######## mem_arbiter ########
**mem_arbiter: M2 wires**

The bar under the picture is 20 um long.
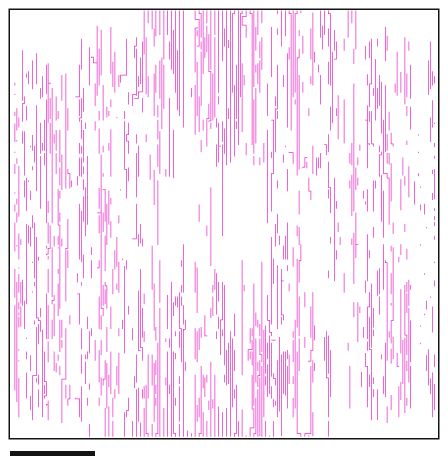

[src/rtl/mem_arbiter_pkg.sv]
// Shared constants for the IF/LS memory arbiter: port ids and default geometry.
package mem_arbiter_pkg;

    localparam int ARB_ADDR_W    = 10;
    localparam int ARB_DATA_W    = 32;
    localparam int ARB_MEM_WORDS = 32;

    // Port ids double as bit positions in the grant vector and pointer values.
    localparam logic PORT_IF = 1'b0;
    localparam logic PORT_LS = 1'b1;

endpackage

[src/rtl/rr_arb2.sv]
// Two-input round-robin picker; ptr holds the port granted last, which loses a tie.
import mem_arbiter_pkg::*;

module rr_arb2 (
    input  logic [1:0] req,
    input  logic       ptr,
    output logic [1:0] gnt,
    output logic       ptr_nxt
);

    always_comb begin
        gnt     = 2'b00;
        ptr_nxt = ptr;
        case (req)
            2'b01:   gnt = 2'b01;
            2'b10:   gnt = 2'b10;
            2'b11:   gnt = (ptr == PORT_LS) ? 2'b01 : 2'b10;
            default: gnt = 2'b00;
        endcase
        if (gnt[PORT_LS])
            ptr_nxt = PORT_LS;
        else if (gnt[PORT_IF])
            ptr_nxt = PORT_IF;
    end

endmodule

[src/rtl/mem_arbiter.sv]
// Single-port memory arbiter between instruction fetch and load/store, one access
// per cycle, registered read data returned with a one-cycle valid pulse.
import mem_arbiter_pkg::*;

module mem_arbiter #(
    parameter int ADDR_W    = ARB_ADDR_W,
    parameter int DATA_W    = ARB_DATA_W,
    parameter int MEM_WORDS = ARB_MEM_WORDS
) (
    input  logic              clk,
    input  logic              reset,

    input  logic              if_req,
    input  logic [ADDR_W-1:0] if_addr,
    output logic              if_ack,
    output logic [DATA_W-1:0] if_rdata,
    output logic              if_rvalid,
    output logic              if_err,

    input  logic              ls_req,
    input  logic              ls_we,
    input  logic [ADDR_W-1:0] ls_addr,
    input  logic [DATA_W-1:0] ls_wdata,
    output logic              ls_ack,
    output logic [DATA_W-1:0] ls_rdata,
    output logic              ls_rvalid,
    output logic              ls_err,

    output logic              mem_we,
    output logic [ADDR_W-1:0] mem_addr,
    output logic [DATA_W-1:0] mem_din,
    input  logic [DATA_W-1:0] mem_dout
);

    logic [1:0]        gnt_raw, gnt;
    logic              ptr_q, ptr_nxt;
    logic              any_gnt, oor;
    logic [ADDR_W-1:0] sel_addr, addr_q;
    logic [DATA_W-1:0] din_q;

    rr_arb2 u_arb (
        .req     ({ls_req, if_req}),
        .ptr     (ptr_q),
        .gnt     (gnt_raw),
        .ptr_nxt (ptr_nxt)
    );

    // Nothing is granted while reset is held, so a reset-cycle request has no effect.
    assign gnt     = reset ? 2'b00 : gnt_raw;
    assign any_gnt = |gnt;
    assign if_ack  = gnt[PORT_IF];
    assign ls_ack  = gnt[PORT_LS];

    assign sel_addr = gnt[PORT_LS] ? ls_addr : if_addr;
    assign oor      = (sel_addr >= ADDR_W'(MEM_WORDS));

    // Idle cycles replay the last driven address/data to keep the memory bus quiet.
    assign mem_addr = any_gnt ? sel_addr : addr_q;
    assign mem_din  = any_gnt ? ls_wdata : din_q;
    assign mem_we   = gnt[PORT_LS] & ls_we & ~oor;

    always_ff @(posedge clk or posedge reset) begin
        if (reset) begin
            ptr_q     <= PORT_LS;
            addr_q    <= '0;
            din_q     <= '0;
            if_rvalid <= 1'b0;
            if_err    <= 1'b0;
            if_rdata  <= '0;
            ls_rvalid <= 1'b0;
            ls_err    <= 1'b0;
            ls_rdata  <= '0;
        end else begin
            if (any_gnt) begin
                ptr_q  <= ptr_nxt;
                addr_q <= sel_addr;
                din_q  <= ls_wdata;
            end
            if_rvalid <= gnt[PORT_IF];
            if_err    <= gnt[PORT_IF] & oor;
            if (gnt[PORT_IF] && !oor)
                if_rdata <= mem_dout;
            ls_rvalid <= gnt[PORT_LS];
            ls_err    <= gnt[PORT_LS] & oor;
            // Stores and out-of-range accesses leave the load register untouched.
            if (gnt[PORT_LS] && !oor && !ls_we)
                ls_rdata <= mem_dout;
        end
    end

endmodule
[config.mk]
export PLATFORM = sky130hd
export DESIGN_NAME = mem_arbiter
export DESIGN_NICKNAME = d
export VERILOG_FILES = /design/src/rtl/mem_arbiter_pkg.sv /design/src/rtl/rr_arb2.sv /design/src/rtl/mem_arbiter.sv
export SDC_FILE = /design/constraint.sdc
export NUM_CORES = 1
export LEC_CHECK = 0
export CORE_UTILIZATION = 44
export CTS_CLUSTER_SIZE = 12
export DETAILED_ROUTE_END_ITERATION = 10
export MAX_ROUTING_LAYER = met4
export PLACE_DENSITY = 0.83
export SYNTH_ARGS = -nofsm -noshare
export SYNTH_HDL_FRONTEND = slang
export SYNTH_SLANG_ARGS = --single-unit
[constraint.sdc]
create_clock -name clk -period 11.9 [get_ports clk]
set_input_delay 2.975 -clock clk [delete_from_list [all_inputs] [get_ports clk]]
set_output_delay 2.975 -clock clk [all_outputs]
set_load 0.01 [all_outputs]
######## manchester_decoder ########
[src/rtl/manchester_decoder.sv]
// manchester_decoder: pairs qualified half-bits into Manchester symbols, aligns by slipping on violations, delivers bits once locked
module manchester_decoder #(
    parameter int LOCK_SYMS = 2,
    parameter int CNT_W     = 8
) (
    input  logic             clk,
    input  logic             reset,
    input  logic             dv,
    input  logic             y,
    output logic             q,
    output logic             q_valid,
    output logic             locked,
    output logic             code_err,
    output logic [CNT_W-1:0] sym_cnt
);
    localparam logic [0:0] H1       = 1'b0;
    localparam logic [0:0] H2       = 1'b1;
    localparam logic [3:0] LOCK_MAX = 4'(LOCK_SYMS);
    localparam logic [3:0] LOCK_M1  = 4'(LOCK_SYMS - 1);

    logic [0:0]       state_q, state_d;
    logic             h_q, h_d;
    logic [3:0]       good_q, good_d;
    logic             q_q, q_d;
    logic             qv_q, qv_d;
    logic             lock_q, lock_d;
    logic             err_q, err_d;
    logic [CNT_W-1:0] cnt_q, cnt_d;

    // next-state: capture first half, then judge the pair; a violation keeps the current half as a new first half
    always_comb begin
        state_d = state_q;
        h_d     = h_q;
        good_d  = good_q;
        q_d     = q_q;
        qv_d    = 1'b0;
        lock_d  = lock_q;
        err_d   = 1'b0;
        cnt_d   = cnt_q;
        if (dv) begin
            if (state_q == H1) begin
                h_d     = y;
                state_d = H2;
            end else if (y != h_q) begin
                state_d = H1;
                if (lock_q || good_q == LOCK_M1) begin
                    q_d    = y;
                    qv_d   = 1'b1;
                    cnt_d  = cnt_q + CNT_W'(1);
                    lock_d = 1'b1;
                    good_d = LOCK_MAX;
                end else begin
                    good_d = good_q + 4'd1;
                end
            end else begin
                err_d  = 1'b1;
                lock_d = 1'b0;
                good_d = 4'd0;
                h_d    = y;
            end
        end
    end

    // state and output registers, cleared asynchronously
    always_ff @(posedge clk or negedge reset) begin
        if (!reset) begin
            state_q <= H1;
            h_q     <= 1'b0;
            good_q  <= 4'd0;
            q_q     <= 1'b0;
            qv_q    <= 1'b0;
            lock_q  <= 1'b0;
            err_q   <= 1'b0;
            cnt_q   <= '0;
        end else begin
            state_q <= state_d;
            h_q     <= h_d;
            good_q  <= good_d;
            q_q     <= q_d;
            qv_q    <= qv_d;
            lock_q  <= lock_d;
            err_q   <= err_d;
            cnt_q   <= cnt_d;
        end
    end

    assign q        = q_q;
    assign q_valid  = qv_q;
    assign locked   = lock_q;
    assign code_err = err_q;
    assign sym_cnt  = cnt_q;
endmodule
[config.mk]
export PLATFORM = sky130hd
export DESIGN_NAME = manchester_decoder
export DESIGN_NICKNAME = d
export VERILOG_FILES = /design/src/rtl/manchester_decoder.sv
export SDC_FILE = /design/constraint.sdc
export NUM_CORES = 1
export LEC_CHECK = 0
export CAP_MARGIN = 30
export CORE_MARGIN = 8
export CORE_UTILIZATION = 25
export CTS_CLUSTER_SIZE = 25
export DETAILED_ROUTE_END_ITERATION = 10
export PLACE_DENSITY = 0.53
export SLEW_MARGIN = 10
export SYNTH_ARGS = -nofsm -noshare
export SYNTH_HDL_FRONTEND = slang
export SYNTH_SLANG_ARGS = --single-unit
[constraint.sdc]
create_clock -name clk -period 1.7 [get_ports clk]
set_input_delay 0.34 -clock clk [delete_from_list [all_inputs] [get_ports clk]]
set_output_delay 0.34 -clock clk [all_outputs]
set_load 0.02 [all_outputs]
**manchester_decoder: nets reached from selected ports**

The bar under the picture is 20 um long.
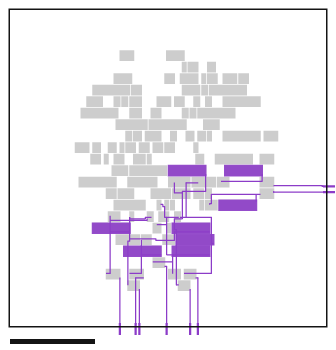
Purple shows sym_cnt, bits 8, direction output, edge 6 south, 2 east, end cells 8, buffers 8, wire 319 um.
IO Port Bufs: 15
Top Ports: 16

**manchester_decoder: M2 wires**

The bar under the picture is 20 um long.
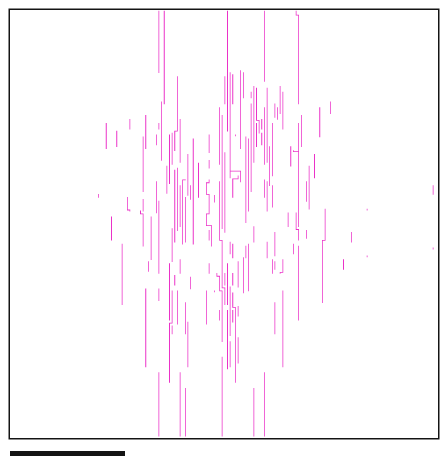
The layer holds 52% of the routed length. The longest straight run is 20.9 um.
total number of vias: 650
GR Layer Usage met2: 12.9%
post-detailed-routing wire length: 1830 um

==> impl_table.tex, manchester_decoder <==
% Yosys + OpenROAD metrics
\begin{tabular}{lr}
\hline
Metric & Value \\
\hline
\multicolumn{2}{l}{\textbf{Yosys}} \\
Fraction of the yosys area taken by sequential cells & a little over half \\
Largest type area fraction & 52.3\% \\
Library cell with the largest summed area after synthesis & sky130\_fd\_sc\_hd\_\_dfrtp\_1 \\
Cells in synth\_stat.txt & around 75 \\
Post-synthesis instance total & between 70 and 80 \\
\multicolumn{2}{l}{\textbf{Cells and area}} \\
Most frequent logic cell in the layout & sky130\_fd\_sc\_hd\_\_dfrtp\_1 \\
Net count, final & 115 \\
\multicolumn{2}{l}{\textbf{Job}} \\
Tally of OpenROAD warnings & 30 \\
Max Cap Violations & 0 \\
\multicolumn{2}{l}{\textbf{Pwr}} \\
Sequential power & 658 uW \\
\multicolumn{2}{l}{\textbf{Critical path}} \\
Buffers and inverters on the worst path & 2 \\
Sort of element at the start of the critical path & flip-flop \\
Logic depth of the worst path, buffers included & 6 \\
Critical path's largest stage delay & 0.41 ns \\
Worst EP required & 1.90 ns \\
Peak fanout along the critical path & 6 \\
Worst Reg-to-Reg Cells & 6 \\
\multicolumn{2}{l}{\textbf{Status}} \\
Failing checks & negative setup slack \\
Status & complete, but fails checks \\
\multicolumn{2}{l}{\textbf{GRT}} \\
Pin count of the biggest net entering global routing & 19 \\
\multicolumn{2}{l}{\textbf{STA}} \\
Sum of negative setup slack & -0.127 ns \\
Setup violators final & 4 \\
Worst path setup slack after routing & -0.0667 ns \\
Number of endpoints with negative hold slack in the final report & 0 \\
\multicolumn{2}{l}{\textbf{Place}} \\
Final Wtd Congestion & 0.818 \\
\multicolumn{2}{l}{\textbf{Worst hold path}} \\
Path category of the worst min-delay check & primary input to async pin \\
\hline
\end{tabular}
[manchester_decoder: layout make-up]
cell class                      count  area (um2)
Timing Repair Buffer               29         260
Tap cell                           46        57.6
Sequential cell                    18         450
Multi-Input combinational cell     53         427
Fill cell                         349        2070
Clock buffer                        4        36.3
Inverter                            3        11.3
[manchester_decoder: sequential cells by signal, summed over array words and instances (netlist names)]
name and cells:
code_err 1, good_q 4, h_q 1, locked 1
q 1, q_valid 1, state_q 1, sym_cnt 8
[manchester_decoder: kinds of logic after synthesis]
| group | Yosys count | synth area share, % |
|---|---|---|
| and+or+nand+nor | 25 | 16.6 |
| adders and majority gates | 3 | 4.36 |
| muxes | 2 | 2.62 |
| buffers and inverters | 4 | 2.62 |
| DFF | 18 | 52.3 |
| AOI/OAI and AO/OA | 14 | 11.5 |
| xor gates and xnor gates | 9 | 10.0 |
[manchester_decoder: stage by stage]
stage	utilization (%)	std cells	hold slack [ns]
2_1_floorplan	-	75	0.0444
3_3_place_gp	34.5	146	0.460
3_5_place_dp	34.5	146	0.468
4_1_cts	36.6	152	0.356
5_1_grt	37.5	153	0.374
6_report	37.5	153	0.348
**mem_arbiter: nets reached from selected ports**

The bar under the picture is 20 um long.
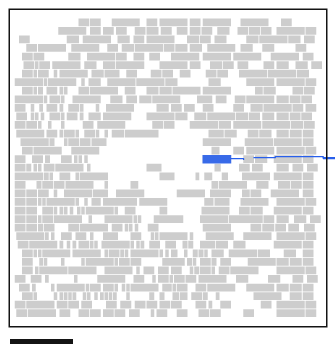
Blue shows if_err, bits 1, direction output, edge east, end cells 1, buffers 1, wire 27.6 um.
IO Port Bufs: 201
Top Ports: 202

**mem_arbiter: wiring by layer**

Two of the layers only.
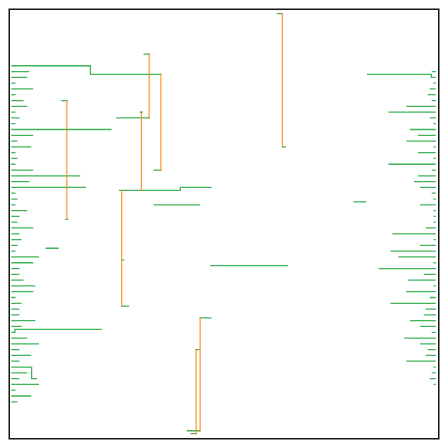
Green shows met3, wire length 543 um. Orange shows met4, wire length 188 um.
total number of vias: 3282
post-DR wirelength/cell: 15.5 um
combined global-route utilization of all metal layers: 22.4%

About 'M2 wires' of mem_arbiter:
The layer carries 5300 um of wire. The layer holds 50% of the routed length. The wires run mostly vertical.
GR Layer Usage met2: 37.9%
post-detailed-routing wire length: 10500 um

==> impl_table.tex, mem_arbiter <==
% Yosys + OpenROAD metrics
\begin{tabular}{lr}
\hline
Metric & Value \\
\hline
\multicolumn{2}{l}{\textbf{STA}} \\
Period Utilization, post-route & 72.1\% \\
Layout Skew & between 0.007 and 0.008 ns \\
Number of endpoints with negative hold slack in the final report & 0 \\
Max transition margin & a little over a third \\
\multicolumn{2}{l}{\textbf{Critical path}} \\
Peak fanout along the critical path & 49 \\
Capturing instance or port of the critical path & mem\_addr[6] \\
Critical path's largest stage delay & roughly 0.6 ns \\
\multicolumn{2}{l}{\textbf{Pwr}} \\
Static Leak & 0.00307 uW \\
Net switching share of the total power & between 20\% and 30\% \\
\multicolumn{2}{l}{\textbf{Yosys}} \\
Post-synthesis instance total & 343 \\
Flops after synth & approximately 110 \\
\multicolumn{2}{l}{\textbf{Status}} \\
Status & finished, final reports clean \\
\multicolumn{2}{l}{\textbf{GRT}} \\
Initial antenna violation count & 0 \\
Fraction of met3 tracks used by global routing & 4.30\% \\
\multicolumn{2}{l}{\textbf{Floorplan}} \\
Core outline area & 9330 um2 \\
\hline
\end{tabular}
[mem_arbiter: worst max-delay path, delay by kind of cell]
| family | cells | cell delay [ns] |
|---|---|---|
| AND-OR/OR-AND | 2 | 0.65 |
| buffers and inverters | 4 | 1.97 |
[mem_arbiter: power by group through the flow]
stage / Sequential, uW / Combinational (uW) / Clock [uW]
after global placement: 438 / 193 / 0
after global routing: 436 / 210 / 295
final: 431 / 196 / 273
after detailed placement: 440 / 197 / 0
after CTS: 432 / 199 / 279
after floorplan: 447 / 61.8 / 0
[mem_arbiter: layer usage]
layer / up-vias / part of all wire (%)
met5: - / 0
met4: 0 / 1.8
met3: 17 / 5.1
met2: 138 / 50
met1: 1601 / 43
li1: 1526 / -
[mem_arbiter: state kept, by name, summed over array words and instances (netlist names)]
register   cells
ptr_q          1
ls_rdata      32
addr_q        10
if_rdata      32
din_q         32
ls_err         1
if_rvalid      1
ls_rvalid      1
if_err         1
[mem_arbiter: cell families (layout without fill, tap and decap cells)]
logic type,after synthesis,in the layout,synth area share (%)
AND/OR/NAND/NOR,126,126,11.8
flip-flops,111,111,65.1
multiplexers,69,69,18.1
AND-OR/OR-AND,19,19,2.76
buffers and inverters,18,223,2.23

==> screenshots <==
Where the registers sit.
Other sequential cells in the stronger gray, the rest of the logic in the fainter gray.
image #1
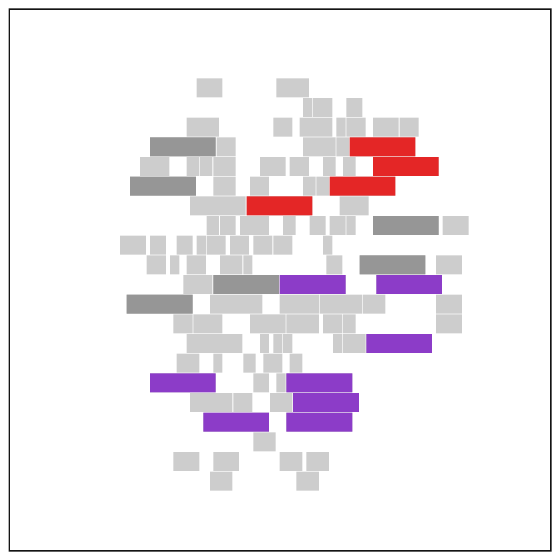
image #2
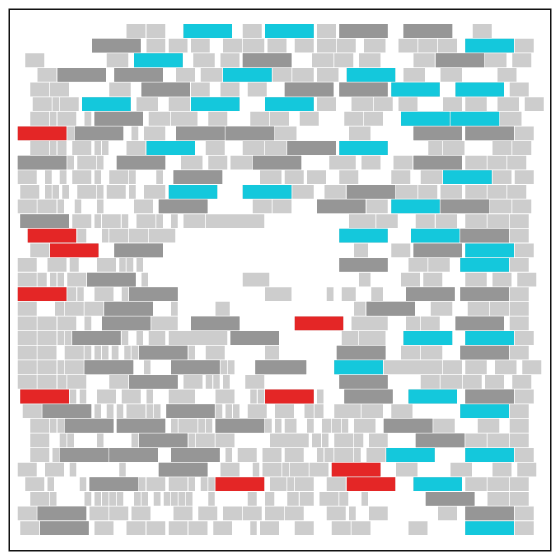
- most cells: image #2
- most sequential cells: image #2
manchester_decoder: image #1
mem_arbiter: image #2


######## shiftreg_seq_flat ########
**shiftreg_seq_flat: wiring by layer**

Two of the layers only.
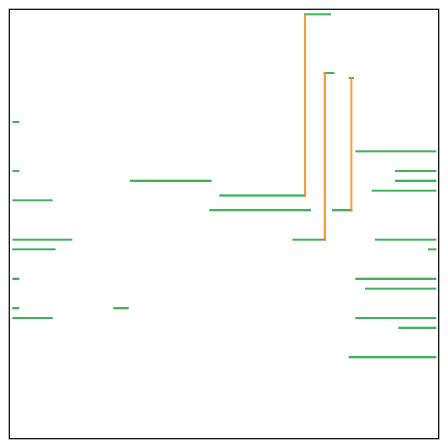

<file path="src/rtl/shiftreg_seq_pkg.sv">
// Shared codes for the shift-register command sequencer: shift ops,
// shiftreg_u mode selects and FSM state encodings.
package shiftreg_seq_pkg;

    typedef logic [2:0] op_t;
    typedef logic [1:0] mode_t;
    typedef logic [1:0] state_t;

    localparam op_t OP_SHL = 3'b000;
    localparam op_t OP_SHR = 3'b001;
    localparam op_t OP_ROL = 3'b010;
    localparam op_t OP_ROR = 3'b011;
    localparam op_t OP_ASR = 3'b100;

    localparam mode_t MODE_HOLD  = 2'b00;
    localparam mode_t MODE_RIGHT = 2'b01;
    localparam mode_t MODE_LEFT  = 2'b10;
    localparam mode_t MODE_LOAD  = 2'b11;

    localparam state_t ST_IDLE  = 2'b00;
    localparam state_t ST_LOAD  = 2'b01;
    localparam state_t ST_SHIFT = 2'b10;
    localparam state_t ST_DONE  = 2'b11;

    // Unrecognised op codes behave as SHL, so they shift left too.
    function automatic mode_t shift_mode(input op_t op);
        mode_t m;
        case (op)
            OP_SHR, OP_ROR, OP_ASR: m = MODE_RIGHT;
            default:                m = MODE_LEFT;
        endcase
        return m;
    endfunction

endpackage

</file>
<file path="src/rtl/shiftreg_seq_if.sv">
// Command channel from a host to the shift-register sequencer.
interface shiftreg_seq_if #(
    parameter int W     = 4,
    parameter int CNT_W = 3
);
    // Handshake: a command transfers on a rising clk edge where cmd_valid and
    // cmd_ready are both high. The host holds cmd_valid and all cmd_* fields
    // stable until that edge; cmd_ready does not depend on cmd_valid.
    logic             cmd_valid;
    logic             cmd_ready;
    logic [2:0]       cmd_op;
    logic             cmd_load;
    logic [W-1:0]     cmd_data;
    logic [CNT_W-1:0] cmd_cnt;
    logic             cmd_fill;

    modport master (
        output cmd_valid, cmd_op, cmd_load, cmd_data, cmd_cnt, cmd_fill,
        input  cmd_ready
    );

    modport slave (
        input  cmd_valid, cmd_op, cmd_load, cmd_data, cmd_cnt, cmd_fill,
        output cmd_ready
    );
endinterface

</file>
<file path="src/rtl/shiftreg_seq.sv">
// Command sequencer for shiftreg_u: accepts one shift/rotate command, optionally
// loads a start value, steps the register cnt times and reports the result.
module shiftreg_seq
    import shiftreg_seq_pkg::*;
#(
    parameter int W     = 4,
    parameter int CNT_W = 3
) (
    input  logic         clk,
    input  logic         rst_n,
    shiftreg_seq_if.slave cmd,
    output logic [1:0]   sr_s,
    output logic [W-1:0] sr_d,
    output logic         sr_lin,
    output logic         sr_rin,
    input  logic [W-1:0] sr_q,
    output logic         busy,
    output logic         done,
    output logic [W-1:0] result,
    output logic [1:0]   dbg_state
);
    state_t           state_q, state_d;
    op_t              op_q, op_d;
    logic [W-1:0]     data_q, data_d;
    logic [CNT_W-1:0] cnt_q, cnt_d;
    logic             fill_q, fill_d;
    logic [W-1:0]     result_q, result_d;
    logic             accept;

    assign cmd.cmd_ready = (state_q == ST_IDLE);
    assign accept        = cmd.cmd_valid && cmd.cmd_ready;

    always_comb begin
        state_d  = state_q;
        op_d     = op_q;
        data_d   = data_q;
        cnt_d    = cnt_q;
        fill_d   = fill_q;
        result_d = result_q;
        case (state_q)
            ST_IDLE: begin
                if (accept) begin
                    op_d   = cmd.cmd_op;
                    data_d = cmd.cmd_data;
                    cnt_d  = cmd.cmd_cnt;
                    fill_d = cmd.cmd_fill;
                    if (cmd.cmd_load)            state_d = ST_LOAD;
                    else if (cmd.cmd_cnt != '0)  state_d = ST_SHIFT;
                    else                         state_d = ST_DONE;
                end
            end
            ST_LOAD: begin
                state_d = (cnt_q != '0) ? ST_SHIFT : ST_DONE;
            end
            ST_SHIFT: begin
                // cnt_q counts the shift edges still owed, including this one.
                cnt_d = cnt_q - 1'b1;
                if (cnt_q <= 1) state_d = ST_DONE;
            end
            ST_DONE: begin
                result_d = sr_q;
                state_d  = ST_IDLE;
            end
            default: state_d = ST_IDLE;
        endcase
    end

    always_ff @(posedge clk or negedge rst_n) begin
        if (!rst_n) begin
            state_q  <= ST_IDLE;
            op_q     <= '0;
            data_q   <= '0;
            cnt_q    <= '0;
            fill_q   <= 1'b0;
            result_q <= '0;
        end else begin
            state_q  <= state_d;
            op_q     <= op_d;
            data_q   <= data_d;
            cnt_q    <= cnt_d;
            fill_q   <= fill_d;
            result_q <= result_d;
        end
    end

    always_comb begin
        sr_s = MODE_HOLD;
        case (state_q)
            ST_LOAD:  sr_s = MODE_LOAD;
            ST_SHIFT: sr_s = shift_mode(op_q);
            default:  sr_s = MODE_HOLD;
        endcase
    end

    // Serial inputs follow the latched op; the side not fed by the op stays 0.
    always_comb begin
        sr_lin = 1'b0;
        sr_rin = 1'b0;
        case (op_q)
            OP_SHR:  sr_lin = fill_q;
            OP_ROL:  sr_rin = sr_q[W-1];
            OP_ROR:  sr_lin = sr_q[0];
            OP_ASR:  sr_lin = sr_q[W-1];
            default: sr_rin = fill_q;
        endcase
    end

    assign sr_d      = data_q;
    assign busy      = (state_q != ST_IDLE);
    assign done      = (state_q == ST_DONE);
    assign result    = result_q;
    assign dbg_state = state_q;
endmodule

</file>
<file path="src/flat_wrapper.sv">
// flat-port wrapper written by rule: the top's interface ports become plain ports
module shiftreg_seq_flat import shiftreg_seq_pkg::*;
#(
    parameter int W     = 4,
    parameter int CNT_W = 3
)
  (clk, rst_n, sr_s, sr_d, sr_lin, sr_rin, sr_q, busy, done, result, dbg_state, cmd_cmd_valid, cmd_cmd_op, cmd_cmd_load, cmd_cmd_data, cmd_cmd_cnt, cmd_cmd_fill, cmd_cmd_ready);
  shiftreg_seq_if #(.W(W), .CNT_W(CNT_W)) cmd_i ();
  input  logic clk;
  input  logic rst_n;
  output logic [1:0] sr_s;
  output logic [W-1:0] sr_d;
  output logic sr_lin;
  output logic sr_rin;
  input  logic [W-1:0] sr_q;
  output logic busy;
  output logic done;
  output logic [W-1:0] result;
  output logic [1:0] dbg_state;
  input wire logic [$bits(cmd_i.cmd_valid)-1:0] cmd_cmd_valid;
  input wire logic [$bits(cmd_i.cmd_op)-1:0] cmd_cmd_op;
  input wire logic [$bits(cmd_i.cmd_load)-1:0] cmd_cmd_load;
  input wire logic [$bits(cmd_i.cmd_data)-1:0] cmd_cmd_data;
  input wire logic [$bits(cmd_i.cmd_cnt)-1:0] cmd_cmd_cnt;
  input wire logic [$bits(cmd_i.cmd_fill)-1:0] cmd_cmd_fill;
  output wire logic [$bits(cmd_i.cmd_ready)-1:0] cmd_cmd_ready;
  assign cmd_i.cmd_valid = cmd_cmd_valid;
  assign cmd_i.cmd_op = cmd_cmd_op;
  assign cmd_i.cmd_load = cmd_cmd_load;
  assign cmd_i.cmd_data = cmd_cmd_data;
  assign cmd_i.cmd_cnt = cmd_cmd_cnt;
  assign cmd_i.cmd_fill = cmd_cmd_fill;
  assign cmd_cmd_ready = cmd_i.cmd_ready;
  shiftreg_seq #(.W(W), .CNT_W(CNT_W)) u_core (.clk(clk), .rst_n(rst_n), .cmd(cmd_i), .sr_s(sr_s), .sr_d(sr_d), .sr_lin(sr_lin), .sr_rin(sr_rin), .sr_q(sr_q), .busy(busy), .done(done), .result(result), .dbg_state(dbg_state));
endmodule
</file>
<file path="config.mk">
export PLATFORM = sky130hd
export DESIGN_NAME = shiftreg_seq_flat
export DESIGN_NICKNAME = d
export VERILOG_FILES = /design/src/rtl/shiftreg_seq_pkg.sv /design/src/rtl/shiftreg_seq_if.sv /design/src/rtl/shiftreg_seq.sv /design/src/flat_wrapper.sv
export SDC_FILE = /design/constraint.sdc
export NUM_CORES = 1
export LEC_CHECK = 0
export ABC_AREA = 1
export ABC_CLOCK_PERIOD_IN_PS = 1440
export CAP_MARGIN = 20
export CORE_MARGIN = 5
export CORE_UTILIZATION = 39
export DETAILED_ROUTE_END_ITERATION = 10
export PLACE_DENSITY_LB_ADDON = 0.12
export SYNTH_ARGS = -nofsm -noshare
export SYNTH_HDL_FRONTEND = slang
export SYNTH_SLANG_ARGS = --single-unit
</file>
<file path="constraint.sdc">
create_clock -name clk -period 1.44 [get_ports clk]
set_input_delay 0.36 -clock clk [delete_from_list [all_inputs] [get_ports clk]]
set_output_delay 0.36 -clock clk [all_outputs]
set_load 0.03 [all_outputs]
</file>
######## fetch_sequencer ########
File: src/rtl/fetch_sequencer_pkg.sv
// Shared definitions for the instruction fetch sequencer: FSM encoding,
// default address window and the word used for faulted fetches.
package fetch_sequencer_pkg;

  typedef enum logic [1:0] {
    ST_RST   = 2'd0,
    ST_FETCH = 2'd1,
    ST_HOLD  = 2'd2,
    ST_ERR   = 2'd3
  } fetch_state_e;

  localparam logic [31:0] DEFAULT_RESET_PC = 32'h0000_3000;
  localparam logic [31:0] DEFAULT_PC_MIN   = 32'h0000_3000;
  localparam logic [31:0] DEFAULT_PC_MAX   = 32'h0000_6ffc;
  localparam logic [31:0] NOP_WORD         = 32'h0000_0000;

  function automatic logic pc_is_legal(input logic [31:0] pc,
                                       input logic [31:0] lo,
                                       input logic [31:0] hi);
    return (pc[1:0] == 2'b00) && (pc >= lo) && (pc <= hi);
  endfunction

endpackage

File: src/rtl/fetch_sequencer_buffer.sv
// One-entry holding register between fetch and decode: pc, instruction word
// and address-error flag, with load / consume / flush.
module fetch_buffer
  import fetch_sequencer_pkg::*;
(
  input  logic        clk,
  input  logic        reset,
  input  logic        load,
  input  logic [31:0] load_pc,
  input  logic [31:0] load_instr,
  input  logic        load_adel,
  input  logic        consume,
  input  logic        flush,
  output logic        valid,
  output logic [31:0] pc,
  output logic [31:0] instr,
  output logic        adel
);

  always_ff @(posedge clk) begin
    // NOTE: non-blocking assignments so every register samples pre-edge values.
    if (reset) begin
      valid <= 1'b0;
      pc    <= '0;
      instr <= NOP_WORD;
      adel  <= 1'b0;
    end else if (flush) begin
      valid <= 1'b0;
    end else if (load) begin
      // A load in the same cycle as a consume replaces the departing entry.
      valid <= 1'b1;
      pc    <= load_pc;
      instr <= load_instr;
      adel  <= load_adel;
    end else if (consume) begin
      valid <= 1'b0;
    end
  end

endmodule

File: src/rtl/fetch_sequencer.sv
// PC owner and fetch sequencer: issues req/ack fetches, applies delay-slot
// redirects and exception flushes, and feeds the one-entry decode buffer.
module fetch_sequencer
  import fetch_sequencer_pkg::*;
#(
  parameter logic [31:0] RESET_PC = DEFAULT_RESET_PC,
  parameter logic [31:0] PC_MIN   = DEFAULT_PC_MIN,
  parameter logic [31:0] PC_MAX   = DEFAULT_PC_MAX
) (
  input  logic        clk,
  input  logic        reset,
  output logic        imem_req,
  output logic [31:0] imem_addr,
  input  logic        imem_ack,
  input  logic [31:0] imem_rdata,
  output logic        if_valid,
  output logic [31:0] if_pc,
  output logic [31:0] if_instr,
  output logic        if_adel,
  input  logic        if_ready,
  input  logic        redirect_valid,
  input  logic [31:0] redirect_pc,
  input  logic [31:0] redirect_target,
  input  logic        flush_valid,
  input  logic [31:0] flush_target
);

  fetch_state_e state, state_next;
  logic [31:0]  pc, pc_next;
  logic         pending_valid, pending_valid_next;
  logic [31:0]  pending_target, pending_target_next;

  logic active, pc_legal, buf_free;
  logic redirect_live, slot_next, slot_done, redirect_hit;
  logic complete, load_err, wrong_path;

  assign active        = (state != ST_RST);
  assign pc_legal      = pc_is_legal(pc, PC_MIN, PC_MAX);
  assign buf_free      = !if_valid || if_ready;
  assign redirect_live = active && redirect_valid && !flush_valid;
  assign slot_next     = (pc == redirect_pc + 32'd4);
  assign slot_done     = (pc == redirect_pc + 32'd8);
  assign redirect_hit  = redirect_live && (slot_next || slot_done);
  // With the delay slot already fetched, pc is on the wrong path: drop its ack.
  assign wrong_path    = redirect_live && slot_done;
  assign complete      = imem_req && imem_ack && !flush_valid && !wrong_path;
  assign load_err      = ((state == ST_FETCH) || (state == ST_HOLD)) && !pc_legal
                         && buf_free && !flush_valid && !wrong_path;

  // FSM state register
  always_ff @(posedge clk) begin
    if (reset) state <= ST_RST;
    else       state <= state_next;
  end

  // FSM next-state logic
  always_comb begin
    state_next = state;
    case (state)
      ST_RST: state_next = ST_FETCH;
      ST_FETCH, ST_HOLD: begin
        if (load_err)                  state_next = ST_ERR;
        else if (if_valid && !if_ready) state_next = ST_HOLD;
        else                           state_next = ST_FETCH;
      end
      ST_ERR: if (redirect_hit) state_next = ST_FETCH;
    endcase
    if (flush_valid) state_next = ST_FETCH;
  end

  // FSM outputs
  always_comb begin
    imem_req  = active && pc_legal && buf_free;
    imem_addr = pc;
  end

  // pc and pending delay-slot target
  always_comb begin
    // NOTE: every variable gets a default first so no path infers a latch.
    pc_next             = pc;
    pending_valid_next  = pending_valid;
    pending_target_next = pending_target;
    if (flush_valid) begin
      pc_next            = flush_target;
      pending_valid_next = 1'b0;
    end else begin
      if (complete) begin
        if (pending_valid) begin
          pc_next            = pending_target;
          pending_valid_next = 1'b0;
        end else begin
          pc_next = pc + 32'd4;
        end
      end
      if (redirect_live && slot_next) begin
        if (complete) begin
          pc_next = redirect_target;
        end else begin
          pending_valid_next  = 1'b1;
          pending_target_next = redirect_target;
        end
      end else if (redirect_live && slot_done) begin
        pc_next            = redirect_target;
        pending_valid_next = 1'b0;
      end
    end
  end

  always_ff @(posedge clk) begin
    if (reset) begin
      pc             <= RESET_PC;
      pending_valid  <= 1'b0;
      pending_target <= '0;
    end else begin
      pc             <= pc_next;
      pending_valid  <= pending_valid_next;
      pending_target <= pending_target_next;
    end
  end

  fetch_buffer u_buffer (
    .clk        (clk),
    .reset      (reset),
    .load       (complete || load_err),
    .load_pc    (pc),
    .load_instr (complete ? imem_rdata : NOP_WORD),
    .load_adel  (!complete),
    .consume    (if_ready),
    .flush      (flush_valid),
    .valid      (if_valid),
    .pc         (if_pc),
    .instr      (if_instr),
    .adel       (if_adel)
  );

  // A redirect must name the branch whose delay slot is at pc or just behind it.
  assert property (@(posedge clk) disable iff (reset) redirect_live |-> redirect_hit)
    else $error("fetch_sequencer: redirect_pc %h inconsistent with pc %h", redirect_pc, pc);

endmodule

File: config.mk
export PLATFORM = sky130hd
export DESIGN_NAME = fetch_sequencer
export DESIGN_NICKNAME = d
export VERILOG_FILES = /design/src/rtl/fetch_sequencer_pkg.sv /design/src/rtl/fetch_sequencer_buffer.sv /design/src/rtl/fetch_sequencer.sv
export SDC_FILE = /design/constraint.sdc
export NUM_CORES = 1
export LEC_CHECK = 0
export ABC_AREA = 1
export ABC_CLOCK_PERIOD_IN_PS = 7200
export CORE_UTILIZATION = 47
export CTS_CLUSTER_SIZE = 28
export DETAILED_ROUTE_END_ITERATION = 16
export PLACE_DENSITY = 0.82
export SETUP_SLACK_MARGIN = 0.15
export SYNTH_ARGS = -nofsm -noshare
export SYNTH_HDL_FRONTEND = slang
export SYNTH_SLANG_ARGS = --single-unit
File: constraint.sdc
create_clock -name clk -period 7.2 [get_ports clk]
set_clock_uncertainty 0.2 [all_clocks]
set_input_delay 1.44 -clock clk [delete_from_list [all_inputs] [get_ports clk]]
set_output_delay 1.44 -clock clk [all_outputs]
set_load 0.01 [all_outputs]
######## cpu_clock_boot_ctrl ########
## src/rtl/cpu_clk_pkg.sv

```systemverilog
// cpu_clk_pkg: shared run-state encoding and pc_force fill value for the CPU clock/boot block
package cpu_clk_pkg;
  typedef enum logic [1:0] {BOOT = 2'd0, RUN = 2'd1, HALT = 2'd2, STEP = 2'd3} run_state_t;
  localparam logic FORCE_ALL = 1'b1;
endpackage

```

## src/rtl/cpu_clock_boot_ctrl_clk_div_counter.sv

```systemverilog
// clk_div_counter: half-period counter with a pending divide value committed only at wrap
module clk_div_counter #(
  parameter int DIV_W       = 16,
  parameter int DIV_DEFAULT = 1
) (
  input  logic             clk_in,
  input  logic             init_n,
  input  logic             enable,
  input  logic             load,
  input  logic [DIV_W-1:0] value,
  output logic             wrap
);
  logic [DIV_W-1:0] counter, div_q, pend;
  logic pend_v;
  assign wrap = enable && counter == div_q;
  always_ff @(posedge clk_in) begin
    if (!init_n) begin
      counter <= '0;
      div_q   <= DIV_W'(DIV_DEFAULT);
      pend    <= '0;
      pend_v  <= 1'b0;
    end else begin
      counter <= (enable && !wrap) ? counter + 1'b1 : '0;
      // the old pending value commits here even if a new load lands on the same edge
      if (wrap && pend_v) div_q <= pend;
      if (load) pend <= value;
      pend_v <= load | (pend_v & ~wrap);
    end
  end
endmodule

```

## src/rtl/cpu_clock_boot_ctrl.sv

```systemverilog
// cpu_clock_boot_ctrl: divided CPU clock, boot vector forcing, halt/single-step and LED heartbeat
module cpu_clock_boot_ctrl
  import cpu_clk_pkg::*;
#(
  parameter int DIV_W       = 16,
  parameter int DIV_DEFAULT = 1,
  parameter int ADDR_W      = 15,
  parameter int BOOT_CYCLES = 4,
  parameter int LED_DIV     = 1
) (
  input  logic              clk_in,
  input  logic              init_n,
  input  logic              div_load,
  input  logic [DIV_W-1:0]  div_value,
  input  logic              halt,
  input  logic              step_req,
  output logic              cpu_clk,
  output logic              cpu_tick,
  output logic [ADDR_W-1:0] pc_force,
  output logic              boot_done,
  output run_state_t        run_state,
  output logic              led
);
  localparam int BW = $clog2(BOOT_CYCLES + 1);
  localparam int LW = $clog2(LED_DIV + 1);
  run_state_t state, state_d;
  logic [BW-1:0] boot_cnt;
  logic [LW-1:0] led_cnt;
  logic wrap, rise, fall, led_wrap;
  assign rise      = wrap & ~cpu_clk;
  assign fall      = wrap & cpu_clk;
  assign led_wrap  = led_cnt == LW'(LED_DIV - 1);
  assign run_state = state;
  clk_div_counter #(.DIV_W(DIV_W), .DIV_DEFAULT(DIV_DEFAULT)) u_div (
    .clk_in (clk_in),
    .init_n (init_n),
    .enable (state == RUN || state == STEP),
    .load   (div_load),
    .value  (div_value),
    .wrap   (wrap)
  );
  always_comb begin
    state_d = state;
    case (state)
      BOOT: state_d = (boot_cnt == BW'(BOOT_CYCLES - 1)) ? RUN : BOOT;
      RUN:  state_d = (fall && halt) ? HALT : RUN;
      HALT: state_d = step_req ? STEP : (halt ? HALT : RUN);
      STEP: state_d = fall ? (halt ? HALT : RUN) : STEP;
    endcase
  end
  always_ff @(posedge clk_in) begin
    if (!init_n) begin
      state     <= BOOT;
      boot_cnt  <= '0;
      cpu_clk   <= 1'b0;
      cpu_tick  <= 1'b0;
      pc_force  <= {ADDR_W{FORCE_ALL}};
      boot_done <= 1'b0;
      led       <= 1'b0;
      led_cnt   <= '0;
    end else begin
      state    <= state_d;
      boot_cnt <= (state == BOOT) ? boot_cnt + 1'b1 : boot_cnt;
      cpu_clk  <= cpu_clk ^ wrap;
      cpu_tick <= rise;
      if (rise) begin
        pc_force  <= '0;
        boot_done <= 1'b1;
        led       <= led ^ led_wrap;
        led_cnt   <= led_wrap ? '0 : led_cnt + 1'b1;
      end
    end
  end
endmodule
```

## config.mk

```make
export PLATFORM = sky130hd
export DESIGN_NAME = cpu_clock_boot_ctrl
export DESIGN_NICKNAME = d
export VERILOG_FILES = /design/src/rtl/cpu_clk_pkg.sv /design/src/rtl/cpu_clock_boot_ctrl_clk_div_counter.sv /design/src/rtl/cpu_clock_boot_ctrl.sv
export SDC_FILE = /design/constraint.sdc
export NUM_CORES = 1
export LEC_CHECK = 0
export CAP_MARGIN = 20
export CORE_UTILIZATION = 57
export DETAILED_ROUTE_END_ITERATION = 16
export HOLD_SLACK_MARGIN = 0.02
export PLACE_DENSITY = 0.9
export SLEW_MARGIN = 15
export SYNTH_ARGS = -nofsm -noshare
export SYNTH_HDL_FRONTEND = slang
export SYNTH_SLANG_ARGS = --single-unit
```

## constraint.sdc

```tcl
create_clock -name clk_in -period 4.1 [get_ports clk_in]
set_input_delay 1.23 -clock clk_in [delete_from_list [all_inputs] [get_ports clk_in]]
set_output_delay 1.23 -clock clk_in [all_outputs]
set_load 0.1 [all_outputs]
```

######## bin2dec_display_ctrl ########
===== config.mk =====
export PLATFORM = sky130hd
export DESIGN_NAME = bin2dec_display_ctrl
export DESIGN_NICKNAME = d
export VERILOG_FILES = /design/src/rtl/bin2dec_display_ctrl.sv
export SDC_FILE = /design/constraint.sdc
export NUM_CORES = 1
export LEC_CHECK = 0
export CAP_MARGIN = 20
export CORE_MARGIN = 3
export CORE_UTILIZATION = 40
export DETAILED_ROUTE_END_ITERATION = 10
export SLEW_MARGIN = 20
export SYNTH_ARGS = -nofsm -noshare
export SYNTH_HDL_FRONTEND = slang
export SYNTH_SLANG_ARGS = --single-unit

===== constraint.sdc =====
create_clock -name clk -period 7.39 [get_ports clk]
set_input_delay 1.1085 -clock clk [delete_from_list [all_inputs] [get_ports clk]]
set_output_delay 1.1085 -clock clk [all_outputs]
set_load 0.05 [all_outputs]

===== src/rtl/bin2dec_display_ctrl.sv =====
`default_nettype none
// +----------------------------------------------------------------------------+
// | Module      : bin2dec_display_ctrl                                         |
// | Description : Sequential binary-to-BCD conversion feeding a multiplexed,   |
// |               leading-zero-blanked seven-segment display scanner.          |
// | Revision    : 1.0 - initial release                                        |
// +----------------------------------------------------------------------------+
module bin2dec_display_ctrl #(
  parameter int NUM_DIGITS  = 4,
  parameter int BIN_W       = 14,
  parameter int REFRESH_DIV = 100000
) (
  input  logic                  clk,
  input  logic                  reset,
  input  logic                  load,
  input  logic [BIN_W-1:0]      value,
  output logic                  busy,
  output logic                  overflow,
  output logic [6:0]            seg,
  output logic [NUM_DIGITS-1:0] an,
  output logic                  dp
);

  function automatic longint pow10(input int n);
    longint r;
    r = 1;
    for (int i = 0; i < n; i++) r = r * 10;
    return r;
  endfunction

  localparam int          BCD_W   = 4 * NUM_DIGITS;
  localparam int          CNT_W   = $clog2(BIN_W + 1);
  localparam int          REF_W   = (REFRESH_DIV > 1) ? $clog2(REFRESH_DIV) : 1;
  localparam int          IDX_W   = (NUM_DIGITS > 1) ? $clog2(NUM_DIGITS) : 1;
  localparam logic [63:0] MAX_VAL = 64'(pow10(NUM_DIGITS) - 1);

  localparam logic [6:0] C_SEG_DASH  = 7'b0111111;
  localparam logic [6:0] C_SEG_BLANK = 7'b1111111;

  function automatic logic [6:0] seg_code(input logic [3:0] d);
    logic [6:0] s;
    case (d)
      4'd0:    s = 7'b1000000;
      4'd1:    s = 7'b1111001;
      4'd2:    s = 7'b0100100;
      4'd3:    s = 7'b0110000;
      4'd4:    s = 7'b0011001;
      4'd5:    s = 7'b0010010;
      4'd6:    s = 7'b0000010;
      4'd7:    s = 7'b1111000;
      4'd8:    s = 7'b0000000;
      4'd9:    s = 7'b0010000;
      default: s = C_SEG_BLANK;
    endcase
    return s;
  endfunction

  typedef enum logic [1:0] {
    S_IDLE   = 2'd0,
    S_SHIFT  = 2'd1,
    S_COMMIT = 2'd2
  } state_t;

  state_t             r_state;
  logic [BIN_W-1:0]   r_bin;
  logic [BCD_W-1:0]   r_bcd;
  logic [CNT_W-1:0]   r_count;
  logic               r_ovf_pend;
  logic [BCD_W-1:0]   r_disp;
  logic [REF_W-1:0]   r_refresh;
  logic [IDX_W-1:0]   r_idx;

  logic [BCD_W-1:0]      w_adj;
  logic [3:0]            w_nib [NUM_DIGITS];
  logic [NUM_DIGITS-1:0] w_blank;
  logic                  w_too_big;
  logic [6:0]            w_seg_next;

  assign w_too_big = (64'(value) > MAX_VAL);
  assign dp        = 1'b1;

  // Per-digit add-3 correction and display view; w_blank marks digits above
  // the most significant nonzero one (digit 0 is always shown).
  for (genvar i = 0; i < NUM_DIGITS; i++) begin : g_digit
    assign w_adj[4*i +: 4] = (r_bcd[4*i +: 4] >= 4'd5) ? r_bcd[4*i +: 4] + 4'd3
                                                       : r_bcd[4*i +: 4];
    assign w_nib[i] = r_disp[4*i +: 4];
    if (i == 0) begin : g_lsd
      assign w_blank[i] = 1'b0;
    end else if (i == NUM_DIGITS - 1) begin : g_msd
      assign w_blank[i] = (r_disp[4*i +: 4] == 4'd0);
    end else begin : g_mid
      assign w_blank[i] = (r_disp[4*i +: 4] == 4'd0) && w_blank[i+1];
    end
  end

  always_ff @(posedge clk or posedge reset) begin
    if (reset) begin
      r_state    <= S_IDLE;
      r_bin      <= '0;
      r_bcd      <= '0;
      r_count    <= '0;
      r_ovf_pend <= 1'b0;
      r_disp     <= '0;
      busy       <= 1'b0;
      overflow   <= 1'b0;
    end else begin
      case (r_state)
        S_IDLE: begin
          if (load) begin
            r_bin      <= value;
            r_bcd      <= '0;
            r_count    <= CNT_W'(BIN_W);
            r_ovf_pend <= w_too_big;
            busy       <= 1'b1;
            r_state    <= S_SHIFT;
          end
        end
        S_SHIFT: begin
          r_bcd   <= {w_adj[BCD_W-2:0], r_bin[BIN_W-1]};
          r_bin   <= {r_bin[BIN_W-2:0], 1'b0};
          r_count <= r_count - 1'b1;
          if (r_count == CNT_W'(1)) r_state <= S_COMMIT;
        end
        S_COMMIT: begin
          // Display registers update in one edge so no partial result shows.
          r_disp   <= r_bcd;
          overflow <= r_ovf_pend;
          busy     <= 1'b0;
          r_state  <= S_IDLE;
        end
        default: begin
          busy    <= 1'b0;
          r_state <= S_IDLE;
        end
      endcase
    end
  end

  always_comb begin
    w_seg_next = seg_code(w_nib[r_idx]);
    if (overflow)            w_seg_next = C_SEG_DASH;
    else if (w_blank[r_idx]) w_seg_next = C_SEG_BLANK;
  end

  always_ff @(posedge clk or posedge reset) begin
    if (reset) begin
      r_refresh <= '0;
      r_idx     <= '0;
      an        <= '1;
      seg       <= C_SEG_BLANK;
    end else begin
      if (r_refresh == REF_W'(REFRESH_DIV - 1)) begin
        r_refresh <= '0;
        r_idx     <= (r_idx == IDX_W'(NUM_DIGITS - 1)) ? '0 : r_idx + 1'b1;
      end else begin
        r_refresh <= r_refresh + 1'b1;
      end
      an  <= ~(NUM_DIGITS'(1) << r_idx);
      seg <= w_seg_next;
    end
  end

endmodule
`default_nettype wire



==> layout pictures side by side <==
Cell outlines without signal wires.
shot_01.png
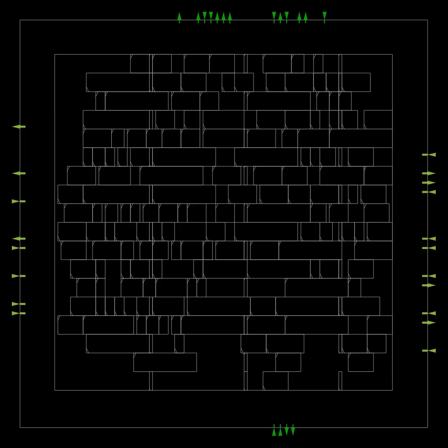
shot_02.png
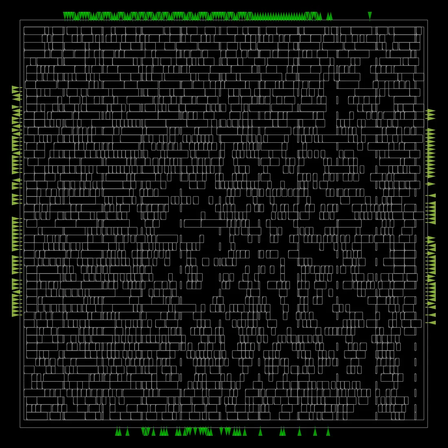
shot_03.png
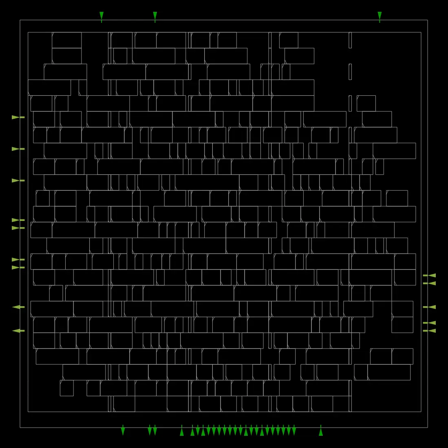
shot_04.png
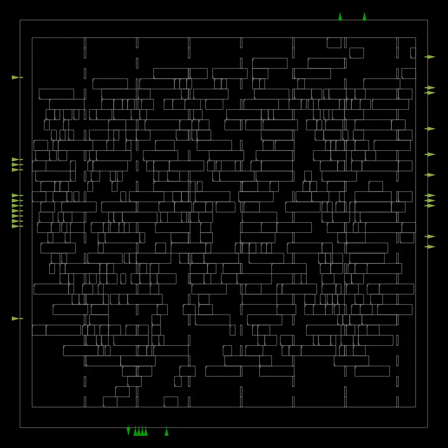
For shiftreg_seq_flat, see shot_01.png.
For bin2dec_display_ctrl, see shot_04.png.
For cpu_clock_boot_ctrl, see shot_03.png.
For fetch_sequencer, see shot_02.png.

**cpu_clock_boot_ctrl: M2 wires**

The bar under the picture is 20 um long.
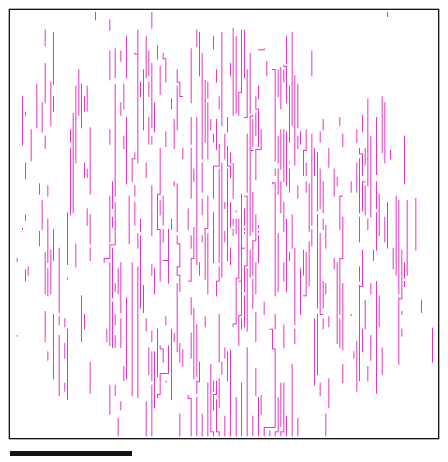
The layer holds 49% of the routed length. The wires run mostly vertical. 278 nets have wire on it. The layer carries 2320 um of wire.
GR Layer Usage met2: 36.0%
total number of vias: 1855
post-detailed-routing wire length: 4760 um

==> impl_table.tex, cpu_clock_boot_ctrl <==
% Yosys + OpenROAD metrics
\begin{tabular}{lr}
\hline
Metric & Value \\
\hline
\multicolumn{2}{l}{\textbf{Yosys}} \\
Top non-seq family & simple AND/OR/NAND/NOR gates \\
Number of warnings printed during yosys synthesis & 0 \\
Post-synthesis instance total & 280 \\
Mux contribution to synthesized area & 12.1\% \\
Yosys synthesis chip area & 2650 um2 \\
\multicolumn{2}{l}{\textbf{Worst hold path}} \\
Path category of the worst min-delay check & flip-flop to flip-flop \\
\multicolumn{2}{l}{\textbf{Status}} \\
Status & finished, final reports clean \\
\multicolumn{2}{l}{\textbf{GRT}} \\
Overflow after GRT & 0 \\
First-pass GRT wire length & 8400 um \\
\multicolumn{2}{l}{\textbf{STA}} \\
Max transition margin & 30.9\% \\
\multicolumn{2}{l}{\textbf{Drt}} \\
Number of violations reported at the end of detailed-routing iteration 0 & roughly 74 \\
Ratio of routed vias to standard cells & 5.11 \\
\multicolumn{2}{l}{\textbf{Floorplan}} \\
Top Ports & 42 \\
Site Rows & 24 \\
\multicolumn{2}{l}{\textbf{Cells and area}} \\
Final antenna diode count & 0 \\
\multicolumn{2}{l}{\textbf{Critical path}} \\
Buffers and inverters on the worst path & 1 \\
\hline
\end{tabular}
cpu_clock_boot_ctrl: path summary, 6_finish.rpt:
check                                                 start                           to  depth (start not counted)
worst max-delay path                run_state[1]$_SDFF_PN0_                 run_state[1]                          1
worst min-delay path                 boot_done$_SDFFE_PN0P_       boot_done$_SDFFE_PN0P_                          1
worst max register to register  u_div.counter[2]$_SDFF_PN0_  u_div.div_q[2]$_SDFFE_PN0P_                          5
worst min register to register       boot_done$_SDFFE_PN0P_       boot_done$_SDFFE_PN0P_                          1
cpu_clock_boot_ctrl: per-stage QoR:
step	instances	setup slack [ns]	total power (uW)	util [%]	instance area, um2
floorplan	280	1.26	686	-	2650
global placement	347	1.13	716	65.8	2900
detailed placement	347	1.03	721	65.8	2900
CTS	363	0.908	1270	70.6	3120
global route	363	0.823	1310	70.6	3120
finish	363	0.916	1260	70.6	3120
cpu_clock_boot_ctrl: cell type report:
| cell class | count | area (um2) |
|---|---|---|
| fillers | 338 | 1300 |
| multi-input cells | 187 | 1250 |
| flip-flops and latches | 59 | 1180 |
| repair buffers | 43 | 385 |
| clock buffers | 12 | 165 |
| well taps | 52 | 65.1 |
| clock inverters | 4 | 47.5 |
| inverters | 6 | 22.5 |
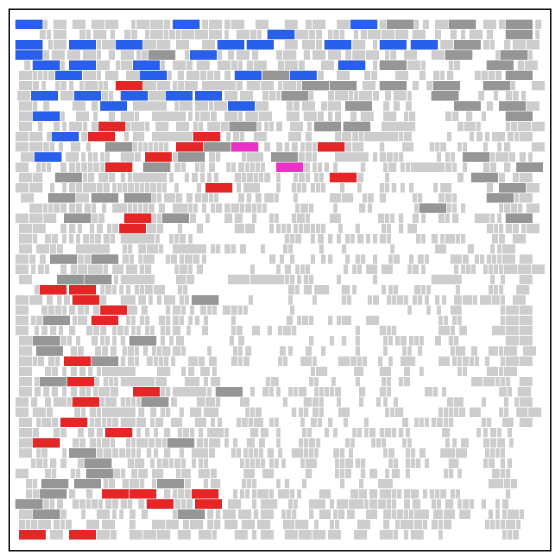
**Above:** fetch_sequencer (where the registers sit).
Other sequential cells in the stronger gray, the rest of the logic in the fainter gray.
Magenta shows state, flops 2. Red shows imem_addr, flops 31, where a vertical strip on the left. Blue shows u_buffer.instr, flops 32.
sequential share of cell area: 21.4%
Reg area: 2660 um2
final cell utilization of the core: 63.6%

**fetch_sequencer: nets reached from selected ports**

The bar under the picture is 50 um long.
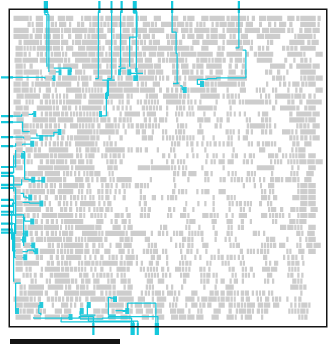
Cyan shows flush_target, bits 32, direction input, edge 17 west, 9 north, 6 south, end cells 32, buffers 32, wire 875 um.
Top Ports: 233
IO Port Bufs: 232

==> impl_table.tex, fetch_sequencer <==
% Yosys + OpenROAD metrics
\begin{tabular}{lr}
\hline
Metric & Value \\
\hline
\multicolumn{2}{l}{\textbf{Yosys}} \\
Mux contribution to synthesized area & 0.106\% \\
Number of warnings printed during yosys synthesis & 0 \\
Fraction of the yosys area taken by sequential cells & 28.1\% \\
Largest type area fraction & 28.1\% \\
\multicolumn{2}{l}{\textbf{Cells and area}} \\
Multi-input logic cell count & $\sim$1200 \\
Clock buffers & 17 \\
\multicolumn{2}{l}{\textbf{Pwr}} \\
Power drawn by the clock network & 871 uW \\
\multicolumn{2}{l}{\textbf{Worst hold path}} \\
Hold Crit Depth & 2 \\
\multicolumn{2}{l}{\textbf{Clocking}} \\
Total CTS buffers & 17 \\
H-Tree Depth & 4 \\
\multicolumn{2}{l}{\textbf{STA}} \\
Sum of negative setup slack & 0 ns \\
\multicolumn{2}{l}{\textbf{Status}} \\
Status & finished, final reports clean \\
\multicolumn{2}{l}{\textbf{Critical path}} \\
Worst R2R End & imem\_addr[28]\$\_SDFF\_PP0\_ \\
Sort of element at the start of the critical path & primary input \\
\multicolumn{2}{l}{\textbf{GRT}} \\
Via count of the first global-routing pass & around 11000 \\
\multicolumn{2}{l}{\textbf{Job}} \\
Max Cap Violations & 0 \\
\hline
\end{tabular}
-- fetch_sequencer: cells in the final DEF, fill, tap and decap left out, types with 6 or more instances in the layout --
master                            count
sky130_fd_sc_hd__nor2_2              12
sky130_fd_sc_hd__xnor2_1             11
sky130_fd_sc_hd__xor2_1              38
sky130_fd_sc_hd__nand3_1            157
sky130_fd_sc_hd__inv_1              209
sky130_fd_sc_hd__nor2_1             152
sky130_fd_sc_hd__nor2_4               7
sky130_fd_sc_hd__o21ai_0            105
sky130_fd_sc_hd__clkbuf_16           17
sky130_fd_sc_hd__buf_4                9
sky130_fd_sc_hd__a21oi_1            105
sky130_fd_sc_hd__clkdlybuf4s50_1    232
sky130_fd_sc_hd__dfxtp_1            133
sky130_fd_sc_hd__nand2_2             11
sky130_fd_sc_hd__nand4_1             25
sky130_fd_sc_hd__o211ai_1            12
sky130_fd_sc_hd__ha_1                 6
sky130_fd_sc_hd__o21ai_1             34
sky130_fd_sc_hd__nand2_1            468
sky130_fd_sc_hd__nor3_1               7
-- fetch_sequencer: worst min-delay path: stages (launching register included) --
cell and delay, ns:
sky130_fd_sc_hd__dfxtp_1 0.31, sky130_fd_sc_hd__inv_1 0.04, sky130_fd_sc_hd__a21oi_1 0.05
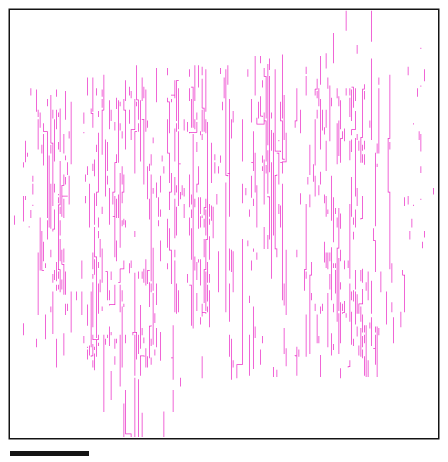
**Above:** bin2dec_display_ctrl (M2 wires).
The bar under the picture is 20 um long.
357 nets have wire on it. The layer holds 47% of the routed length. The wires run mostly vertical. The layer carries 3550 um of wire. The longest straight run is 49.0 um.
post-detailed-routing wire length: 7490 um
total number of vias: 2870
GR Layer Usage met2: 22.4%

**bin2dec_display_ctrl: nets reached from selected ports**

The bar under the picture is 20 um long.
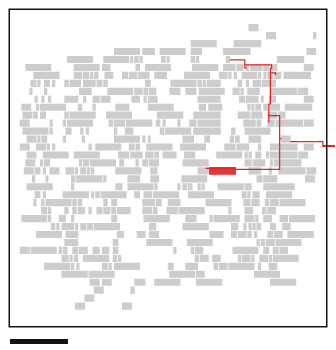
Red shows overflow, bits 1, direction output, edge east, end cells 1, buffers 1, wire 103 um.
IO Port Bufs: 29
Top Ports: 31

==> impl_table.tex, bin2dec_display_ctrl <==
% Yosys + OpenROAD metrics
\begin{tabular}{lr}
\hline
Metric & Value \\
\hline
\multicolumn{2}{l}{\textbf{Critical path}} \\
Logic depth of the worst path, buffers included & 1 \\
Buffers and inverters on the worst path & 1 \\
Worst setup path start & overflow\$\_DFFE\_PP0N\_ \\
Critical path's top delay family & buffers and inverters \\
\multicolumn{2}{l}{\textbf{Yosys}} \\
Main flop type after synthesis & sky130\_fd\_sc\_hd\_\_dfrtp\_1 \\
Area of the mapped netlist & approximately 4200 um2 \\
Synth top cell by count & sky130\_fd\_sc\_hd\_\_dfrtp\_1 \\
Cells in synth\_stat.txt & 391 \\
Async set-or-reset flop fraction in the synthesized netlist & 100\% \\
\multicolumn{2}{l}{\textbf{Drt}} \\
DRC violation count after routing & 0 \\
Length of the first detailed-routing pass in iterations & 4 \\
\multicolumn{2}{l}{\textbf{Clocking}} \\
Clock insertion delay at the later pin of the skew report & 0.36 ns \\
\multicolumn{2}{l}{\textbf{Place}} \\
Final Wtd Congestion & 0.806 \\
\multicolumn{2}{l}{\textbf{Cells and area}} \\
Register ranked first by flip-flop count & r\_refresh \\
Top flop regs & r\_refresh x17, r\_bcd x16, r\_disp x16 \\
Largest register FFs & 17 \\
\multicolumn{2}{l}{\textbf{Pwr}} \\
Comb group & 660 uW \\
Portion of total power attributed to the clock network & between 10\% and 20\% \\
\multicolumn{2}{l}{\textbf{Status}} \\
Status & finished, final reports clean \\
\multicolumn{2}{l}{\textbf{Job}} \\
Max Cap Violations & 0 \\
Tally of OpenROAD warnings & 38 \\
\hline
\end{tabular}
==> bin2dec_display_ctrl: area by class of cell <==
class	count	area share (%)
clock inverter	5	1.05
inverter	25	2.00
multi-input combinational	262	38.7
clock buffer	11	2.98
timing repair buffer	32	6.67
tap	133	3.51
sequential	85	45.1
==> bin2dec_display_ctrl: layer usage <==
layer / share of wire (%) / routed length (um) / global-route usage, %
met1: 47 / 3550 / 18.4
met2: 47 / 3550 / 22.4
met5: 0 / 0 / 0
met3: 4.1 / 306 / 4.42
met4: 1.1 / 82 / 5.05
==> bin2dec_display_ctrl: worst min path at each step <==
stage          slack (ns)                     end              startpoint
5_1_grt              0.52   r_disp[1]$_DFFE_PP0N_   r_disp[1]$_DFFE_PP0N_
3_5_place_dp         0.47   r_disp[1]$_DFFE_PP0N_   r_disp[1]$_DFFE_PP0N_
6_report             0.49   r_disp[1]$_DFFE_PP0N_   r_disp[1]$_DFFE_PP0N_
3_3_place_gp         0.47  r_refresh[0]$_DFF_PP0_  r_refresh[0]$_DFF_PP0_
2_1_floorplan        0.44   r_disp[0]$_DFFE_PP0N_   r_disp[0]$_DFFE_PP0N_
4_1_cts              0.49   r_disp[1]$_DFFE_PP0N_   r_disp[1]$_DFFE_PP0N_
**shiftreg_seq_flat: M2 wires**

The bar under the picture is 20 um long.
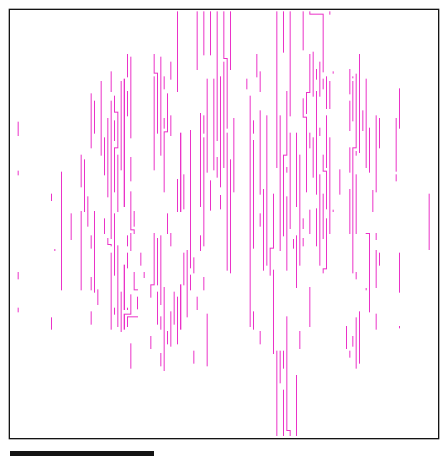
159 nets have wire on it. The longest straight run is 32.0 um.
post-detailed-routing wire length: 2670 um
GR Layer Usage met2: 28.1%
total number of vias: 929

Notes on 'wiring by layer' of shiftreg_seq_flat above:
Orange shows met4, wire length 66.6 um. Green shows met3, wire length 165 um.
combined global-route utilization of all metal layers: 15.9%
post-DR wirelength/cell: 13.7 um

==> impl_table.tex, shiftreg_seq_flat <==
% Yosys + OpenROAD metrics
\begin{tabular}{lr}
\hline
Metric & Value \\
\hline
\multicolumn{2}{l}{\textbf{Status}} \\
Failing checks & negative setup slack \\
Status & complete, but fails checks \\
\multicolumn{2}{l}{\textbf{STA}} \\
Sum of negative setup slack & -1.80 ns \\
Unrepaired setup endpoints after global routing & true \\
Period Utilization, post-route & 121\% \\
Worst path setup slack after routing & -0.299 ns \\
Setup violators final & 10 \\
\multicolumn{2}{l}{\textbf{Clocking}} \\
Clock insertion delay at the later pin of the skew report & 0.30 ns \\
\multicolumn{2}{l}{\textbf{Yosys}} \\
Largest type area fraction & 44.7\% \\
Post-synthesis share of cell area spent on and-or and or-and gates & roughly 11\% \\
Xor and xnor area share after synthesis & 0.920\% \\
Post-synthesis area per instance & 8.90 um2 \\
\multicolumn{2}{l}{\textbf{Cells and area}} \\
Summed area of non-filler cells in the final layout & 1690 um2 \\
Final cell utilization of the core & a little over two thirds \\
Fin cells & 195 \\
\multicolumn{2}{l}{\textbf{Critical path}} \\
Origin of the critical flop-to-flop path & u\_core.dbg\_state[0]\$\_DFFE\_PN0P\_ \\
Setup crit end kind & output port \\
\multicolumn{2}{l}{\textbf{Pwr}} \\
Cell area power density & 2550 nW/um2 \\
\multicolumn{2}{l}{\textbf{GRT}} \\
Overflow after GRT & 0 \\
\multicolumn{2}{l}{\textbf{Drt}} \\
Number of violations reported at the end of detailed-routing iteration 0 & 47 \\
\hline
\end{tabular}
-- shiftreg_seq_flat: final timing paths --
kind	endpoint	cells past startpoint
setup / recovery	sr_lin	6
hold / removal	u_core.cnt_q[1]$_DFFE_PN0P_	2
setup reg to reg	u_core.result[2]$_DFFE_PN0P_	6
hold reg to reg	u_core.result[1]$_DFFE_PN0P_	1
max in group asynchronous	u_core.dbg_state[1]$_DFFE_PN0P_	2
min in group clk	u_core.result[1]$_DFFE_PN0P_	1
-- shiftreg_seq_flat: flip-flops by register name, summed over array words and instances, names as in the netlist --
register / flops
u_core.dbg_state: 2
u_core.result: 4
u_core.fill_q: 1
u_core.sr_d: 4
u_core.op_q: 3
u_core.cnt_q: 3
-- shiftreg_seq_flat: worst reg2reg max path: cells and delay by family (launching register included) --
| family | cells | cell delay [ns] |
|---|---|---|
| flip-flops | 1 | 0.45 |
| adder cells (fa/ha/maj) | 1 | 0.16 |
| multiplexers | 1 | 0.26 |
| buffers and inverters | 4 | 0.54 |
-- shiftreg_seq_flat: layout make-up --
type	instances	area, um2
flip-flops and latches	17	428
inverters	15	70.1
fillers	173	716
clock inverters	1	5.00
clock buffers	3	22.5
well taps	30	37.5
multi-input cells	74	624
repair buffers	55	507

######## hazard_ctrl_unit ########
**hazard_ctrl_unit: M2 wires**

The bar under the picture is 20 um long.
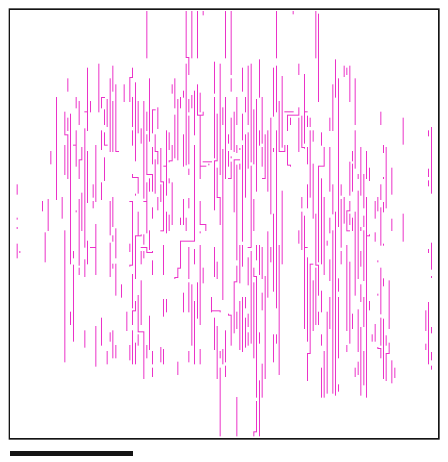

===== src/rtl/hazard_ctrl_unit_pkg.sv =====
// rtl/hazard_ctrl_unit_pkg.sv - shared constants for the pipeline hazard control unit
package hazard_ctrl_unit_pkg;

  // Operand forwarding source selects
  localparam logic [1:0] FWD_REGFILE = 2'd0;
  localparam logic [1:0] FWD_EX      = 2'd1;
  localparam logic [1:0] FWD_MEM     = 2'd2;

  // Legal multi-cycle unit occupancy and the down-counter width that covers it
  localparam int MDU_LAT_MIN = 1;
  localparam int MDU_LAT_MAX = 255;
  localparam int MDU_CNT_W   = 8;

  typedef enum logic [0:0] {
    RUN      = 1'b0,
    MDU_WAIT = 1'b1
  } state_t;

  // EX result is younger than MEM, so it wins when both match
  function automatic logic [1:0] fwd_pick(input logic ex_dep, input logic mem_dep);
    if (ex_dep)       return FWD_EX;
    else if (mem_dep) return FWD_MEM;
    else              return FWD_REGFILE;
  endfunction

endpackage


===== src/rtl/hazard_ctrl_unit_cmp.sv =====
// rtl/hazard_ctrl_unit_cmp.sv - EX/MEM dependency detection for one source operand
module hazard_cmp #(
  parameter int REG_ADDR_W = 5
) (
  input  logic                  valid,
  input  logic                  use_src,
  input  logic [REG_ADDR_W-1:0] src,
  input  logic [REG_ADDR_W-1:0] ex_wreg,
  input  logic                  ex_we,
  input  logic [REG_ADDR_W-1:0] mem_wreg,
  input  logic                  mem_we,
  output logic                  ex_dep,
  output logic                  mem_dep
);

  logic src_live;

  // Register 0 is hardwired, so it never carries a dependency
  assign src_live = valid && use_src && (src != '0);
  assign ex_dep   = src_live && ex_we  && (src == ex_wreg);
  assign mem_dep  = src_live && mem_we && (src == mem_wreg);

endmodule


===== src/rtl/hazard_ctrl_unit.sv =====
// rtl/hazard_ctrl_unit.sv - forwarding, stall, flush and MDU occupancy control for the pipeline
module hazard_ctrl_unit
  import hazard_ctrl_unit_pkg::*;
#(
  parameter int REG_ADDR_W  = 5,
  parameter int FWD_EN      = 1,
  parameter int MDU_LATENCY = 4,
  parameter int CNT_W       = 16
) (
  input  logic                  clk,
  input  logic                  rst,
  input  logic                  id_valid,
  input  logic [REG_ADDR_W-1:0] id_rs,
  input  logic [REG_ADDR_W-1:0] id_rt,
  input  logic                  id_use_rs,
  input  logic                  id_use_rt,
  input  logic                  id_is_mdu,
  input  logic [REG_ADDR_W-1:0] ex_wreg,
  input  logic                  ex_we,
  input  logic                  ex_is_load,
  input  logic [REG_ADDR_W-1:0] mem_wreg,
  input  logic                  mem_we,
  input  logic                  branch_taken,
  output logic [1:0]            fwd_rs_sel,
  output logic [1:0]            fwd_rt_sel,
  output logic                  stall_if,
  output logic                  stall_id,
  output logic                  flush_id,
  output logic                  flush_ex,
  output logic                  mdu_busy,
  output logic [CNT_W-1:0]      stall_count
);

  logic rs_ex_dep, rs_mem_dep, rt_ex_dep, rt_mem_dep;

  hazard_cmp #(.REG_ADDR_W(REG_ADDR_W)) u_cmp_rs (
    .valid    (id_valid),
    .use_src  (id_use_rs),
    .src      (id_rs),
    .ex_wreg  (ex_wreg),
    .ex_we    (ex_we),
    .mem_wreg (mem_wreg),
    .mem_we   (mem_we),
    .ex_dep   (rs_ex_dep),
    .mem_dep  (rs_mem_dep)
  );

  hazard_cmp #(.REG_ADDR_W(REG_ADDR_W)) u_cmp_rt (
    .valid    (id_valid),
    .use_src  (id_use_rt),
    .src      (id_rt),
    .ex_wreg  (ex_wreg),
    .ex_we    (ex_we),
    .mem_wreg (mem_wreg),
    .mem_we   (mem_we),
    .ex_dep   (rt_ex_dep),
    .mem_dep  (rt_mem_dep)
  );

  state_t                 state, state_nx;
  logic [MDU_CNT_W-1:0]   mdu_cnt, mdu_cnt_nx;
  logic                   load_use, dep_stall, mdu_stall, hazard_stall, mdu_accept;

  always_comb begin
    load_use  = 1'b0;
    dep_stall = 1'b0;
    if (FWD_EN != 0) begin
      load_use = ex_is_load && (rs_ex_dep || rt_ex_dep);
    end else begin
      dep_stall = rs_ex_dep || rs_mem_dep || rt_ex_dep || rt_mem_dep;
    end
    mdu_stall    = (state == MDU_WAIT) && id_valid && id_is_mdu;
    hazard_stall = load_use || dep_stall || mdu_stall;
    mdu_accept   = (state == RUN) && id_valid && id_is_mdu && !hazard_stall && !branch_taken;
  end

  // Reset and branch redirect both override every stall source
  always_comb begin
    fwd_rs_sel = FWD_REGFILE;
    fwd_rt_sel = FWD_REGFILE;
    stall_if   = 1'b0;
    stall_id   = 1'b0;
    flush_id   = 1'b0;
    flush_ex   = 1'b0;
    if (rst) begin
      flush_id = 1'b1;
      flush_ex = 1'b1;
    end else begin
      if (FWD_EN != 0) begin
        fwd_rs_sel = fwd_pick(rs_ex_dep, rs_mem_dep);
        fwd_rt_sel = fwd_pick(rt_ex_dep, rt_mem_dep);
      end
      if (branch_taken) begin
        flush_id = 1'b1;
        flush_ex = 1'b1;
      end else begin
        stall_if = hazard_stall;
        stall_id = hazard_stall;
        flush_ex = load_use;
      end
    end
  end

  always_comb begin
    state_nx   = state;
    mdu_cnt_nx = mdu_cnt;
    case (state)
      RUN: begin
        if (mdu_accept && (MDU_LATENCY > 1)) begin
          state_nx   = MDU_WAIT;
          mdu_cnt_nx = MDU_CNT_W'(MDU_LATENCY - 1);
        end
      end
      MDU_WAIT: begin
        mdu_cnt_nx = mdu_cnt - MDU_CNT_W'(1);
        if (mdu_cnt == MDU_CNT_W'(1)) state_nx = RUN;
      end
      default: state_nx = RUN;
    endcase
  end

  always_ff @(posedge clk) begin
    if (rst) begin
      state       <= RUN;
      mdu_cnt     <= '0;
      stall_count <= '0;
    end else begin
      state   <= state_nx;
      mdu_cnt <= mdu_cnt_nx;
      if (stall_id && (stall_count != '1)) stall_count <= stall_count + CNT_W'(1);
    end
  end

  assign mdu_busy = (state == MDU_WAIT);

endmodule


===== config.mk =====
export PLATFORM = sky130hd
export DESIGN_NAME = hazard_ctrl_unit
export DESIGN_NICKNAME = d
export VERILOG_FILES = /design/src/rtl/hazard_ctrl_unit_pkg.sv /design/src/rtl/hazard_ctrl_unit_cmp.sv /design/src/rtl/hazard_ctrl_unit.sv
export SDC_FILE = /design/constraint.sdc
export NUM_CORES = 1
export LEC_CHECK = 0
export CORE_MARGIN = 5
export CORE_UTILIZATION = 45
export DETAILED_ROUTE_END_ITERATION = 10
export GPL_TIMING_DRIVEN = 0
export PLACE_DENSITY = 0.79
export SYNTH_ARGS = -nofsm -noshare
export SYNTH_HDL_FRONTEND = slang
export SYNTH_HIERARCHICAL = 1
export SYNTH_SLANG_ARGS = --single-unit
export TNS_END_PERCENT = 50

===== constraint.sdc =====
create_clock -name clk -period 2.3 [get_ports clk]
set_clock_uncertainty 0.05 [all_clocks]
set_input_delay 0.23 -clock clk [delete_from_list [all_inputs] [get_ports clk]]
set_output_delay 0.23 -clock clk [all_outputs]
set_load 0.005 [all_outputs]

######## spi_slave_param ########
===== src/rtl/spi_slave_param.sv =====
// Purpose: SPI slave oversampled in the CLK domain, parameterised word width, CPOL/CPHA and synchroniser depth.
// Latency: pins seen SYNC_STAGES CLK late; RX_VALID one CLK after the DW-th sample edge; MISO one CLK after the TX shift register.
// Backpressure: none toward the master; TX_LOAD ignored while TX_READY=0, empty holding register at a word boundary sends all-ones with TX_UNDERRUN.
module spi_slave_param #(
  parameter int DW          = 8,
  parameter int CPOL        = 0,
  parameter int CPHA        = 0,
  parameter int SYNC_STAGES = 2
) (
  input  logic          CLK,
  input  logic          nRST,
  input  logic          SCK,
  input  logic          MOSI,
  input  logic          CS,
  output logic          MISO,
  input  logic [DW-1:0] TX_DATA,
  input  logic          TX_LOAD,
  output logic          TX_READY,
  output logic [DW-1:0] RX_DATA,
  output logic          RX_VALID,
  output logic          FRAME_DONE,
  output logic          TX_UNDERRUN,
  output logic [1:0]    STATE
);

  localparam int            CW       = $clog2(DW);
  localparam logic [CW-1:0] LAST_BIT = CW'(DW - 1);

  typedef enum logic [1:0] {
    IDLE   = 2'd0,
    ARMED  = 2'd1,
    ACTIVE = 2'd2
  } state_t;

  state_t                 state, state_nxt;
  logic [SYNC_STAGES-1:0] sck_sync, cs_sync, mosi_sync;
  logic                   sck_s, cs_s, mosi_s, sck_prev;
  logic                   sck_rise, sck_fall, lead_edge, trail_edge;
  logic                   sample_edge, shift_edge;
  logic                   frame_start, frame_end, sample_en, shift_en;
  logic                   tx_boundary;
  logic [CW-1:0]          bit_cnt;
  logic [DW-1:0]          rx_shift, rx_word;
  logic [DW-1:0]          tx_shift, tx_hold;
  logic                   tx_full;

  // Equal-depth synchronisers keep SCK, CS and MOSI aligned to each other;
  // CS resets low so a frame already in progress cannot be entered.
  always_ff @(posedge CLK or negedge nRST) begin
    if (!nRST) begin
      sck_sync  <= '0;
      cs_sync   <= '0;
      mosi_sync <= '0;
      sck_prev  <= 1'b0;
    end else begin
      sck_sync  <= {sck_sync[SYNC_STAGES-2:0], SCK};
      cs_sync   <= {cs_sync[SYNC_STAGES-2:0], CS};
      mosi_sync <= {mosi_sync[SYNC_STAGES-2:0], MOSI};
      sck_prev  <= sck_s;
    end
  end

  assign sck_s  = sck_sync[SYNC_STAGES-1];
  assign cs_s   = cs_sync[SYNC_STAGES-1];
  assign mosi_s = mosi_sync[SYNC_STAGES-1];

  assign sck_rise    = sck_s & ~sck_prev;
  assign sck_fall    = ~sck_s & sck_prev;
  assign lead_edge   = (CPOL == 0) ? sck_rise : sck_fall;
  assign trail_edge  = (CPOL == 0) ? sck_fall : sck_rise;
  assign sample_edge = (CPHA == 0) ? lead_edge : trail_edge;
  assign shift_edge  = (CPHA == 0) ? trail_edge : lead_edge;

  // State register.
  always_ff @(posedge CLK or negedge nRST) begin
    if (!nRST) begin
      state <= IDLE;
    end else begin
      state <= state_nxt;
    end
  end

  // Next state plus frame strobes; SCK edges only count while the frame is open.
  always_comb begin
    state_nxt   = state;
    frame_start = 1'b0;
    frame_end   = 1'b0;
    sample_en   = 1'b0;
    shift_en    = 1'b0;
    case (state)
      IDLE: begin
        if (cs_s) state_nxt = ARMED;
      end
      ARMED: begin
        if (!cs_s) begin
          state_nxt   = ACTIVE;
          frame_start = 1'b1;
        end
      end
      ACTIVE: begin
        if (cs_s) begin
          state_nxt = ARMED;
          frame_end = 1'b1;
        end else begin
          sample_en = sample_edge;
          shift_en  = shift_edge;
        end
      end
      default: state_nxt = IDLE;
    endcase
  end

  assign STATE = state;

  // A shift edge with the bit counter at zero starts a new word; CPHA=0 also
  // needs the first bit on MISO before any SCK edge, so frame start is a boundary.
  assign tx_boundary = (frame_start && (CPHA == 0)) || (shift_en && (bit_cnt == '0));

  assign rx_word = {rx_shift[DW-2:0], mosi_s};

  // Receive path: MSB-first shift, word strobe on the DW-th sample, partial words dropped at frame end.
  always_ff @(posedge CLK or negedge nRST) begin
    if (!nRST) begin
      bit_cnt    <= '0;
      rx_shift   <= '0;
      RX_DATA    <= '0;
      RX_VALID   <= 1'b0;
      FRAME_DONE <= 1'b0;
    end else begin
      RX_VALID   <= 1'b0;
      FRAME_DONE <= frame_end;
      if (frame_end) begin
        bit_cnt <= '0;
      end else if (sample_en) begin
        rx_shift <= rx_word;
        if (bit_cnt == LAST_BIT) begin
          bit_cnt  <= '0;
          RX_DATA  <= rx_word;
          RX_VALID <= 1'b1;
        end else begin
          bit_cnt <= bit_cnt + CW'(1);
        end
      end
    end
  end

  // Transmit path: holding register feeds the shift register at word boundaries;
  // a load arriving exactly at a boundary with nothing held bypasses the holding register.
  always_ff @(posedge CLK or negedge nRST) begin
    if (!nRST) begin
      tx_shift    <= '0;
      tx_hold     <= '0;
      tx_full     <= 1'b0;
      TX_UNDERRUN <= 1'b0;
    end else begin
      TX_UNDERRUN <= 1'b0;
      if (tx_boundary) begin
        if (tx_full) begin
          tx_shift <= tx_hold;
          tx_full  <= 1'b0;
        end else if (TX_LOAD) begin
          tx_shift <= TX_DATA;
        end else begin
          tx_shift    <= '1;
          TX_UNDERRUN <= 1'b1;
        end
      end else begin
        if (shift_en) tx_shift <= {tx_shift[DW-2:0], 1'b1};
        if (TX_LOAD && !tx_full) begin
          tx_hold <= TX_DATA;
          tx_full <= 1'b1;
        end
      end
    end
  end

  assign TX_READY = ~tx_full;

  // Registered MISO: idles high outside a frame.
  always_ff @(posedge CLK or negedge nRST) begin
    if (!nRST) begin
      MISO <= 1'b1;
    end else begin
      MISO <= (state == ACTIVE) ? tx_shift[DW-1] : 1'b1;
    end
  end

endmodule


===== config.mk =====
export PLATFORM = sky130hd
export DESIGN_NAME = spi_slave_param
export DESIGN_NICKNAME = d
export VERILOG_FILES = /design/src/rtl/spi_slave_param.sv
export SDC_FILE = /design/constraint.sdc
export NUM_CORES = 1
export LEC_CHECK = 0
export ABC_AREA = 1
export CORE_MARGIN = 2
export CORE_UTILIZATION = 30
export CTS_CLUSTER_DIAMETER = 30
export DETAILED_ROUTE_END_ITERATION = 10
export PLACE_DENSITY = 0.56
export SYNTH_ARGS = -nofsm -noshare
export SYNTH_HDL_FRONTEND = slang
export SYNTH_SLANG_ARGS = --single-unit

===== constraint.sdc =====
create_clock -name CLK -period 2.4 [get_ports CLK]
set_input_delay 0.6 -clock CLK [delete_from_list [all_inputs] [get_ports CLK]]
set_output_delay 0.6 -clock CLK [all_outputs]
set_load 0.02 [all_outputs]

**spi_slave_param: cell outlines without signal wires**

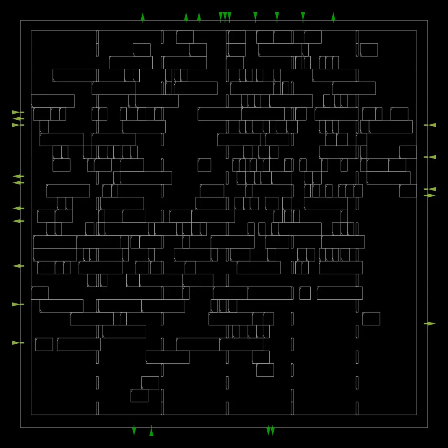
number of tap cells added at floorplan: 80
core outline area: 6680 um2
final cell utilization of the core: 37.6%
sequential share of cell area: 47.8%
fin cells: 324

==> impl_table.tex, spi_slave_param <==
% Yosys + OpenROAD metrics
\begin{tabular}{lr}
\hline
Metric & Value \\
\hline
\multicolumn{2}{l}{\textbf{Place}} \\
Placed cell areas & 2400 um2 \\
IO Port Bufs & 28 \\
\multicolumn{2}{l}{\textbf{GRT}} \\
Via count of the first global-routing pass & 1499 \\
GR Layer Usage met2 & 19.0\% \\
Overflow after GRT & 0 \\
GRT met1 Usage & 13.6\% \\
\multicolumn{2}{l}{\textbf{Drt}} \\
Ratio of routed vias to standard cells & 4.44 \\
DRC violation count after routing & 0 \\
\multicolumn{2}{l}{\textbf{Yosys}} \\
Post-synthesis share of cell area spent on full adders, half adders and majority gates & 1.84\% \\
Synth top cell by count & sky130\_fd\_sc\_hd\_\_nand2\_1 \\
\multicolumn{2}{l}{\textbf{Pwr}} \\
Internal Pwr Total & 1460 uW \\
\multicolumn{2}{l}{\textbf{Floorplan}} \\
Site Rows & 30 \\
\multicolumn{2}{l}{\textbf{Critical path}} \\
Setup crit end kind & output port \\
Critical path type & flip-flop to output port \\
Origin of the critical flop-to-flop path & bit\_cnt[0]\$\_DFFE\_PN0P\_ \\
Capturing instance or port of the critical path & MISO \\
\multicolumn{2}{l}{\textbf{Status}} \\
Status & finished, final reports clean \\
\hline
\end{tabular}
spi_slave_param: through the flow:
| stage | cells | power (uW) | hold slack [ns] | worst slack (ns) |
|---|---|---|---|---|
| floorplan | 210 | 1370 | 0.304 | 0.914 |
| global placement | 316 | 1510 | 0.334 | 0.433 |
| detailed placement | 316 | 1520 | 0.337 | 0.411 |
| CTS | 324 | 2100 | 0.219 | 0.381 |
| global route | 324 | 2220 | 0.226 | 0.355 |
| finish | 324 | 2080 | 0.205 | 0.392 |
spi_slave_param: layout make-up:
cell class / instances / area (um2) / area share, %
well taps: 80 / 100 / 3.98
clock inverters: 3 / 42.5 / 1.69
clock buffers: 5 / 68.8 / 2.74
inverters: 26 / 98.8 / 3.93
flip-flops and latches: 48 / 1200 / 47.8
repair buffers: 31 / 298 / 11.8
multi-input cells: 131 / 704 / 28.0
spi_slave_param: kinds of logic (layout without fill, tap and decap cells):
group	Yosys count	in the layout
AND-OR/OR-AND	29	29
AND/OR/NAND/NOR	99	99
adder cells (fa/ha/maj)	3	3
buffers and inverters	31	65
flip-flops	48	48
**hazard_ctrl_unit: cell outlines without signal wires**

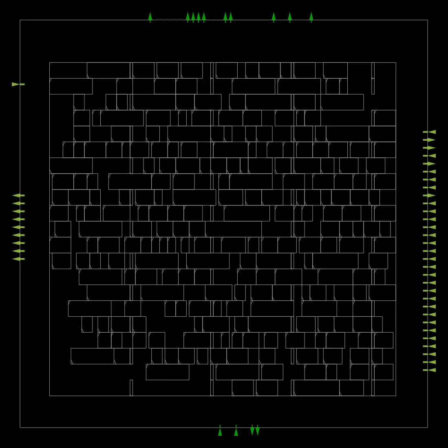
Site Rows: 21
Flops: 25
fin cells: 300

About 'M2 wires' of hazard_ctrl_unit:
The wires run mostly vertical. The longest straight run is 32.6 um.
GR Layer Usage met2: 31.0%
total number of vias: 1788
post-detailed-routing wire length: 4950 um

==> impl_table.tex, hazard_ctrl_unit <==
% Yosys + OpenROAD metrics
\begin{tabular}{lr}
\hline
Metric & Value \\
\hline
\multicolumn{2}{l}{\textbf{Status}} \\
Status & finished, final reports clean \\
\multicolumn{2}{l}{\textbf{Drt}} \\
Number of antenna-violating nets in the routed design & 0 \\
DRC violation count after routing & 0 \\
\multicolumn{2}{l}{\textbf{Clocking}} \\
Total CTS buffers & 3 \\
\multicolumn{2}{l}{\textbf{Yosys}} \\
Main flop type after synthesis & sky130\_fd\_sc\_hd\_\_dfxtp\_1 \\
Mux contribution to synthesized area & 0.699\% \\
Area of the mapped netlist & 1610 um2 \\
Synth top cell by count & sky130\_fd\_sc\_hd\_\_dfxtp\_1 \\
Post-synthesis area per instance & 8.66 um2 \\
\multicolumn{2}{l}{\textbf{STA}} \\
Worst path setup slack after routing & 0.0418 ns \\
\multicolumn{2}{l}{\textbf{Job}} \\
Tally of OpenROAD warnings & 28 \\
\multicolumn{2}{l}{\textbf{GRT}} \\
Overflow after GRT & 0 \\
Combined global-route utilization of all metal layers & 19.7\% \\
\multicolumn{2}{l}{\textbf{Critical path}} \\
Peak fanout along the critical path & 7 \\
\multicolumn{2}{l}{\textbf{Worst hold path}} \\
Hold-critical path endpoint & mdu\_cnt[1]\$\_SDFFE\_PP0P\_ \\
\hline
\end{tabular}
## hazard_ctrl_unit: per-layer routing
layer | up-vias | global-route usage, % | wire [um]
met5 | - | 0 | 0
met3 | 8 | 5.07 | 395
met2 | 77 | 31.0 | 2270
li1 | 862 | - | -
met1 | 841 | 26.6 | 2220
met4 | 0 | 5.32 | 69
## hazard_ctrl_unit: where the power goes
part / internal (uW) / switching, uW / leakage, uW
Combinational: 92.4 / 86.5 / 0.000641
Clock: 67.8 / 134 / 0.0000150
Sequential: 443 / 8.18 / 0.000202
Total: 604 / 229 / 0.000859
## hazard_ctrl_unit: state kept, by name, indices dropped and copies added (netlist names)
| signal | flops |
|---|---|
| stall_count | 16 |
| mdu_busy | 1 |
| mdu_cnt | 8 |
## hazard_ctrl_unit: per-stage QoR
step,instance area [um2],setup TNS [ns]
2_1_floorplan,1610,0
3_3_place_gp,2200,-13.23
3_5_place_dp,2200,-13.67
4_1_cts,2360,-0.138
5_1_grt,2400,-0.00661
6_report,2400,0
## hazard_ctrl_unit: cell type report
cell class                 instances  area [um2]
inverter                           7        26.3
sequential                        25         500
fill                             275         993
tap                               46        57.6
timing repair buffer              64         571
multi-input combinational        146        1160
clock buffer                       4        26.3
buffer                             8        55.1

==> screenshots <==
Wiring by layer.
Two of the layers only.
(a)
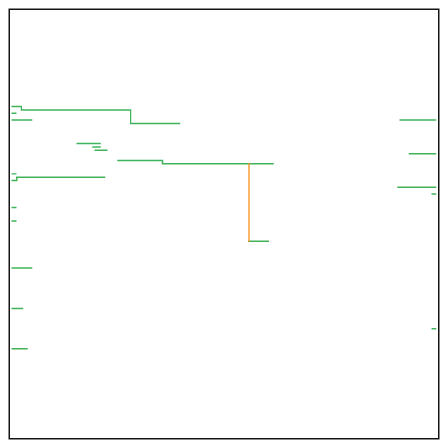
(b)
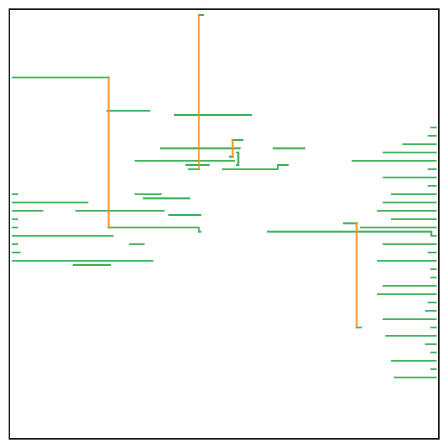
The one with the most wire is (b).
(b) comes from hazard_ctrl_unit.
(a) comes from spi_slave_param.


######## pe_unit ########
**pe_unit: cell outlines without signal wires**

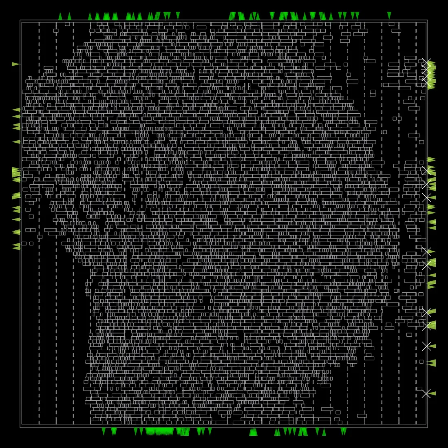

### src/rtl/pe_pkg.sv
// Shared definitions for the systolic processing element and array-level code.
package pe_pkg;

   // Default operand width; the accumulator is twice as wide so products never truncate.
   localparam int DATA_WIDTH = 32;
   localparam int RES_WIDTH  = 2 * DATA_WIDTH;

   // Accumulator / result type at the default width.
   typedef logic [RES_WIDTH-1:0] res_t;

endpackage : pe_pkg

### src/rtl/pe_mac.sv
// Unsigned full-width multiply-accumulate with asynchronous active-low reset.
// The accumulator wraps modulo 2^(2*DATA_WIDTH); reset is the only way to clear it.
module pe_mac #(
   parameter int DATA_WIDTH = pe_pkg::DATA_WIDTH
) (
   input  logic                      clk_i,
   input  logic                      rst_ni,
   input  logic [DATA_WIDTH-1:0]     a_i,
   input  logic [DATA_WIDTH-1:0]     b_i,
   output logic [2*DATA_WIDTH-1:0]   acc_o
);

   import pe_pkg::*;

   localparam int RES_W = 2 * DATA_WIDTH;

   logic [RES_W-1:0] w_prod;
   logic [RES_W-1:0] w_sum;
   logic [RES_W-1:0] r_acc;

   // Both operands are widened before multiplying so the product keeps every bit.
   assign w_prod = RES_W'(a_i) * RES_W'(b_i);

   // Carry out of the top bit is dropped on purpose: the sum wraps.
   assign w_sum  = r_acc + w_prod;

   // Accumulator register; reset discards any partial sum immediately.
   always_ff @(posedge clk_i or negedge rst_ni) begin
      if (!rst_ni) begin
         r_acc <= '0;
      end else begin
         r_acc <= w_sum;
      end
   end

   assign acc_o = r_acc;

endmodule : pe_mac

### src/rtl/pe_unit.sv
// Output-stationary systolic PE: accumulates up_i*left_i locally and forwards
// both operands, registered, to the neighbours below and to the right.
module pe_unit #(
   parameter int DATA_WIDTH = pe_pkg::DATA_WIDTH
) (
   input  logic                      clk_i,
   input  logic                      rst_ni,
   input  logic [DATA_WIDTH-1:0]     up_i,
   input  logic [DATA_WIDTH-1:0]     left_i,
   output logic [DATA_WIDTH-1:0]     down_o,
   output logic [DATA_WIDTH-1:0]     right_o,
   output logic [2*DATA_WIDTH-1:0]   res_o
);

   import pe_pkg::*;

   logic [DATA_WIDTH-1:0]   r_down;
   logic [DATA_WIDTH-1:0]   r_right;
   logic [2*DATA_WIDTH-1:0] w_acc;

   pe_mac #(
      .DATA_WIDTH (DATA_WIDTH)
   ) u_mac (
      .clk_i  (clk_i),
      .rst_ni (rst_ni),
      .a_i    (up_i),
      .b_i    (left_i),
      .acc_o  (w_acc)
   );

   // Forwarding registers: one-cycle hop of each operand to the next PE, unmodified.
   always_ff @(posedge clk_i or negedge rst_ni) begin
      if (!rst_ni) begin
         r_down  <= '0;
         r_right <= '0;
      end else begin
         r_down  <= up_i;
         r_right <= left_i;
      end
   end

   assign down_o  = r_down;
   assign right_o = r_right;
   // Result comes straight from the accumulator register, no logic after it.
   assign res_o   = w_acc;

endmodule : pe_unit

### config.mk
export PLATFORM = sky130hd
export DESIGN_NAME = pe_unit
export DESIGN_NICKNAME = d
export VERILOG_FILES = /design/src/rtl/pe_pkg.sv /design/src/rtl/pe_mac.sv /design/src/rtl/pe_unit.sv
export SDC_FILE = /design/constraint.sdc
export NUM_CORES = 2
export LEC_CHECK = 0
export ABC_AREA = 1
export CORE_UTILIZATION = 38
export DETAILED_ROUTE_END_ITERATION = 16
export PLACE_DENSITY = 0.57
export SLEW_MARGIN = 15
export SYNTH_ARGS = -nofsm -noshare
export SYNTH_HDL_FRONTEND = slang
export SYNTH_HIERARCHICAL = 1
export SYNTH_SLANG_ARGS = --single-unit
### constraint.sdc
create_clock -name clk_i -period 6.2 [get_ports clk_i]
set_clock_uncertainty 0.2 [all_clocks]
set_input_delay 0.93 -clock clk_i [delete_from_list [all_inputs] [get_ports clk_i]]
set_output_delay 0.93 -clock clk_i [all_outputs]
set_load 0.02 [all_outputs]
######## vreg_ctx_save ########
`src/rtl/vreg_pkg.sv`:
```
// Shared types and constants for the vector register file context-save path.
package vreg_pkg;

  typedef enum logic [1:0] {
    IDLE = 2'd0,
    SCAN = 2'd1,
    SEND = 2'd2,
    FIN  = 2'd3
  } state_e;

  localparam int unsigned NREGS      = 32;
  localparam int unsigned DW         = 64;
  localparam int unsigned VREG_BYTES = 8;

endpackage

```
`src/rtl/prio_enc_lsb.sv`:
```
// Lowest-set-bit encoder: binary index, one-hot isolate and any-set flag.
module prio_enc_lsb #(
  parameter int unsigned N  = 32,
  parameter int unsigned IW = $clog2(N)
) (
  input  logic [N-1:0]  req,
  output logic [IW-1:0] idx,
  output logic [N-1:0]  onehot,
  output logic          any
);

  // Two's-complement isolate keeps the index OR-tree free of a priority chain.
  always_comb begin
    onehot = req & (~req + N'(1));
    any    = |req;
    idx    = '0;
    for (int unsigned i = 0; i < N; i++) begin
      if (onehot[i]) idx = idx | IW'(i);
    end
  end

endmodule

```
`src/rtl/vreg_ctx_save.sv`:
```
// Context-save engine: drains masked vector registers to memory over valid/ready.
module vreg_ctx_save #(
  parameter int unsigned NREGS  = 32,
  parameter int unsigned DW     = 64,
  parameter int unsigned MAW    = 32,
  parameter int unsigned STRIDE = 8
) (
  input  logic                     CLK,
  input  logic                     RESET,
  input  logic                     START,
  input  logic [MAW-1:0]           BASE_ADDR,
  input  logic [NREGS-1:0]         MASK,
  output logic                     BUSY,
  output logic                     DONE,
  output logic [$clog2(NREGS):0]   COUNT,
  output logic [$clog2(NREGS)-1:0] RF_Addr,
  input  logic [DW-1:0]            RF_Data,
  output logic                     M_VALID,
  input  logic                     M_READY,
  output logic [MAW-1:0]           M_ADDR,
  output logic [DW-1:0]            M_DATA
);

  import vreg_pkg::*;

  localparam int unsigned IW = $clog2(NREGS);
  localparam int unsigned CW = IW + 1;

  state_e           state_q, state_d;
  logic [NREGS-1:0] pend_q, pend_d;
  logic [MAW-1:0]   base_q, base_d;
  logic [CW-1:0]    count_q, count_d;
  logic             m_valid_q, m_valid_d;
  logic [MAW-1:0]   m_addr_q, m_addr_d;
  logic [DW-1:0]    m_data_q, m_data_d;

  logic [IW-1:0]    lo_idx;
  logic [NREGS-1:0] lo_onehot;
  logic             lo_any;
  logic [MAW-1:0]   beat_addr;
  logic             load;

  prio_enc_lsb #(
    .N  (NREGS),
    .IW (IW)
  ) u_enc (
    .req    (pend_q),
    .idx    (lo_idx),
    .onehot (lo_onehot),
    .any    (lo_any)
  );

  assign RF_Addr   = lo_idx;
  assign beat_addr = base_q + MAW'(lo_idx) * MAW'(STRIDE);

  always_ff @(posedge CLK) begin
    if (!RESET) begin
      state_q   <= IDLE;
      pend_q    <= '0;
      base_q    <= '0;
      count_q   <= '0;
      m_valid_q <= 1'b0;
      m_addr_q  <= '0;
      m_data_q  <= '0;
    end else begin
      state_q   <= state_d;
      pend_q    <= pend_d;
      base_q    <= base_d;
      count_q   <= count_d;
      m_valid_q <= m_valid_d;
      m_addr_q  <= m_addr_d;
      m_data_q  <= m_data_d;
    end
  end

  always_comb begin
    state_d = state_q;
    unique case (state_q)
      IDLE:    if (START) state_d = SCAN;
      SCAN:    state_d = lo_any ? SEND : FIN;
      SEND:    if (M_READY && !lo_any) state_d = FIN;
      FIN:     state_d = IDLE;
      default: state_d = IDLE;
    endcase
  end

  // A beat is loaded from SCAN or, back-to-back, on an accepted handshake in SEND.
  always_comb begin
    pend_d    = pend_q;
    base_d    = base_q;
    count_d   = count_q;
    m_valid_d = m_valid_q;
    m_addr_d  = m_addr_q;
    m_data_d  = m_data_q;
    load      = 1'b0;
    unique case (state_q)
      IDLE: begin
        if (START) begin
          pend_d  = MASK;
          base_d  = BASE_ADDR;
          count_d = '0;
        end
      end
      SCAN: load = lo_any;
      SEND: begin
        if (M_READY) begin
          count_d = count_q + CW'(1);
          load    = lo_any;
          if (!lo_any) m_valid_d = 1'b0;
        end
      end
      default: ;
    endcase
    if (load) begin
      m_data_d  = RF_Data;
      m_addr_d  = beat_addr;
      m_valid_d = 1'b1;
      pend_d    = pend_q & ~lo_onehot;
    end
  end

  always_comb begin
    BUSY    = (state_q != IDLE);
    DONE    = (state_q == FIN);
    COUNT   = count_q;
    M_VALID = m_valid_q;
    M_ADDR  = m_addr_q;
    M_DATA  = m_data_q;
  end

endmodule

```
`config.mk`:
```
export PLATFORM = sky130hd
export DESIGN_NAME = vreg_ctx_save
export DESIGN_NICKNAME = d
export VERILOG_FILES = /design/src/rtl/vreg_pkg.sv /design/src/rtl/prio_enc_lsb.sv /design/src/rtl/vreg_ctx_save.sv
export SDC_FILE = /design/constraint.sdc
export NUM_CORES = 1
export LEC_CHECK = 0
export ABC_AREA = 1
export CAP_MARGIN = 25
export CORE_ASPECT_RATIO = 1.2
export CORE_UTILIZATION = 51
export DETAILED_ROUTE_END_ITERATION = 12
export PLACE_DENSITY = 0.89
export SLEW_MARGIN = 20
export SYNTH_ARGS = -nofsm -noshare
export SYNTH_HDL_FRONTEND = slang
export SYNTH_SLANG_ARGS = --single-unit
```
`constraint.sdc`:
```
create_clock -name CLK -period 7.79 [get_ports CLK]
set_clock_uncertainty 0.15 [all_clocks]
set_input_delay 0.779 -clock CLK [delete_from_list [all_inputs] [get_ports CLK]]
set_output_delay 0.779 -clock CLK [all_outputs]
set_load 0.02 [all_outputs]
```
######## alu_sequencer ########
==> config.mk <==
export PLATFORM = sky130hd
export DESIGN_NAME = alu_sequencer
export DESIGN_NICKNAME = d
export VERILOG_FILES = /design/src/rtl/alu_sequencer.sv
export SDC_FILE = /design/constraint.sdc
export NUM_CORES = 1
export LEC_CHECK = 0
export ABC_AREA = 0
export CAP_MARGIN = 10
export CORE_ASPECT_RATIO = 0.9
export CORE_UTILIZATION = 55
export CTS_BUF_LIST = sky130_fd_sc_hd__clkbuf_8
export CTS_CLUSTER_DIAMETER = 40
export DETAILED_ROUTE_END_ITERATION = 16
export GPL_ROUTABILITY_DRIVEN = 0
export PLACE_DENSITY_LB_ADDON = 0.12
export SYNTH_ARGS = -nofsm -noshare
export SYNTH_HDL_FRONTEND = slang
export SYNTH_SLANG_ARGS = --single-unit
==> constraint.sdc <==
create_clock -name clk -period 13.2 [get_ports clk]
set_clock_uncertainty 0.2 [all_clocks]
set_input_delay 2.64 -clock clk [delete_from_list [all_inputs] [get_ports clk]]
set_output_delay 2.64 -clock clk [all_outputs]
set_load 0.02 [all_outputs]
==> src/rtl/alu_sequencer.sv <==
// Issue-side sequencer for the combinational ALU: buffers requests,
// drives registered ALU inputs, optionally reads flags, returns results.
module alu_sequencer #(
  parameter int WIDTH = 64,
  parameter int DEPTH = 4,
  parameter int TAGW  = 4
) (
  input  logic             clk,
  input  logic             rst,
  input  logic             req_valid,
  output logic             req_ready,
  input  logic [4:0]       req_cmd,
  input  logic [6:0]       req_opm,
  input  logic [WIDTH-1:0] req_a,
  input  logic [WIDTH-1:0] req_b,
  input  logic             req_flags,
  input  logic [TAGW-1:0]  req_tag,
  output logic             rsp_valid,
  input  logic             rsp_ready,
  output logic [WIDTH-1:0] rsp_result,
  output logic [WIDTH-1:0] rsp_flags,
  output logic [TAGW-1:0]  rsp_tag,
  output logic [6:0]       alu_opm,
  output logic [4:0]       alu_cmd,
  output logic [WIDTH-1:0] alu_a,
  output logic [WIDTH-1:0] alu_b,
  input  logic [WIDTH-1:0] alu_out
);

  localparam int AW = $clog2(DEPTH);
  localparam logic [4:0] PASSFLAG = 5'b00010;

  typedef enum logic [1:0] {IDLE, EXEC, FLAG, RESP} state_t;

  typedef struct packed {
    logic [4:0]       cmd;
    logic [6:0]       opm;
    logic [WIDTH-1:0] a;
    logic [WIDTH-1:0] b;
    logic             flags;
    logic [TAGW-1:0]  tag;
  } entry_t;

  entry_t     mem [DEPTH];
  entry_t     head;
  logic [AW:0] wp;
  logic [AW:0] rp;
  logic        empty;
  logic        full;
  logic        push;
  logic        flag_req;
  state_t      state;

  assign empty     = (wp == rp);
  assign full      = ((wp - rp) == (AW+1)'(DEPTH));
  assign req_ready = !full;
  assign push      = req_valid && req_ready;
  assign head      = mem[rp[AW-1:0]];

  // Storage needs no reset; occupancy is tracked by the pointers.
  always_ff @(posedge clk) begin
    if (push) begin
      mem[wp[AW-1:0]] <= '{cmd: req_cmd, opm: req_opm, a: req_a,
                           b: req_b, flags: req_flags, tag: req_tag};
    end
  end

  always_ff @(posedge clk) begin
    if (rst) begin
      wp         <= '0;
      rp         <= '0;
      state      <= IDLE;
      flag_req   <= 1'b0;
      rsp_valid  <= 1'b0;
      rsp_result <= '0;
      rsp_flags  <= '0;
      rsp_tag    <= '0;
      alu_opm    <= '0;
      alu_cmd    <= '0;
      alu_a      <= '0;
      alu_b      <= '0;
    end else begin
      if (push) wp <= wp + (AW+1)'(1);
      unique case (state)
        IDLE: begin
          if (!empty) begin
            alu_opm  <= head.opm;
            alu_cmd  <= head.cmd;
            alu_a    <= head.a;
            alu_b    <= head.b;
            rsp_tag  <= head.tag;
            flag_req <= head.flags;
            rp       <= rp + (AW+1)'(1);
            state    <= EXEC;
          end
        end
        EXEC: begin
          rsp_result <= alu_out;
          if (flag_req) begin
            alu_cmd <= PASSFLAG;
            state   <= FLAG;
          end else begin
            rsp_flags <= '0;
            rsp_valid <= 1'b1;
            state     <= RESP;
          end
        end
        FLAG: begin
          rsp_flags <= alu_out;
          rsp_valid <= 1'b1;
          state     <= RESP;
        end
        RESP: begin
          if (rsp_ready) begin
            rsp_valid <= 1'b0;
            state     <= IDLE;
          end
        end
        default: state <= IDLE;
      endcase
    end
  end

endmodule

**vreg_ctx_save: wiring by layer**

Two of the layers only.
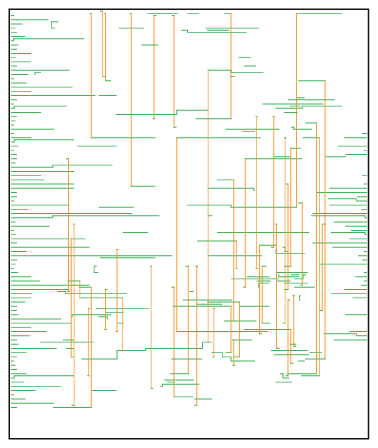
Green shows met3, wire length 2190 um. Orange shows met4, wire length 1690 um.
combined global-route utilization of all metal layers: 34.6%
post-detailed-routing wire length: 27200 um
total number of vias: 8593
post-DR wirelength/cell: 17.2 um

**vreg_ctx_save: nets reached from selected ports**

The bar under the picture is 20 um long.
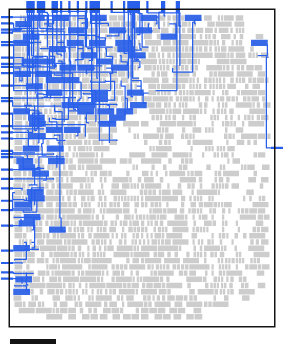
Blue shows M_DATA, bits 64, direction output, edge 33 north, 30 west, 1 east, end cells 64, buffers 64, wire 2480 um.
IO Port Bufs: 241
Top Ports: 242

==> impl_table.tex, vreg_ctx_save <==
% Yosys + OpenROAD metrics
\begin{tabular}{lr}
\hline
Metric & Value \\
\hline
\multicolumn{2}{l}{\textbf{Critical path}} \\
Worst Reg-to-Reg Cells & 22 \\
\multicolumn{2}{l}{\textbf{Cells and area}} \\
Final-layout non-clock buffer area share & 22.3\% \\
Post-synthesis to final-layout area growth & 39.2\% \\
Multi-input logic cell count & 858 \\
Clock buffers & 18 \\
Largest register FFs & 64 \\
Clock buffers and inverters, area share & 5.70\% \\
Final antenna diode count & 0 \\
\multicolumn{2}{l}{\textbf{Clocking}} \\
Clock input transition at the sequential cells of the worst setup and hold paths & 0.07 ns \\
Setup fix buffers added after clock tree synthesis & 0 \\
\multicolumn{2}{l}{\textbf{Yosys}} \\
Yosys synthesis chip area & 7870 um2 \\
Post-synthesis share of cell area spent on full adders, half adders and majority gates & under 10\% \\
Top non-seq family & simple AND/OR/NAND/NOR gates \\
Synth top cell by count & sky130\_fd\_sc\_hd\_\_nor2\_1 \\
Post-synthesis share of cell area spent on and-or and or-and gates & 17.4\% \\
\multicolumn{2}{l}{\textbf{STA}} \\
Slew @ Worst Pin & 0.960 ns \\
\multicolumn{2}{l}{\textbf{GRT}} \\
Via count of the first global-routing pass & 8471 \\
\multicolumn{2}{l}{\textbf{Status}} \\
Status & finished, final reports clean \\
\multicolumn{2}{l}{\textbf{Floorplan}} \\
Number of tap cells added at floorplan & just over 200 \\
\hline
\end{tabular}
==> vreg_ctx_save: stage by stage <==
stage / hold slack (ns) / util [%]
floorplan: 0.295 / -
global placement: 0.289 / 68.8
detailed placement: 0.292 / 68.8
CTS: 0.307 / 73.0
global route: 0.336 / 73.0
finish: 0.302 / 73.0
==> vreg_ctx_save: layout by cell type (no fill, tap or decap), types with 4 or more instances in the layout <==
cell / n
sky130_fd_sc_hd__nand4_1: 15
sky130_fd_sc_hd__o21ai_0: 185
sky130_fd_sc_hd__clkdlybuf4s50_1: 240
sky130_fd_sc_hd__nor2_1: 296
sky130_fd_sc_hd__xor2_1: 7
sky130_fd_sc_hd__buf_4: 5
sky130_fd_sc_hd__ha_1: 11
sky130_fd_sc_hd__nand2_1: 163
sky130_fd_sc_hd__nand3_1: 57
sky130_fd_sc_hd__nor3_1: 15
sky130_fd_sc_hd__inv_1: 72
sky130_fd_sc_hd__clkbuf_16: 17
sky130_fd_sc_hd__a21oi_1: 75
sky130_fd_sc_hd__xnor2_1: 7
sky130_fd_sc_hd__inv_8: 4
sky130_fd_sc_hd__dfxtp_1: 169
**alu_sequencer: where the registers sit**

Other sequential cells in the stronger gray, the rest of the logic in the fainter gray.
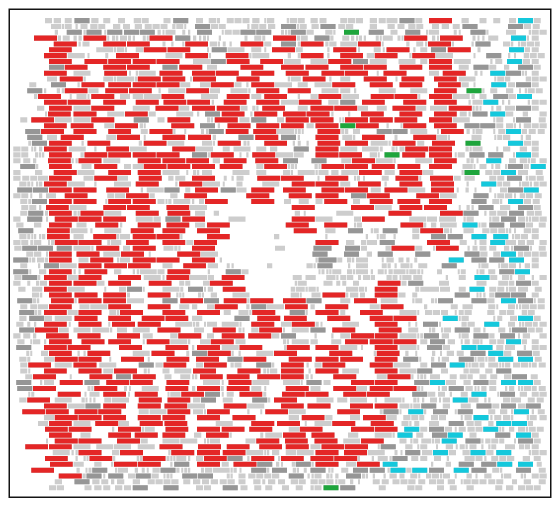
Green shows alu_opm, flops 7. Cyan shows rsp_flags, flops 64, where a vertical strip on the right. Red shows mem, flops 580, where all over the die.
Another 213 sequential cells are not colored.
final cell utilization of the core: 70.9%
sequential share of cell area: 59.4%

**alu_sequencer: nets reached from selected ports**

The bar under the picture is 100 um long.
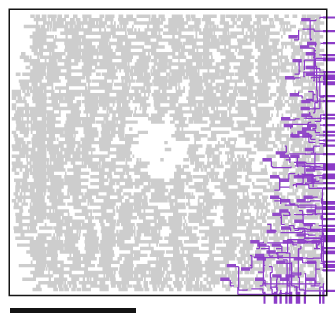
Purple shows rsp_result, bits 64, direction output, edge 52 east, 12 south, end cells 64, buffers 64, wire 2170 um.
IO Port Bufs: 486
Top Ports: 487

==> impl_table.tex, alu_sequencer <==
% Yosys + OpenROAD metrics
\begin{tabular}{lr}
\hline
Metric & Value \\
\hline
\multicolumn{2}{l}{\textbf{Clocking}} \\
\# hold bufs at CTS & 0 \\
Clock tree from TritonCTS & built \\
Resized cells post-CTS & 0 \\
\multicolumn{2}{l}{\textbf{GRT}} \\
Pin count of the biggest net entering global routing & between 100 and 150 \\
\multicolumn{2}{l}{\textbf{STA}} \\
Fmax & 179 MHz \\
Slew @ Worst Pin & between 1 and 1.5 ns \\
\multicolumn{2}{l}{\textbf{Status}} \\
Status & finished, final reports clean \\
\multicolumn{2}{l}{\textbf{Yosys}} \\
Main area contributors after synthesis & sky130\_fd\_sc\_hd\_\_edfxtp\_1, sky130\_fd\_sc\_hd\_\_dfxtp\_1, sky130\_fd\_sc\_hd\_\_mux4\_2 \\
Most frequent cells after synthesis & sky130\_fd\_sc\_hd\_\_edfxtp\_1, sky130\_fd\_sc\_hd\_\_nand2\_1, sky130\_fd\_sc\_hd\_\_dfxtp\_1 \\
Nets at Floorplan & 2108 \\
\multicolumn{2}{l}{\textbf{Cells and area}} \\
Count of filler cells inserted in the layout & 3591 \\
\multicolumn{2}{l}{\textbf{Worst hold path}} \\
Hold Crit Depth & 2 \\
\multicolumn{2}{l}{\textbf{Place}} \\
Total half-perimeter wirelength after legalization and detailed placement & approximately 44000 um \\
\hline
\end{tabular}
[alu_sequencer: registers in the layout, indices dropped and copies added (netlist names), 4 cells and up, named ones only]
signal      cells
mem           580
alu_a          64
alu_b          64
rsp_flags      64
rsp_result     64
alu_opm         7
alu_cmd         5
rsp_tag         4
[alu_sequencer: critical path: stages (launching register included)]
cell and delay (ns):
sky130_fd_sc_hd__dfxtp_1 0.39, sky130_fd_sc_hd__inv_1 0.12, sky130_fd_sc_hd__ha_1 0.20, sky130_fd_sc_hd__nor2b_1 0.13, sky130_fd_sc_hd__xnor2_1 0.37, sky130_fd_sc_hd__nand2_1 0.13
sky130_fd_sc_hd__clkdlybuf4s50_1 0.66
[alu_sequencer: logic make-up after synthesis]
family	synth area share, %
buf+inv	1.87
simple gates	5.44
compound gates	4.30
flops	74.9
xor+xnor	0.166
fa+ha+maj	0.487
mux	12.8
**pe_unit: M2 wires**

The bar under the picture is 100 um long.
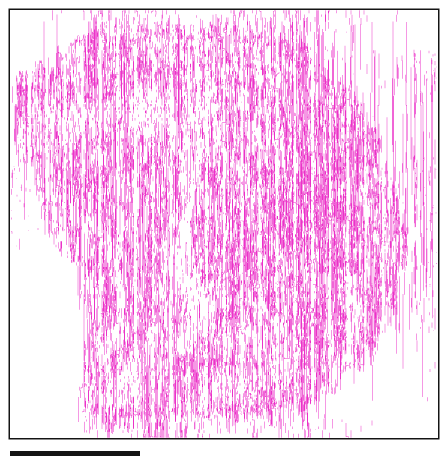
The layer holds 48% of the routed length. The longest straight run is 187 um. The wires run mostly vertical. 5935 nets have wire on it. The layer carries 70.4 mm of wire.
GR Layer Usage met2: 46.5%
total number of vias: 33947
post-detailed-routing wire length: 145000 um

Notes on 'cell outlines without signal wires' of pe_unit above:
final cell utilization of the core: 51.7%
number of tap cells added at floorplan: 1391
core outline area: 105000 um2
Flops: 128
count of filler cells inserted in the layout: 9853

==> impl_table.tex, pe_unit <==
% Yosys + OpenROAD metrics
\begin{tabular}{lr}
\hline
Metric & Value \\
\hline
\multicolumn{2}{l}{\textbf{Cells and area}} \\
Net count, final & 7059 \\
Share of cell area taken by multi-input logic gates & 60.0\% \\
Most frequent cells in the layout & sky130\_fd\_sc\_hd\_\_inv\_1, sky130\_fd\_sc\_hd\_\_nand2\_1, sky130\_fd\_sc\_hd\_\_fa\_1, sky130\_fd\_sc\_hd\_\_buf\_4, sky130\_fd\_sc\_hd\_\_nand2\_2 \\
Sequential share of cell area & 5.88\% \\
\multicolumn{2}{l}{\textbf{Place}} \\
Post-placement cell count & 6945 \\
\multicolumn{2}{l}{\textbf{Yosys}} \\
Synth top cell by count & sky130\_fd\_sc\_hd\_\_inv\_1 \\
Post-synthesis instance total & 5170 \\
Number of enable flip-flop cells & 0 \\
\multicolumn{2}{l}{\textbf{GRT}} \\
Fraction of met3 tracks used by global routing & 3.17\% \\
Busiest metal layer after global routing & met2 \\
GRT met1 Usage & a little under two fifths \\
\multicolumn{2}{l}{\textbf{Clocking}} \\
Maximum count of clock buffers along a single path & 2 \\
Clock tree from TritonCTS & built \\
\multicolumn{2}{l}{\textbf{STA}} \\
Worst path setup slack after routing & -0.701 ns \\
Shortest clock period the worst path allows after layout & $\sim$6.9 ns \\
Min Hold Slack & 0.145 ns \\
Setup violators final & between 50 and 60 \\
Unrepaired setup endpoints after global routing & true \\
\multicolumn{2}{l}{\textbf{Status}} \\
Failing checks & design-rule violations, negative setup slack \\
Status & complete, but fails checks \\
\multicolumn{2}{l}{\textbf{Drt}} \\
Routed met1 length & about 60000 um \\
DRC violation count after routing & 26 \\
\hline
\end{tabular}
## pe_unit: cells by family after synthesis
| logic type | after synthesis | synth area share [%] |
|---|---|---|
| xor+xnor | 37 | 0.801 |
| flops | 128 | 7.92 |
| simple gates | 1761 | 17.1 |
| fa+ha+maj | 1202 | 55.0 |
| compound gates | 61 | 0.819 |
| buf+inv | 1981 | 18.4 |
## pe_unit: registers in the layout, indices dropped and copies added, names as in the netlist
name         flops
right_o         32
u_mac/acc_o     64
down_o          32
## pe_unit: worst max-delay path by stage
stage | start | endpoint | slack, ns | depth (start not counted)
after floorplan | left_i[22] | u_mac/acc_o[51]$_DFF_PN0_ | -0.48 | 27
after global placement | up_i[28] | u_mac/acc_o[58]$_DFF_PN0_ | -1.83 | 25
after detailed placement | up_i[28] | u_mac/acc_o[58]$_DFF_PN0_ | -1.85 | 25
after CTS | up_i[21] | u_mac/acc_o[42]$_DFF_PN0_ | -0.69 | 29
after global routing | up_i[21] | u_mac/acc_o[46]$_DFF_PN0_ | -0.83 | 29
final | up_i[21] | u_mac/acc_o[44]$_DFF_PN0_ | -0.70 | 31

######## async_fifo_rd_ctrl ########
--- config.mk ---
export PLATFORM = sky130hd
export DESIGN_NAME = async_fifo_rd_ctrl
export DESIGN_NICKNAME = d
export VERILOG_FILES = /design/src/rtl/async_fifo_pkg.sv /design/src/rtl/ptr_sync.sv /design/src/rtl/async_fifo_rd_ctrl.sv
export SDC_FILE = /design/constraint.sdc
export NUM_CORES = 1
export LEC_CHECK = 0
export CAP_MARGIN = 20
export CORE_UTILIZATION = 38
export DETAILED_ROUTE_END_ITERATION = 8
export GPL_ROUTABILITY_DRIVEN = 0
export PLACE_DENSITY = 0.69
export SLEW_MARGIN = 20
export SYNTH_ARGS = -nofsm -noshare
export SYNTH_HDL_FRONTEND = slang
export SYNTH_SLANG_ARGS = --single-unit
--- constraint.sdc ---
create_clock -name clk -period 3.1 [get_ports clk]
set_clock_uncertainty 0.05 [all_clocks]
set_input_delay 0.62 -clock clk [delete_from_list [all_inputs] [get_ports clk]]
set_output_delay 0.62 -clock clk [all_outputs]
set_load 0.02 [all_outputs]
--- src/rtl/async_fifo_pkg.sv ---
// Shared helpers for both sides of the asynchronous FIFO: Gray/binary conversion
// and the default RAM address width.
package async_fifo_pkg;

   localparam int DEFAULT_ADDR_W = 4;

   // Conversions run on a wide vector; callers zero-extend in and truncate out,
   // which is exact because leading zeros never change the low Gray/binary bits.
   localparam int GRAY_MAX_W = 32;

   function automatic logic [GRAY_MAX_W-1:0] bin2gray(input logic [GRAY_MAX_W-1:0] b);
      return b ^ (b >> 1);
   endfunction

   function automatic logic [GRAY_MAX_W-1:0] gray2bin(input logic [GRAY_MAX_W-1:0] g);
      logic [GRAY_MAX_W-1:0] b;
      b[GRAY_MAX_W-1] = g[GRAY_MAX_W-1];
      for (int i = GRAY_MAX_W-2; i >= 0; i--) begin
         b[i] = b[i+1] ^ g[i];
      end
      return b;
   endfunction

endpackage

--- src/rtl/ptr_sync.sv ---
// Multi-stage flop synchroniser for a Gray-coded FIFO pointer crossing clock domains.
// Also used by the write side to bring the read pointer across.
module ptr_sync #(
   parameter int WIDTH  = 5,
   parameter int STAGES = 2
) (
   input  logic             clk,
   input  logic             clear,
   input  logic [WIDTH-1:0] i_d,
   output logic [WIDTH-1:0] o_q
);

   logic [WIDTH-1:0] r_stage [STAGES];

   // The first stage may go metastable; only the last stage is consumed downstream.
   always_ff @(posedge clk) begin
      if (clear) begin
         for (int i = 0; i < STAGES; i++) begin
            r_stage[i] <= '0;
         end
      end else begin
         r_stage[0] <= i_d;
         for (int i = 1; i < STAGES; i++) begin
            r_stage[i] <= r_stage[i-1];
         end
      end
   end

   assign o_q = r_stage[STAGES-1];

endmodule

--- src/rtl/async_fifo_rd_ctrl.sv ---
// Read-side pointer controller of the asynchronous FIFO: synchronises the write
// pointer, tracks the read pointer, and derives empty, level and read handshake.
module async_fifo_rd_ctrl
   import async_fifo_pkg::*;
#(
   parameter int ADDR_W      = DEFAULT_ADDR_W,
   parameter int SYNC_STAGES = 2
) (
   input  logic              clk,
   input  logic              clear,
   input  logic [ADDR_W:0]   wptr_gray_async,
   input  logic              rd_en,
   output logic [ADDR_W-1:0] rd_addr,
   output logic              rd_valid,
   output logic [ADDR_W:0]   rptr_gray,
   output logic              empty,
   output logic [ADDR_W:0]   level,
   output logic              underflow
);

   localparam int PTR_W = ADDR_W + 1;

   logic [PTR_W-1:0] w_wsync_gray;
   logic [PTR_W-1:0] w_wsync_bin;
   logic [PTR_W-1:0] w_rptr_bin_nxt;
   logic [PTR_W-1:0] r_rptr_bin;
   logic [PTR_W-1:0] r_rptr_gray;
   logic             r_rd_valid;
   logic             r_underflow;
   logic             w_empty;
   logic             w_accept;

   ptr_sync #(
      .WIDTH  (PTR_W),
      .STAGES (SYNC_STAGES)
   ) u_wptr_sync (
      .clk   (clk),
      .clear (clear),
      .i_d   (wptr_gray_async),
      .o_q   (w_wsync_gray)
   );

   assign w_wsync_bin    = PTR_W'(gray2bin(GRAY_MAX_W'(w_wsync_gray)));
   assign w_rptr_bin_nxt = r_rptr_bin + PTR_W'(1);

   // Empty compares registered Gray values directly, so it is glitch-free and
   // includes the wrap bit, which is what separates empty from full.
   assign w_empty  = (r_rptr_gray == w_wsync_gray);
   assign w_accept = rd_en && !w_empty;

   always_ff @(posedge clk) begin
      if (clear) begin
         r_rptr_bin  <= '0;
         r_rptr_gray <= '0;
         r_rd_valid  <= 1'b0;
         r_underflow <= 1'b0;
      end else begin
         if (w_accept) begin
            r_rptr_bin  <= w_rptr_bin_nxt;
            r_rptr_gray <= PTR_W'(bin2gray(GRAY_MAX_W'(w_rptr_bin_nxt)));
         end
         r_rd_valid  <= w_accept;
         r_underflow <= rd_en && w_empty;
      end
   end

   assign rd_addr   = r_rptr_bin[ADDR_W-1:0];
   assign rd_valid  = r_rd_valid;
   assign rptr_gray = r_rptr_gray;
   assign empty     = w_empty;
   assign level     = w_wsync_bin - r_rptr_bin;
   assign underflow = r_underflow;

endmodule
**async_fifo_rd_ctrl: wiring by layer**

Two of the layers only.
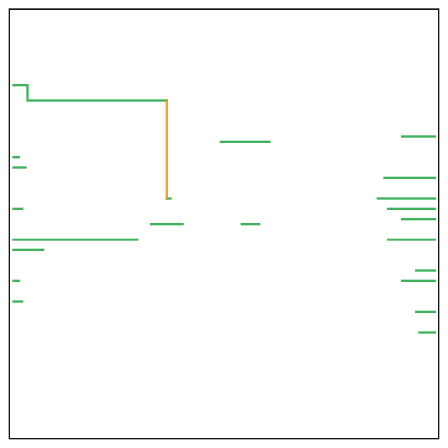
Orange shows met4, wire length 12.9 um. Green shows met3, wire length 108 um.
post-detailed-routing wire length: 2190 um
combined global-route utilization of all metal layers: 15.3%
total number of vias: 909

**async_fifo_rd_ctrl: nets reached from selected ports**

The bar under the picture is 20 um long.
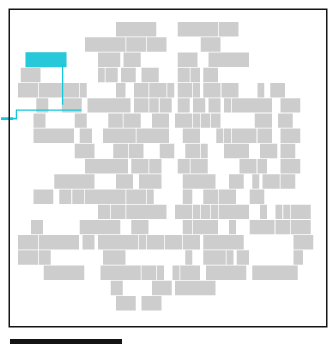
Cyan shows rd_valid, bits 1, direction output, edge west, end cells 1, buffers 1, wire 21.3 um.
Top Ports: 25
IO Port Bufs: 24

==> impl_table.tex <==
% Yosys + OpenROAD metrics
\begin{tabular}{lr}
\hline
Metric & Value \\
\hline
\multicolumn{2}{l}{\textbf{Floorplan}} \\
Overall die area & 3190 um2 \\
Number of tap cells added at floorplan & 31 \\
\multicolumn{2}{l}{\textbf{Pwr}} \\
Total design power & 756 uW \\
Group with the largest share of power & combinational logic \\
\multicolumn{2}{l}{\textbf{STA}} \\
Worst path setup slack after routing & 0.0329 ns \\
Fmax & 326 MHz \\
Min Hold Slack & 0.397 ns \\
Sum of negative setup slack & 0 ns \\
Setup violators final & 0 \\
\multicolumn{2}{l}{\textbf{Status}} \\
Status & finished, final reports clean \\
\multicolumn{2}{l}{\textbf{Yosys}} \\
Main area contributors after synthesis & sky130\_fd\_sc\_hd\_\_dfxtp\_1, sky130\_fd\_sc\_hd\_\_xnor2\_1, sky130\_fd\_sc\_hd\_\_nor2b\_1 \\
Yosys synthesis chip area & 1130 um2 \\
Nets at Floorplan & approximately 130 \\
\multicolumn{2}{l}{\textbf{Critical path}} \\
Sort of element at the start of the critical path & flip-flop \\
Worst EP required & 2.43 ns \\
\multicolumn{2}{l}{\textbf{Cells and area}} \\
Clock buffers and inverters, area share & 1.85\% \\
Final-layout non-clock buffer area share & 19.9\% \\
\multicolumn{2}{l}{\textbf{Clocking}} \\
Clock insertion delay at the later pin of the skew report & 0.30 ns \\
Maximum count of clock buffers along a single path & 2 \\
Library cell used as clock root buffer & sky130\_fd\_sc\_hd\_\_clkbuf\_4 \\
\multicolumn{2}{l}{\textbf{Drt}} \\
Top routing layer in use & met4 \\
\hline
\end{tabular}
[sequential cells by signal, summed over array words and instances (netlist names)]
| signal | count |
|---|---|
| u_wptr_sync.r_stage | 10 |
| r_rptr_bin | 5 |
| rptr_gray | 4 |
| rd_valid | 1 |
| underflow | 1 |
[critical path, stage by stage, from the launching register on]
cell	delay (ns)
sky130_fd_sc_hd__dfxtp_2	0.35
sky130_fd_sc_hd__xor2_2	0.19
sky130_fd_sc_hd__xnor2_2	0.21
sky130_fd_sc_hd__xor2_2	0.18
sky130_fd_sc_hd__xor2_1	0.16
sky130_fd_sc_hd__ha_2	0.21
sky130_fd_sc_hd__fa_2	0.21
sky130_fd_sc_hd__inv_2	0.03
sky130_fd_sc_hd__a21o_1	0.15
sky130_fd_sc_hd__a21oi_2	0.13
sky130_fd_sc_hd__xnor2_1	0.12
sky130_fd_sc_hd__buf_4	0.16
[cells by family after synthesis]
family | synth area share [%]
and+or+nand+nor | 17.4
buffers and inverters | 5.10
adders and majority gates | 7.32
xor gates and xnor gates | 16.0
AOI/OAI and AO/OA | 11.3
DFF | 37.3
muxes | 5.65


==> notes/layouts.md <==
Pictures saved along the way, in no particular order.

Cell outlines without signal wires.
picture 1
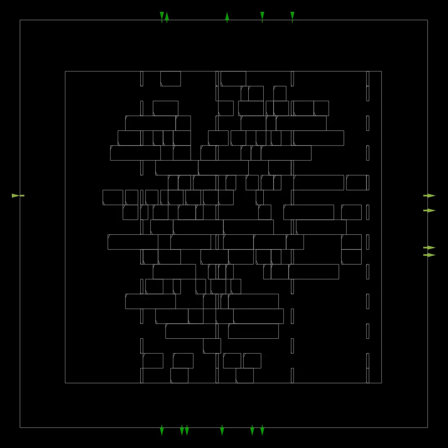
picture 2
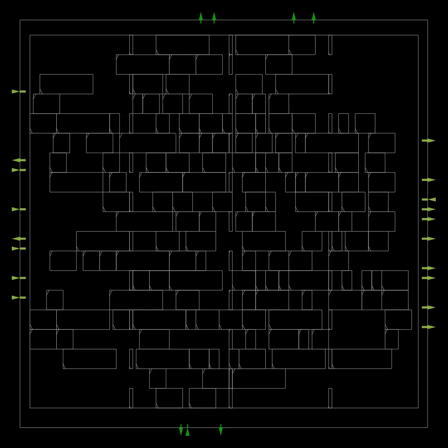
picture 3
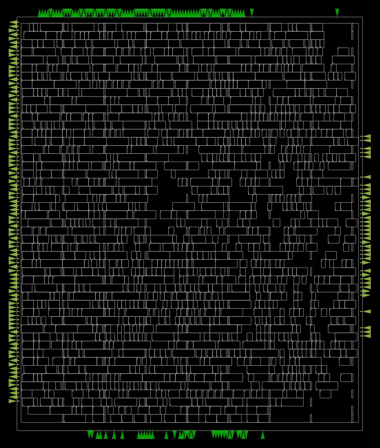
picture 4
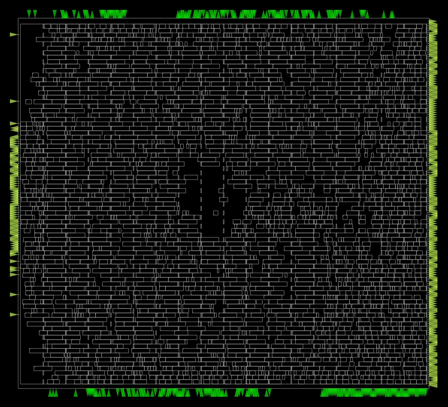
picture 5
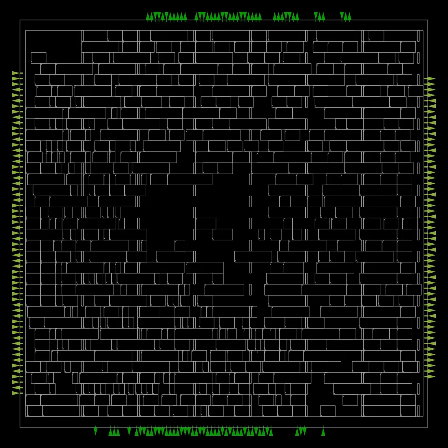
Of these, lowest utilization: picture 1
Of these, most cells: picture 4
Picture 1 is manchester_decoder.
Picture 4 is alu_sequencer.
Picture 2 is async_fifo_rd_ctrl.
Picture 5 is mem_arbiter.
Picture 3 is vreg_ctx_save.


==> screenshots <==
Wiring by layer.
Two of the layers only.
panel A
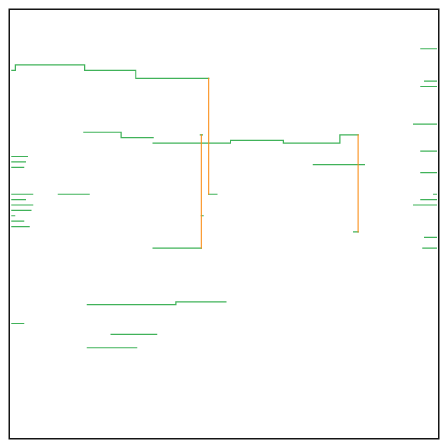
panel B
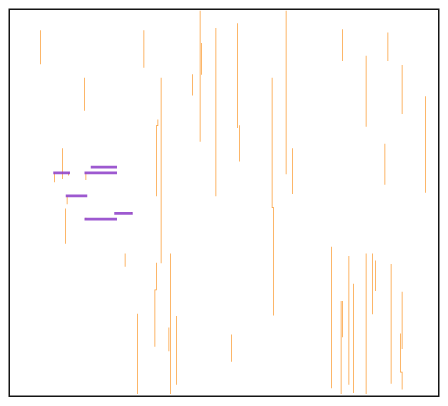
panel C
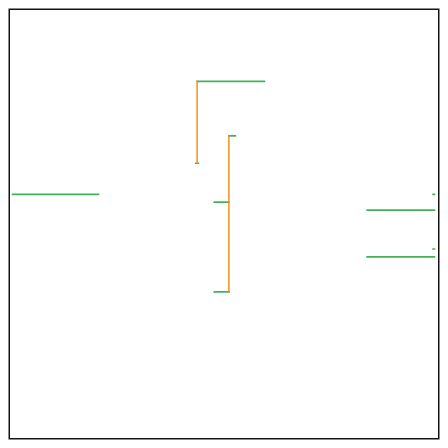
panel D
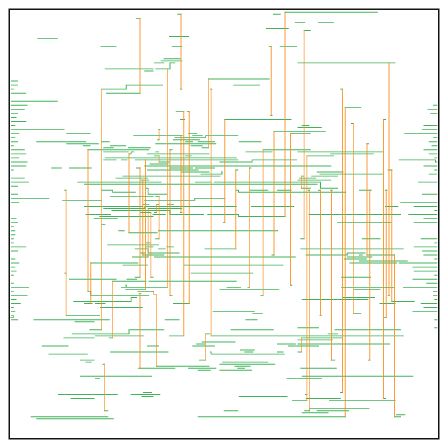
panel E
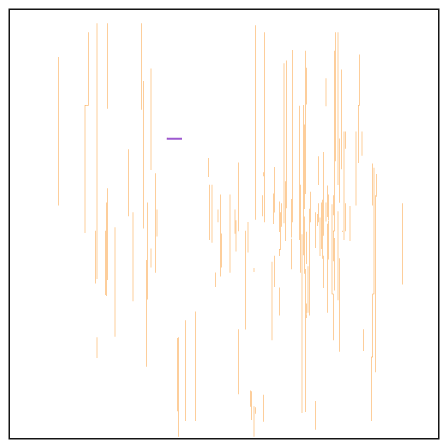
panel F
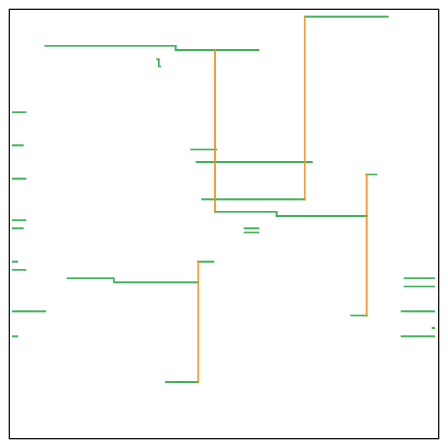
| picture | from |
|---|---|
| panel D | fetch_sequencer |
| panel A | bin2dec_display_ctrl |
| panel C | manchester_decoder |
| panel F | cpu_clock_boot_ctrl |
| panel B | alu_sequencer |
| panel E | pe_unit |

No activity file was given, so power comes from the tool's default toggle rates.
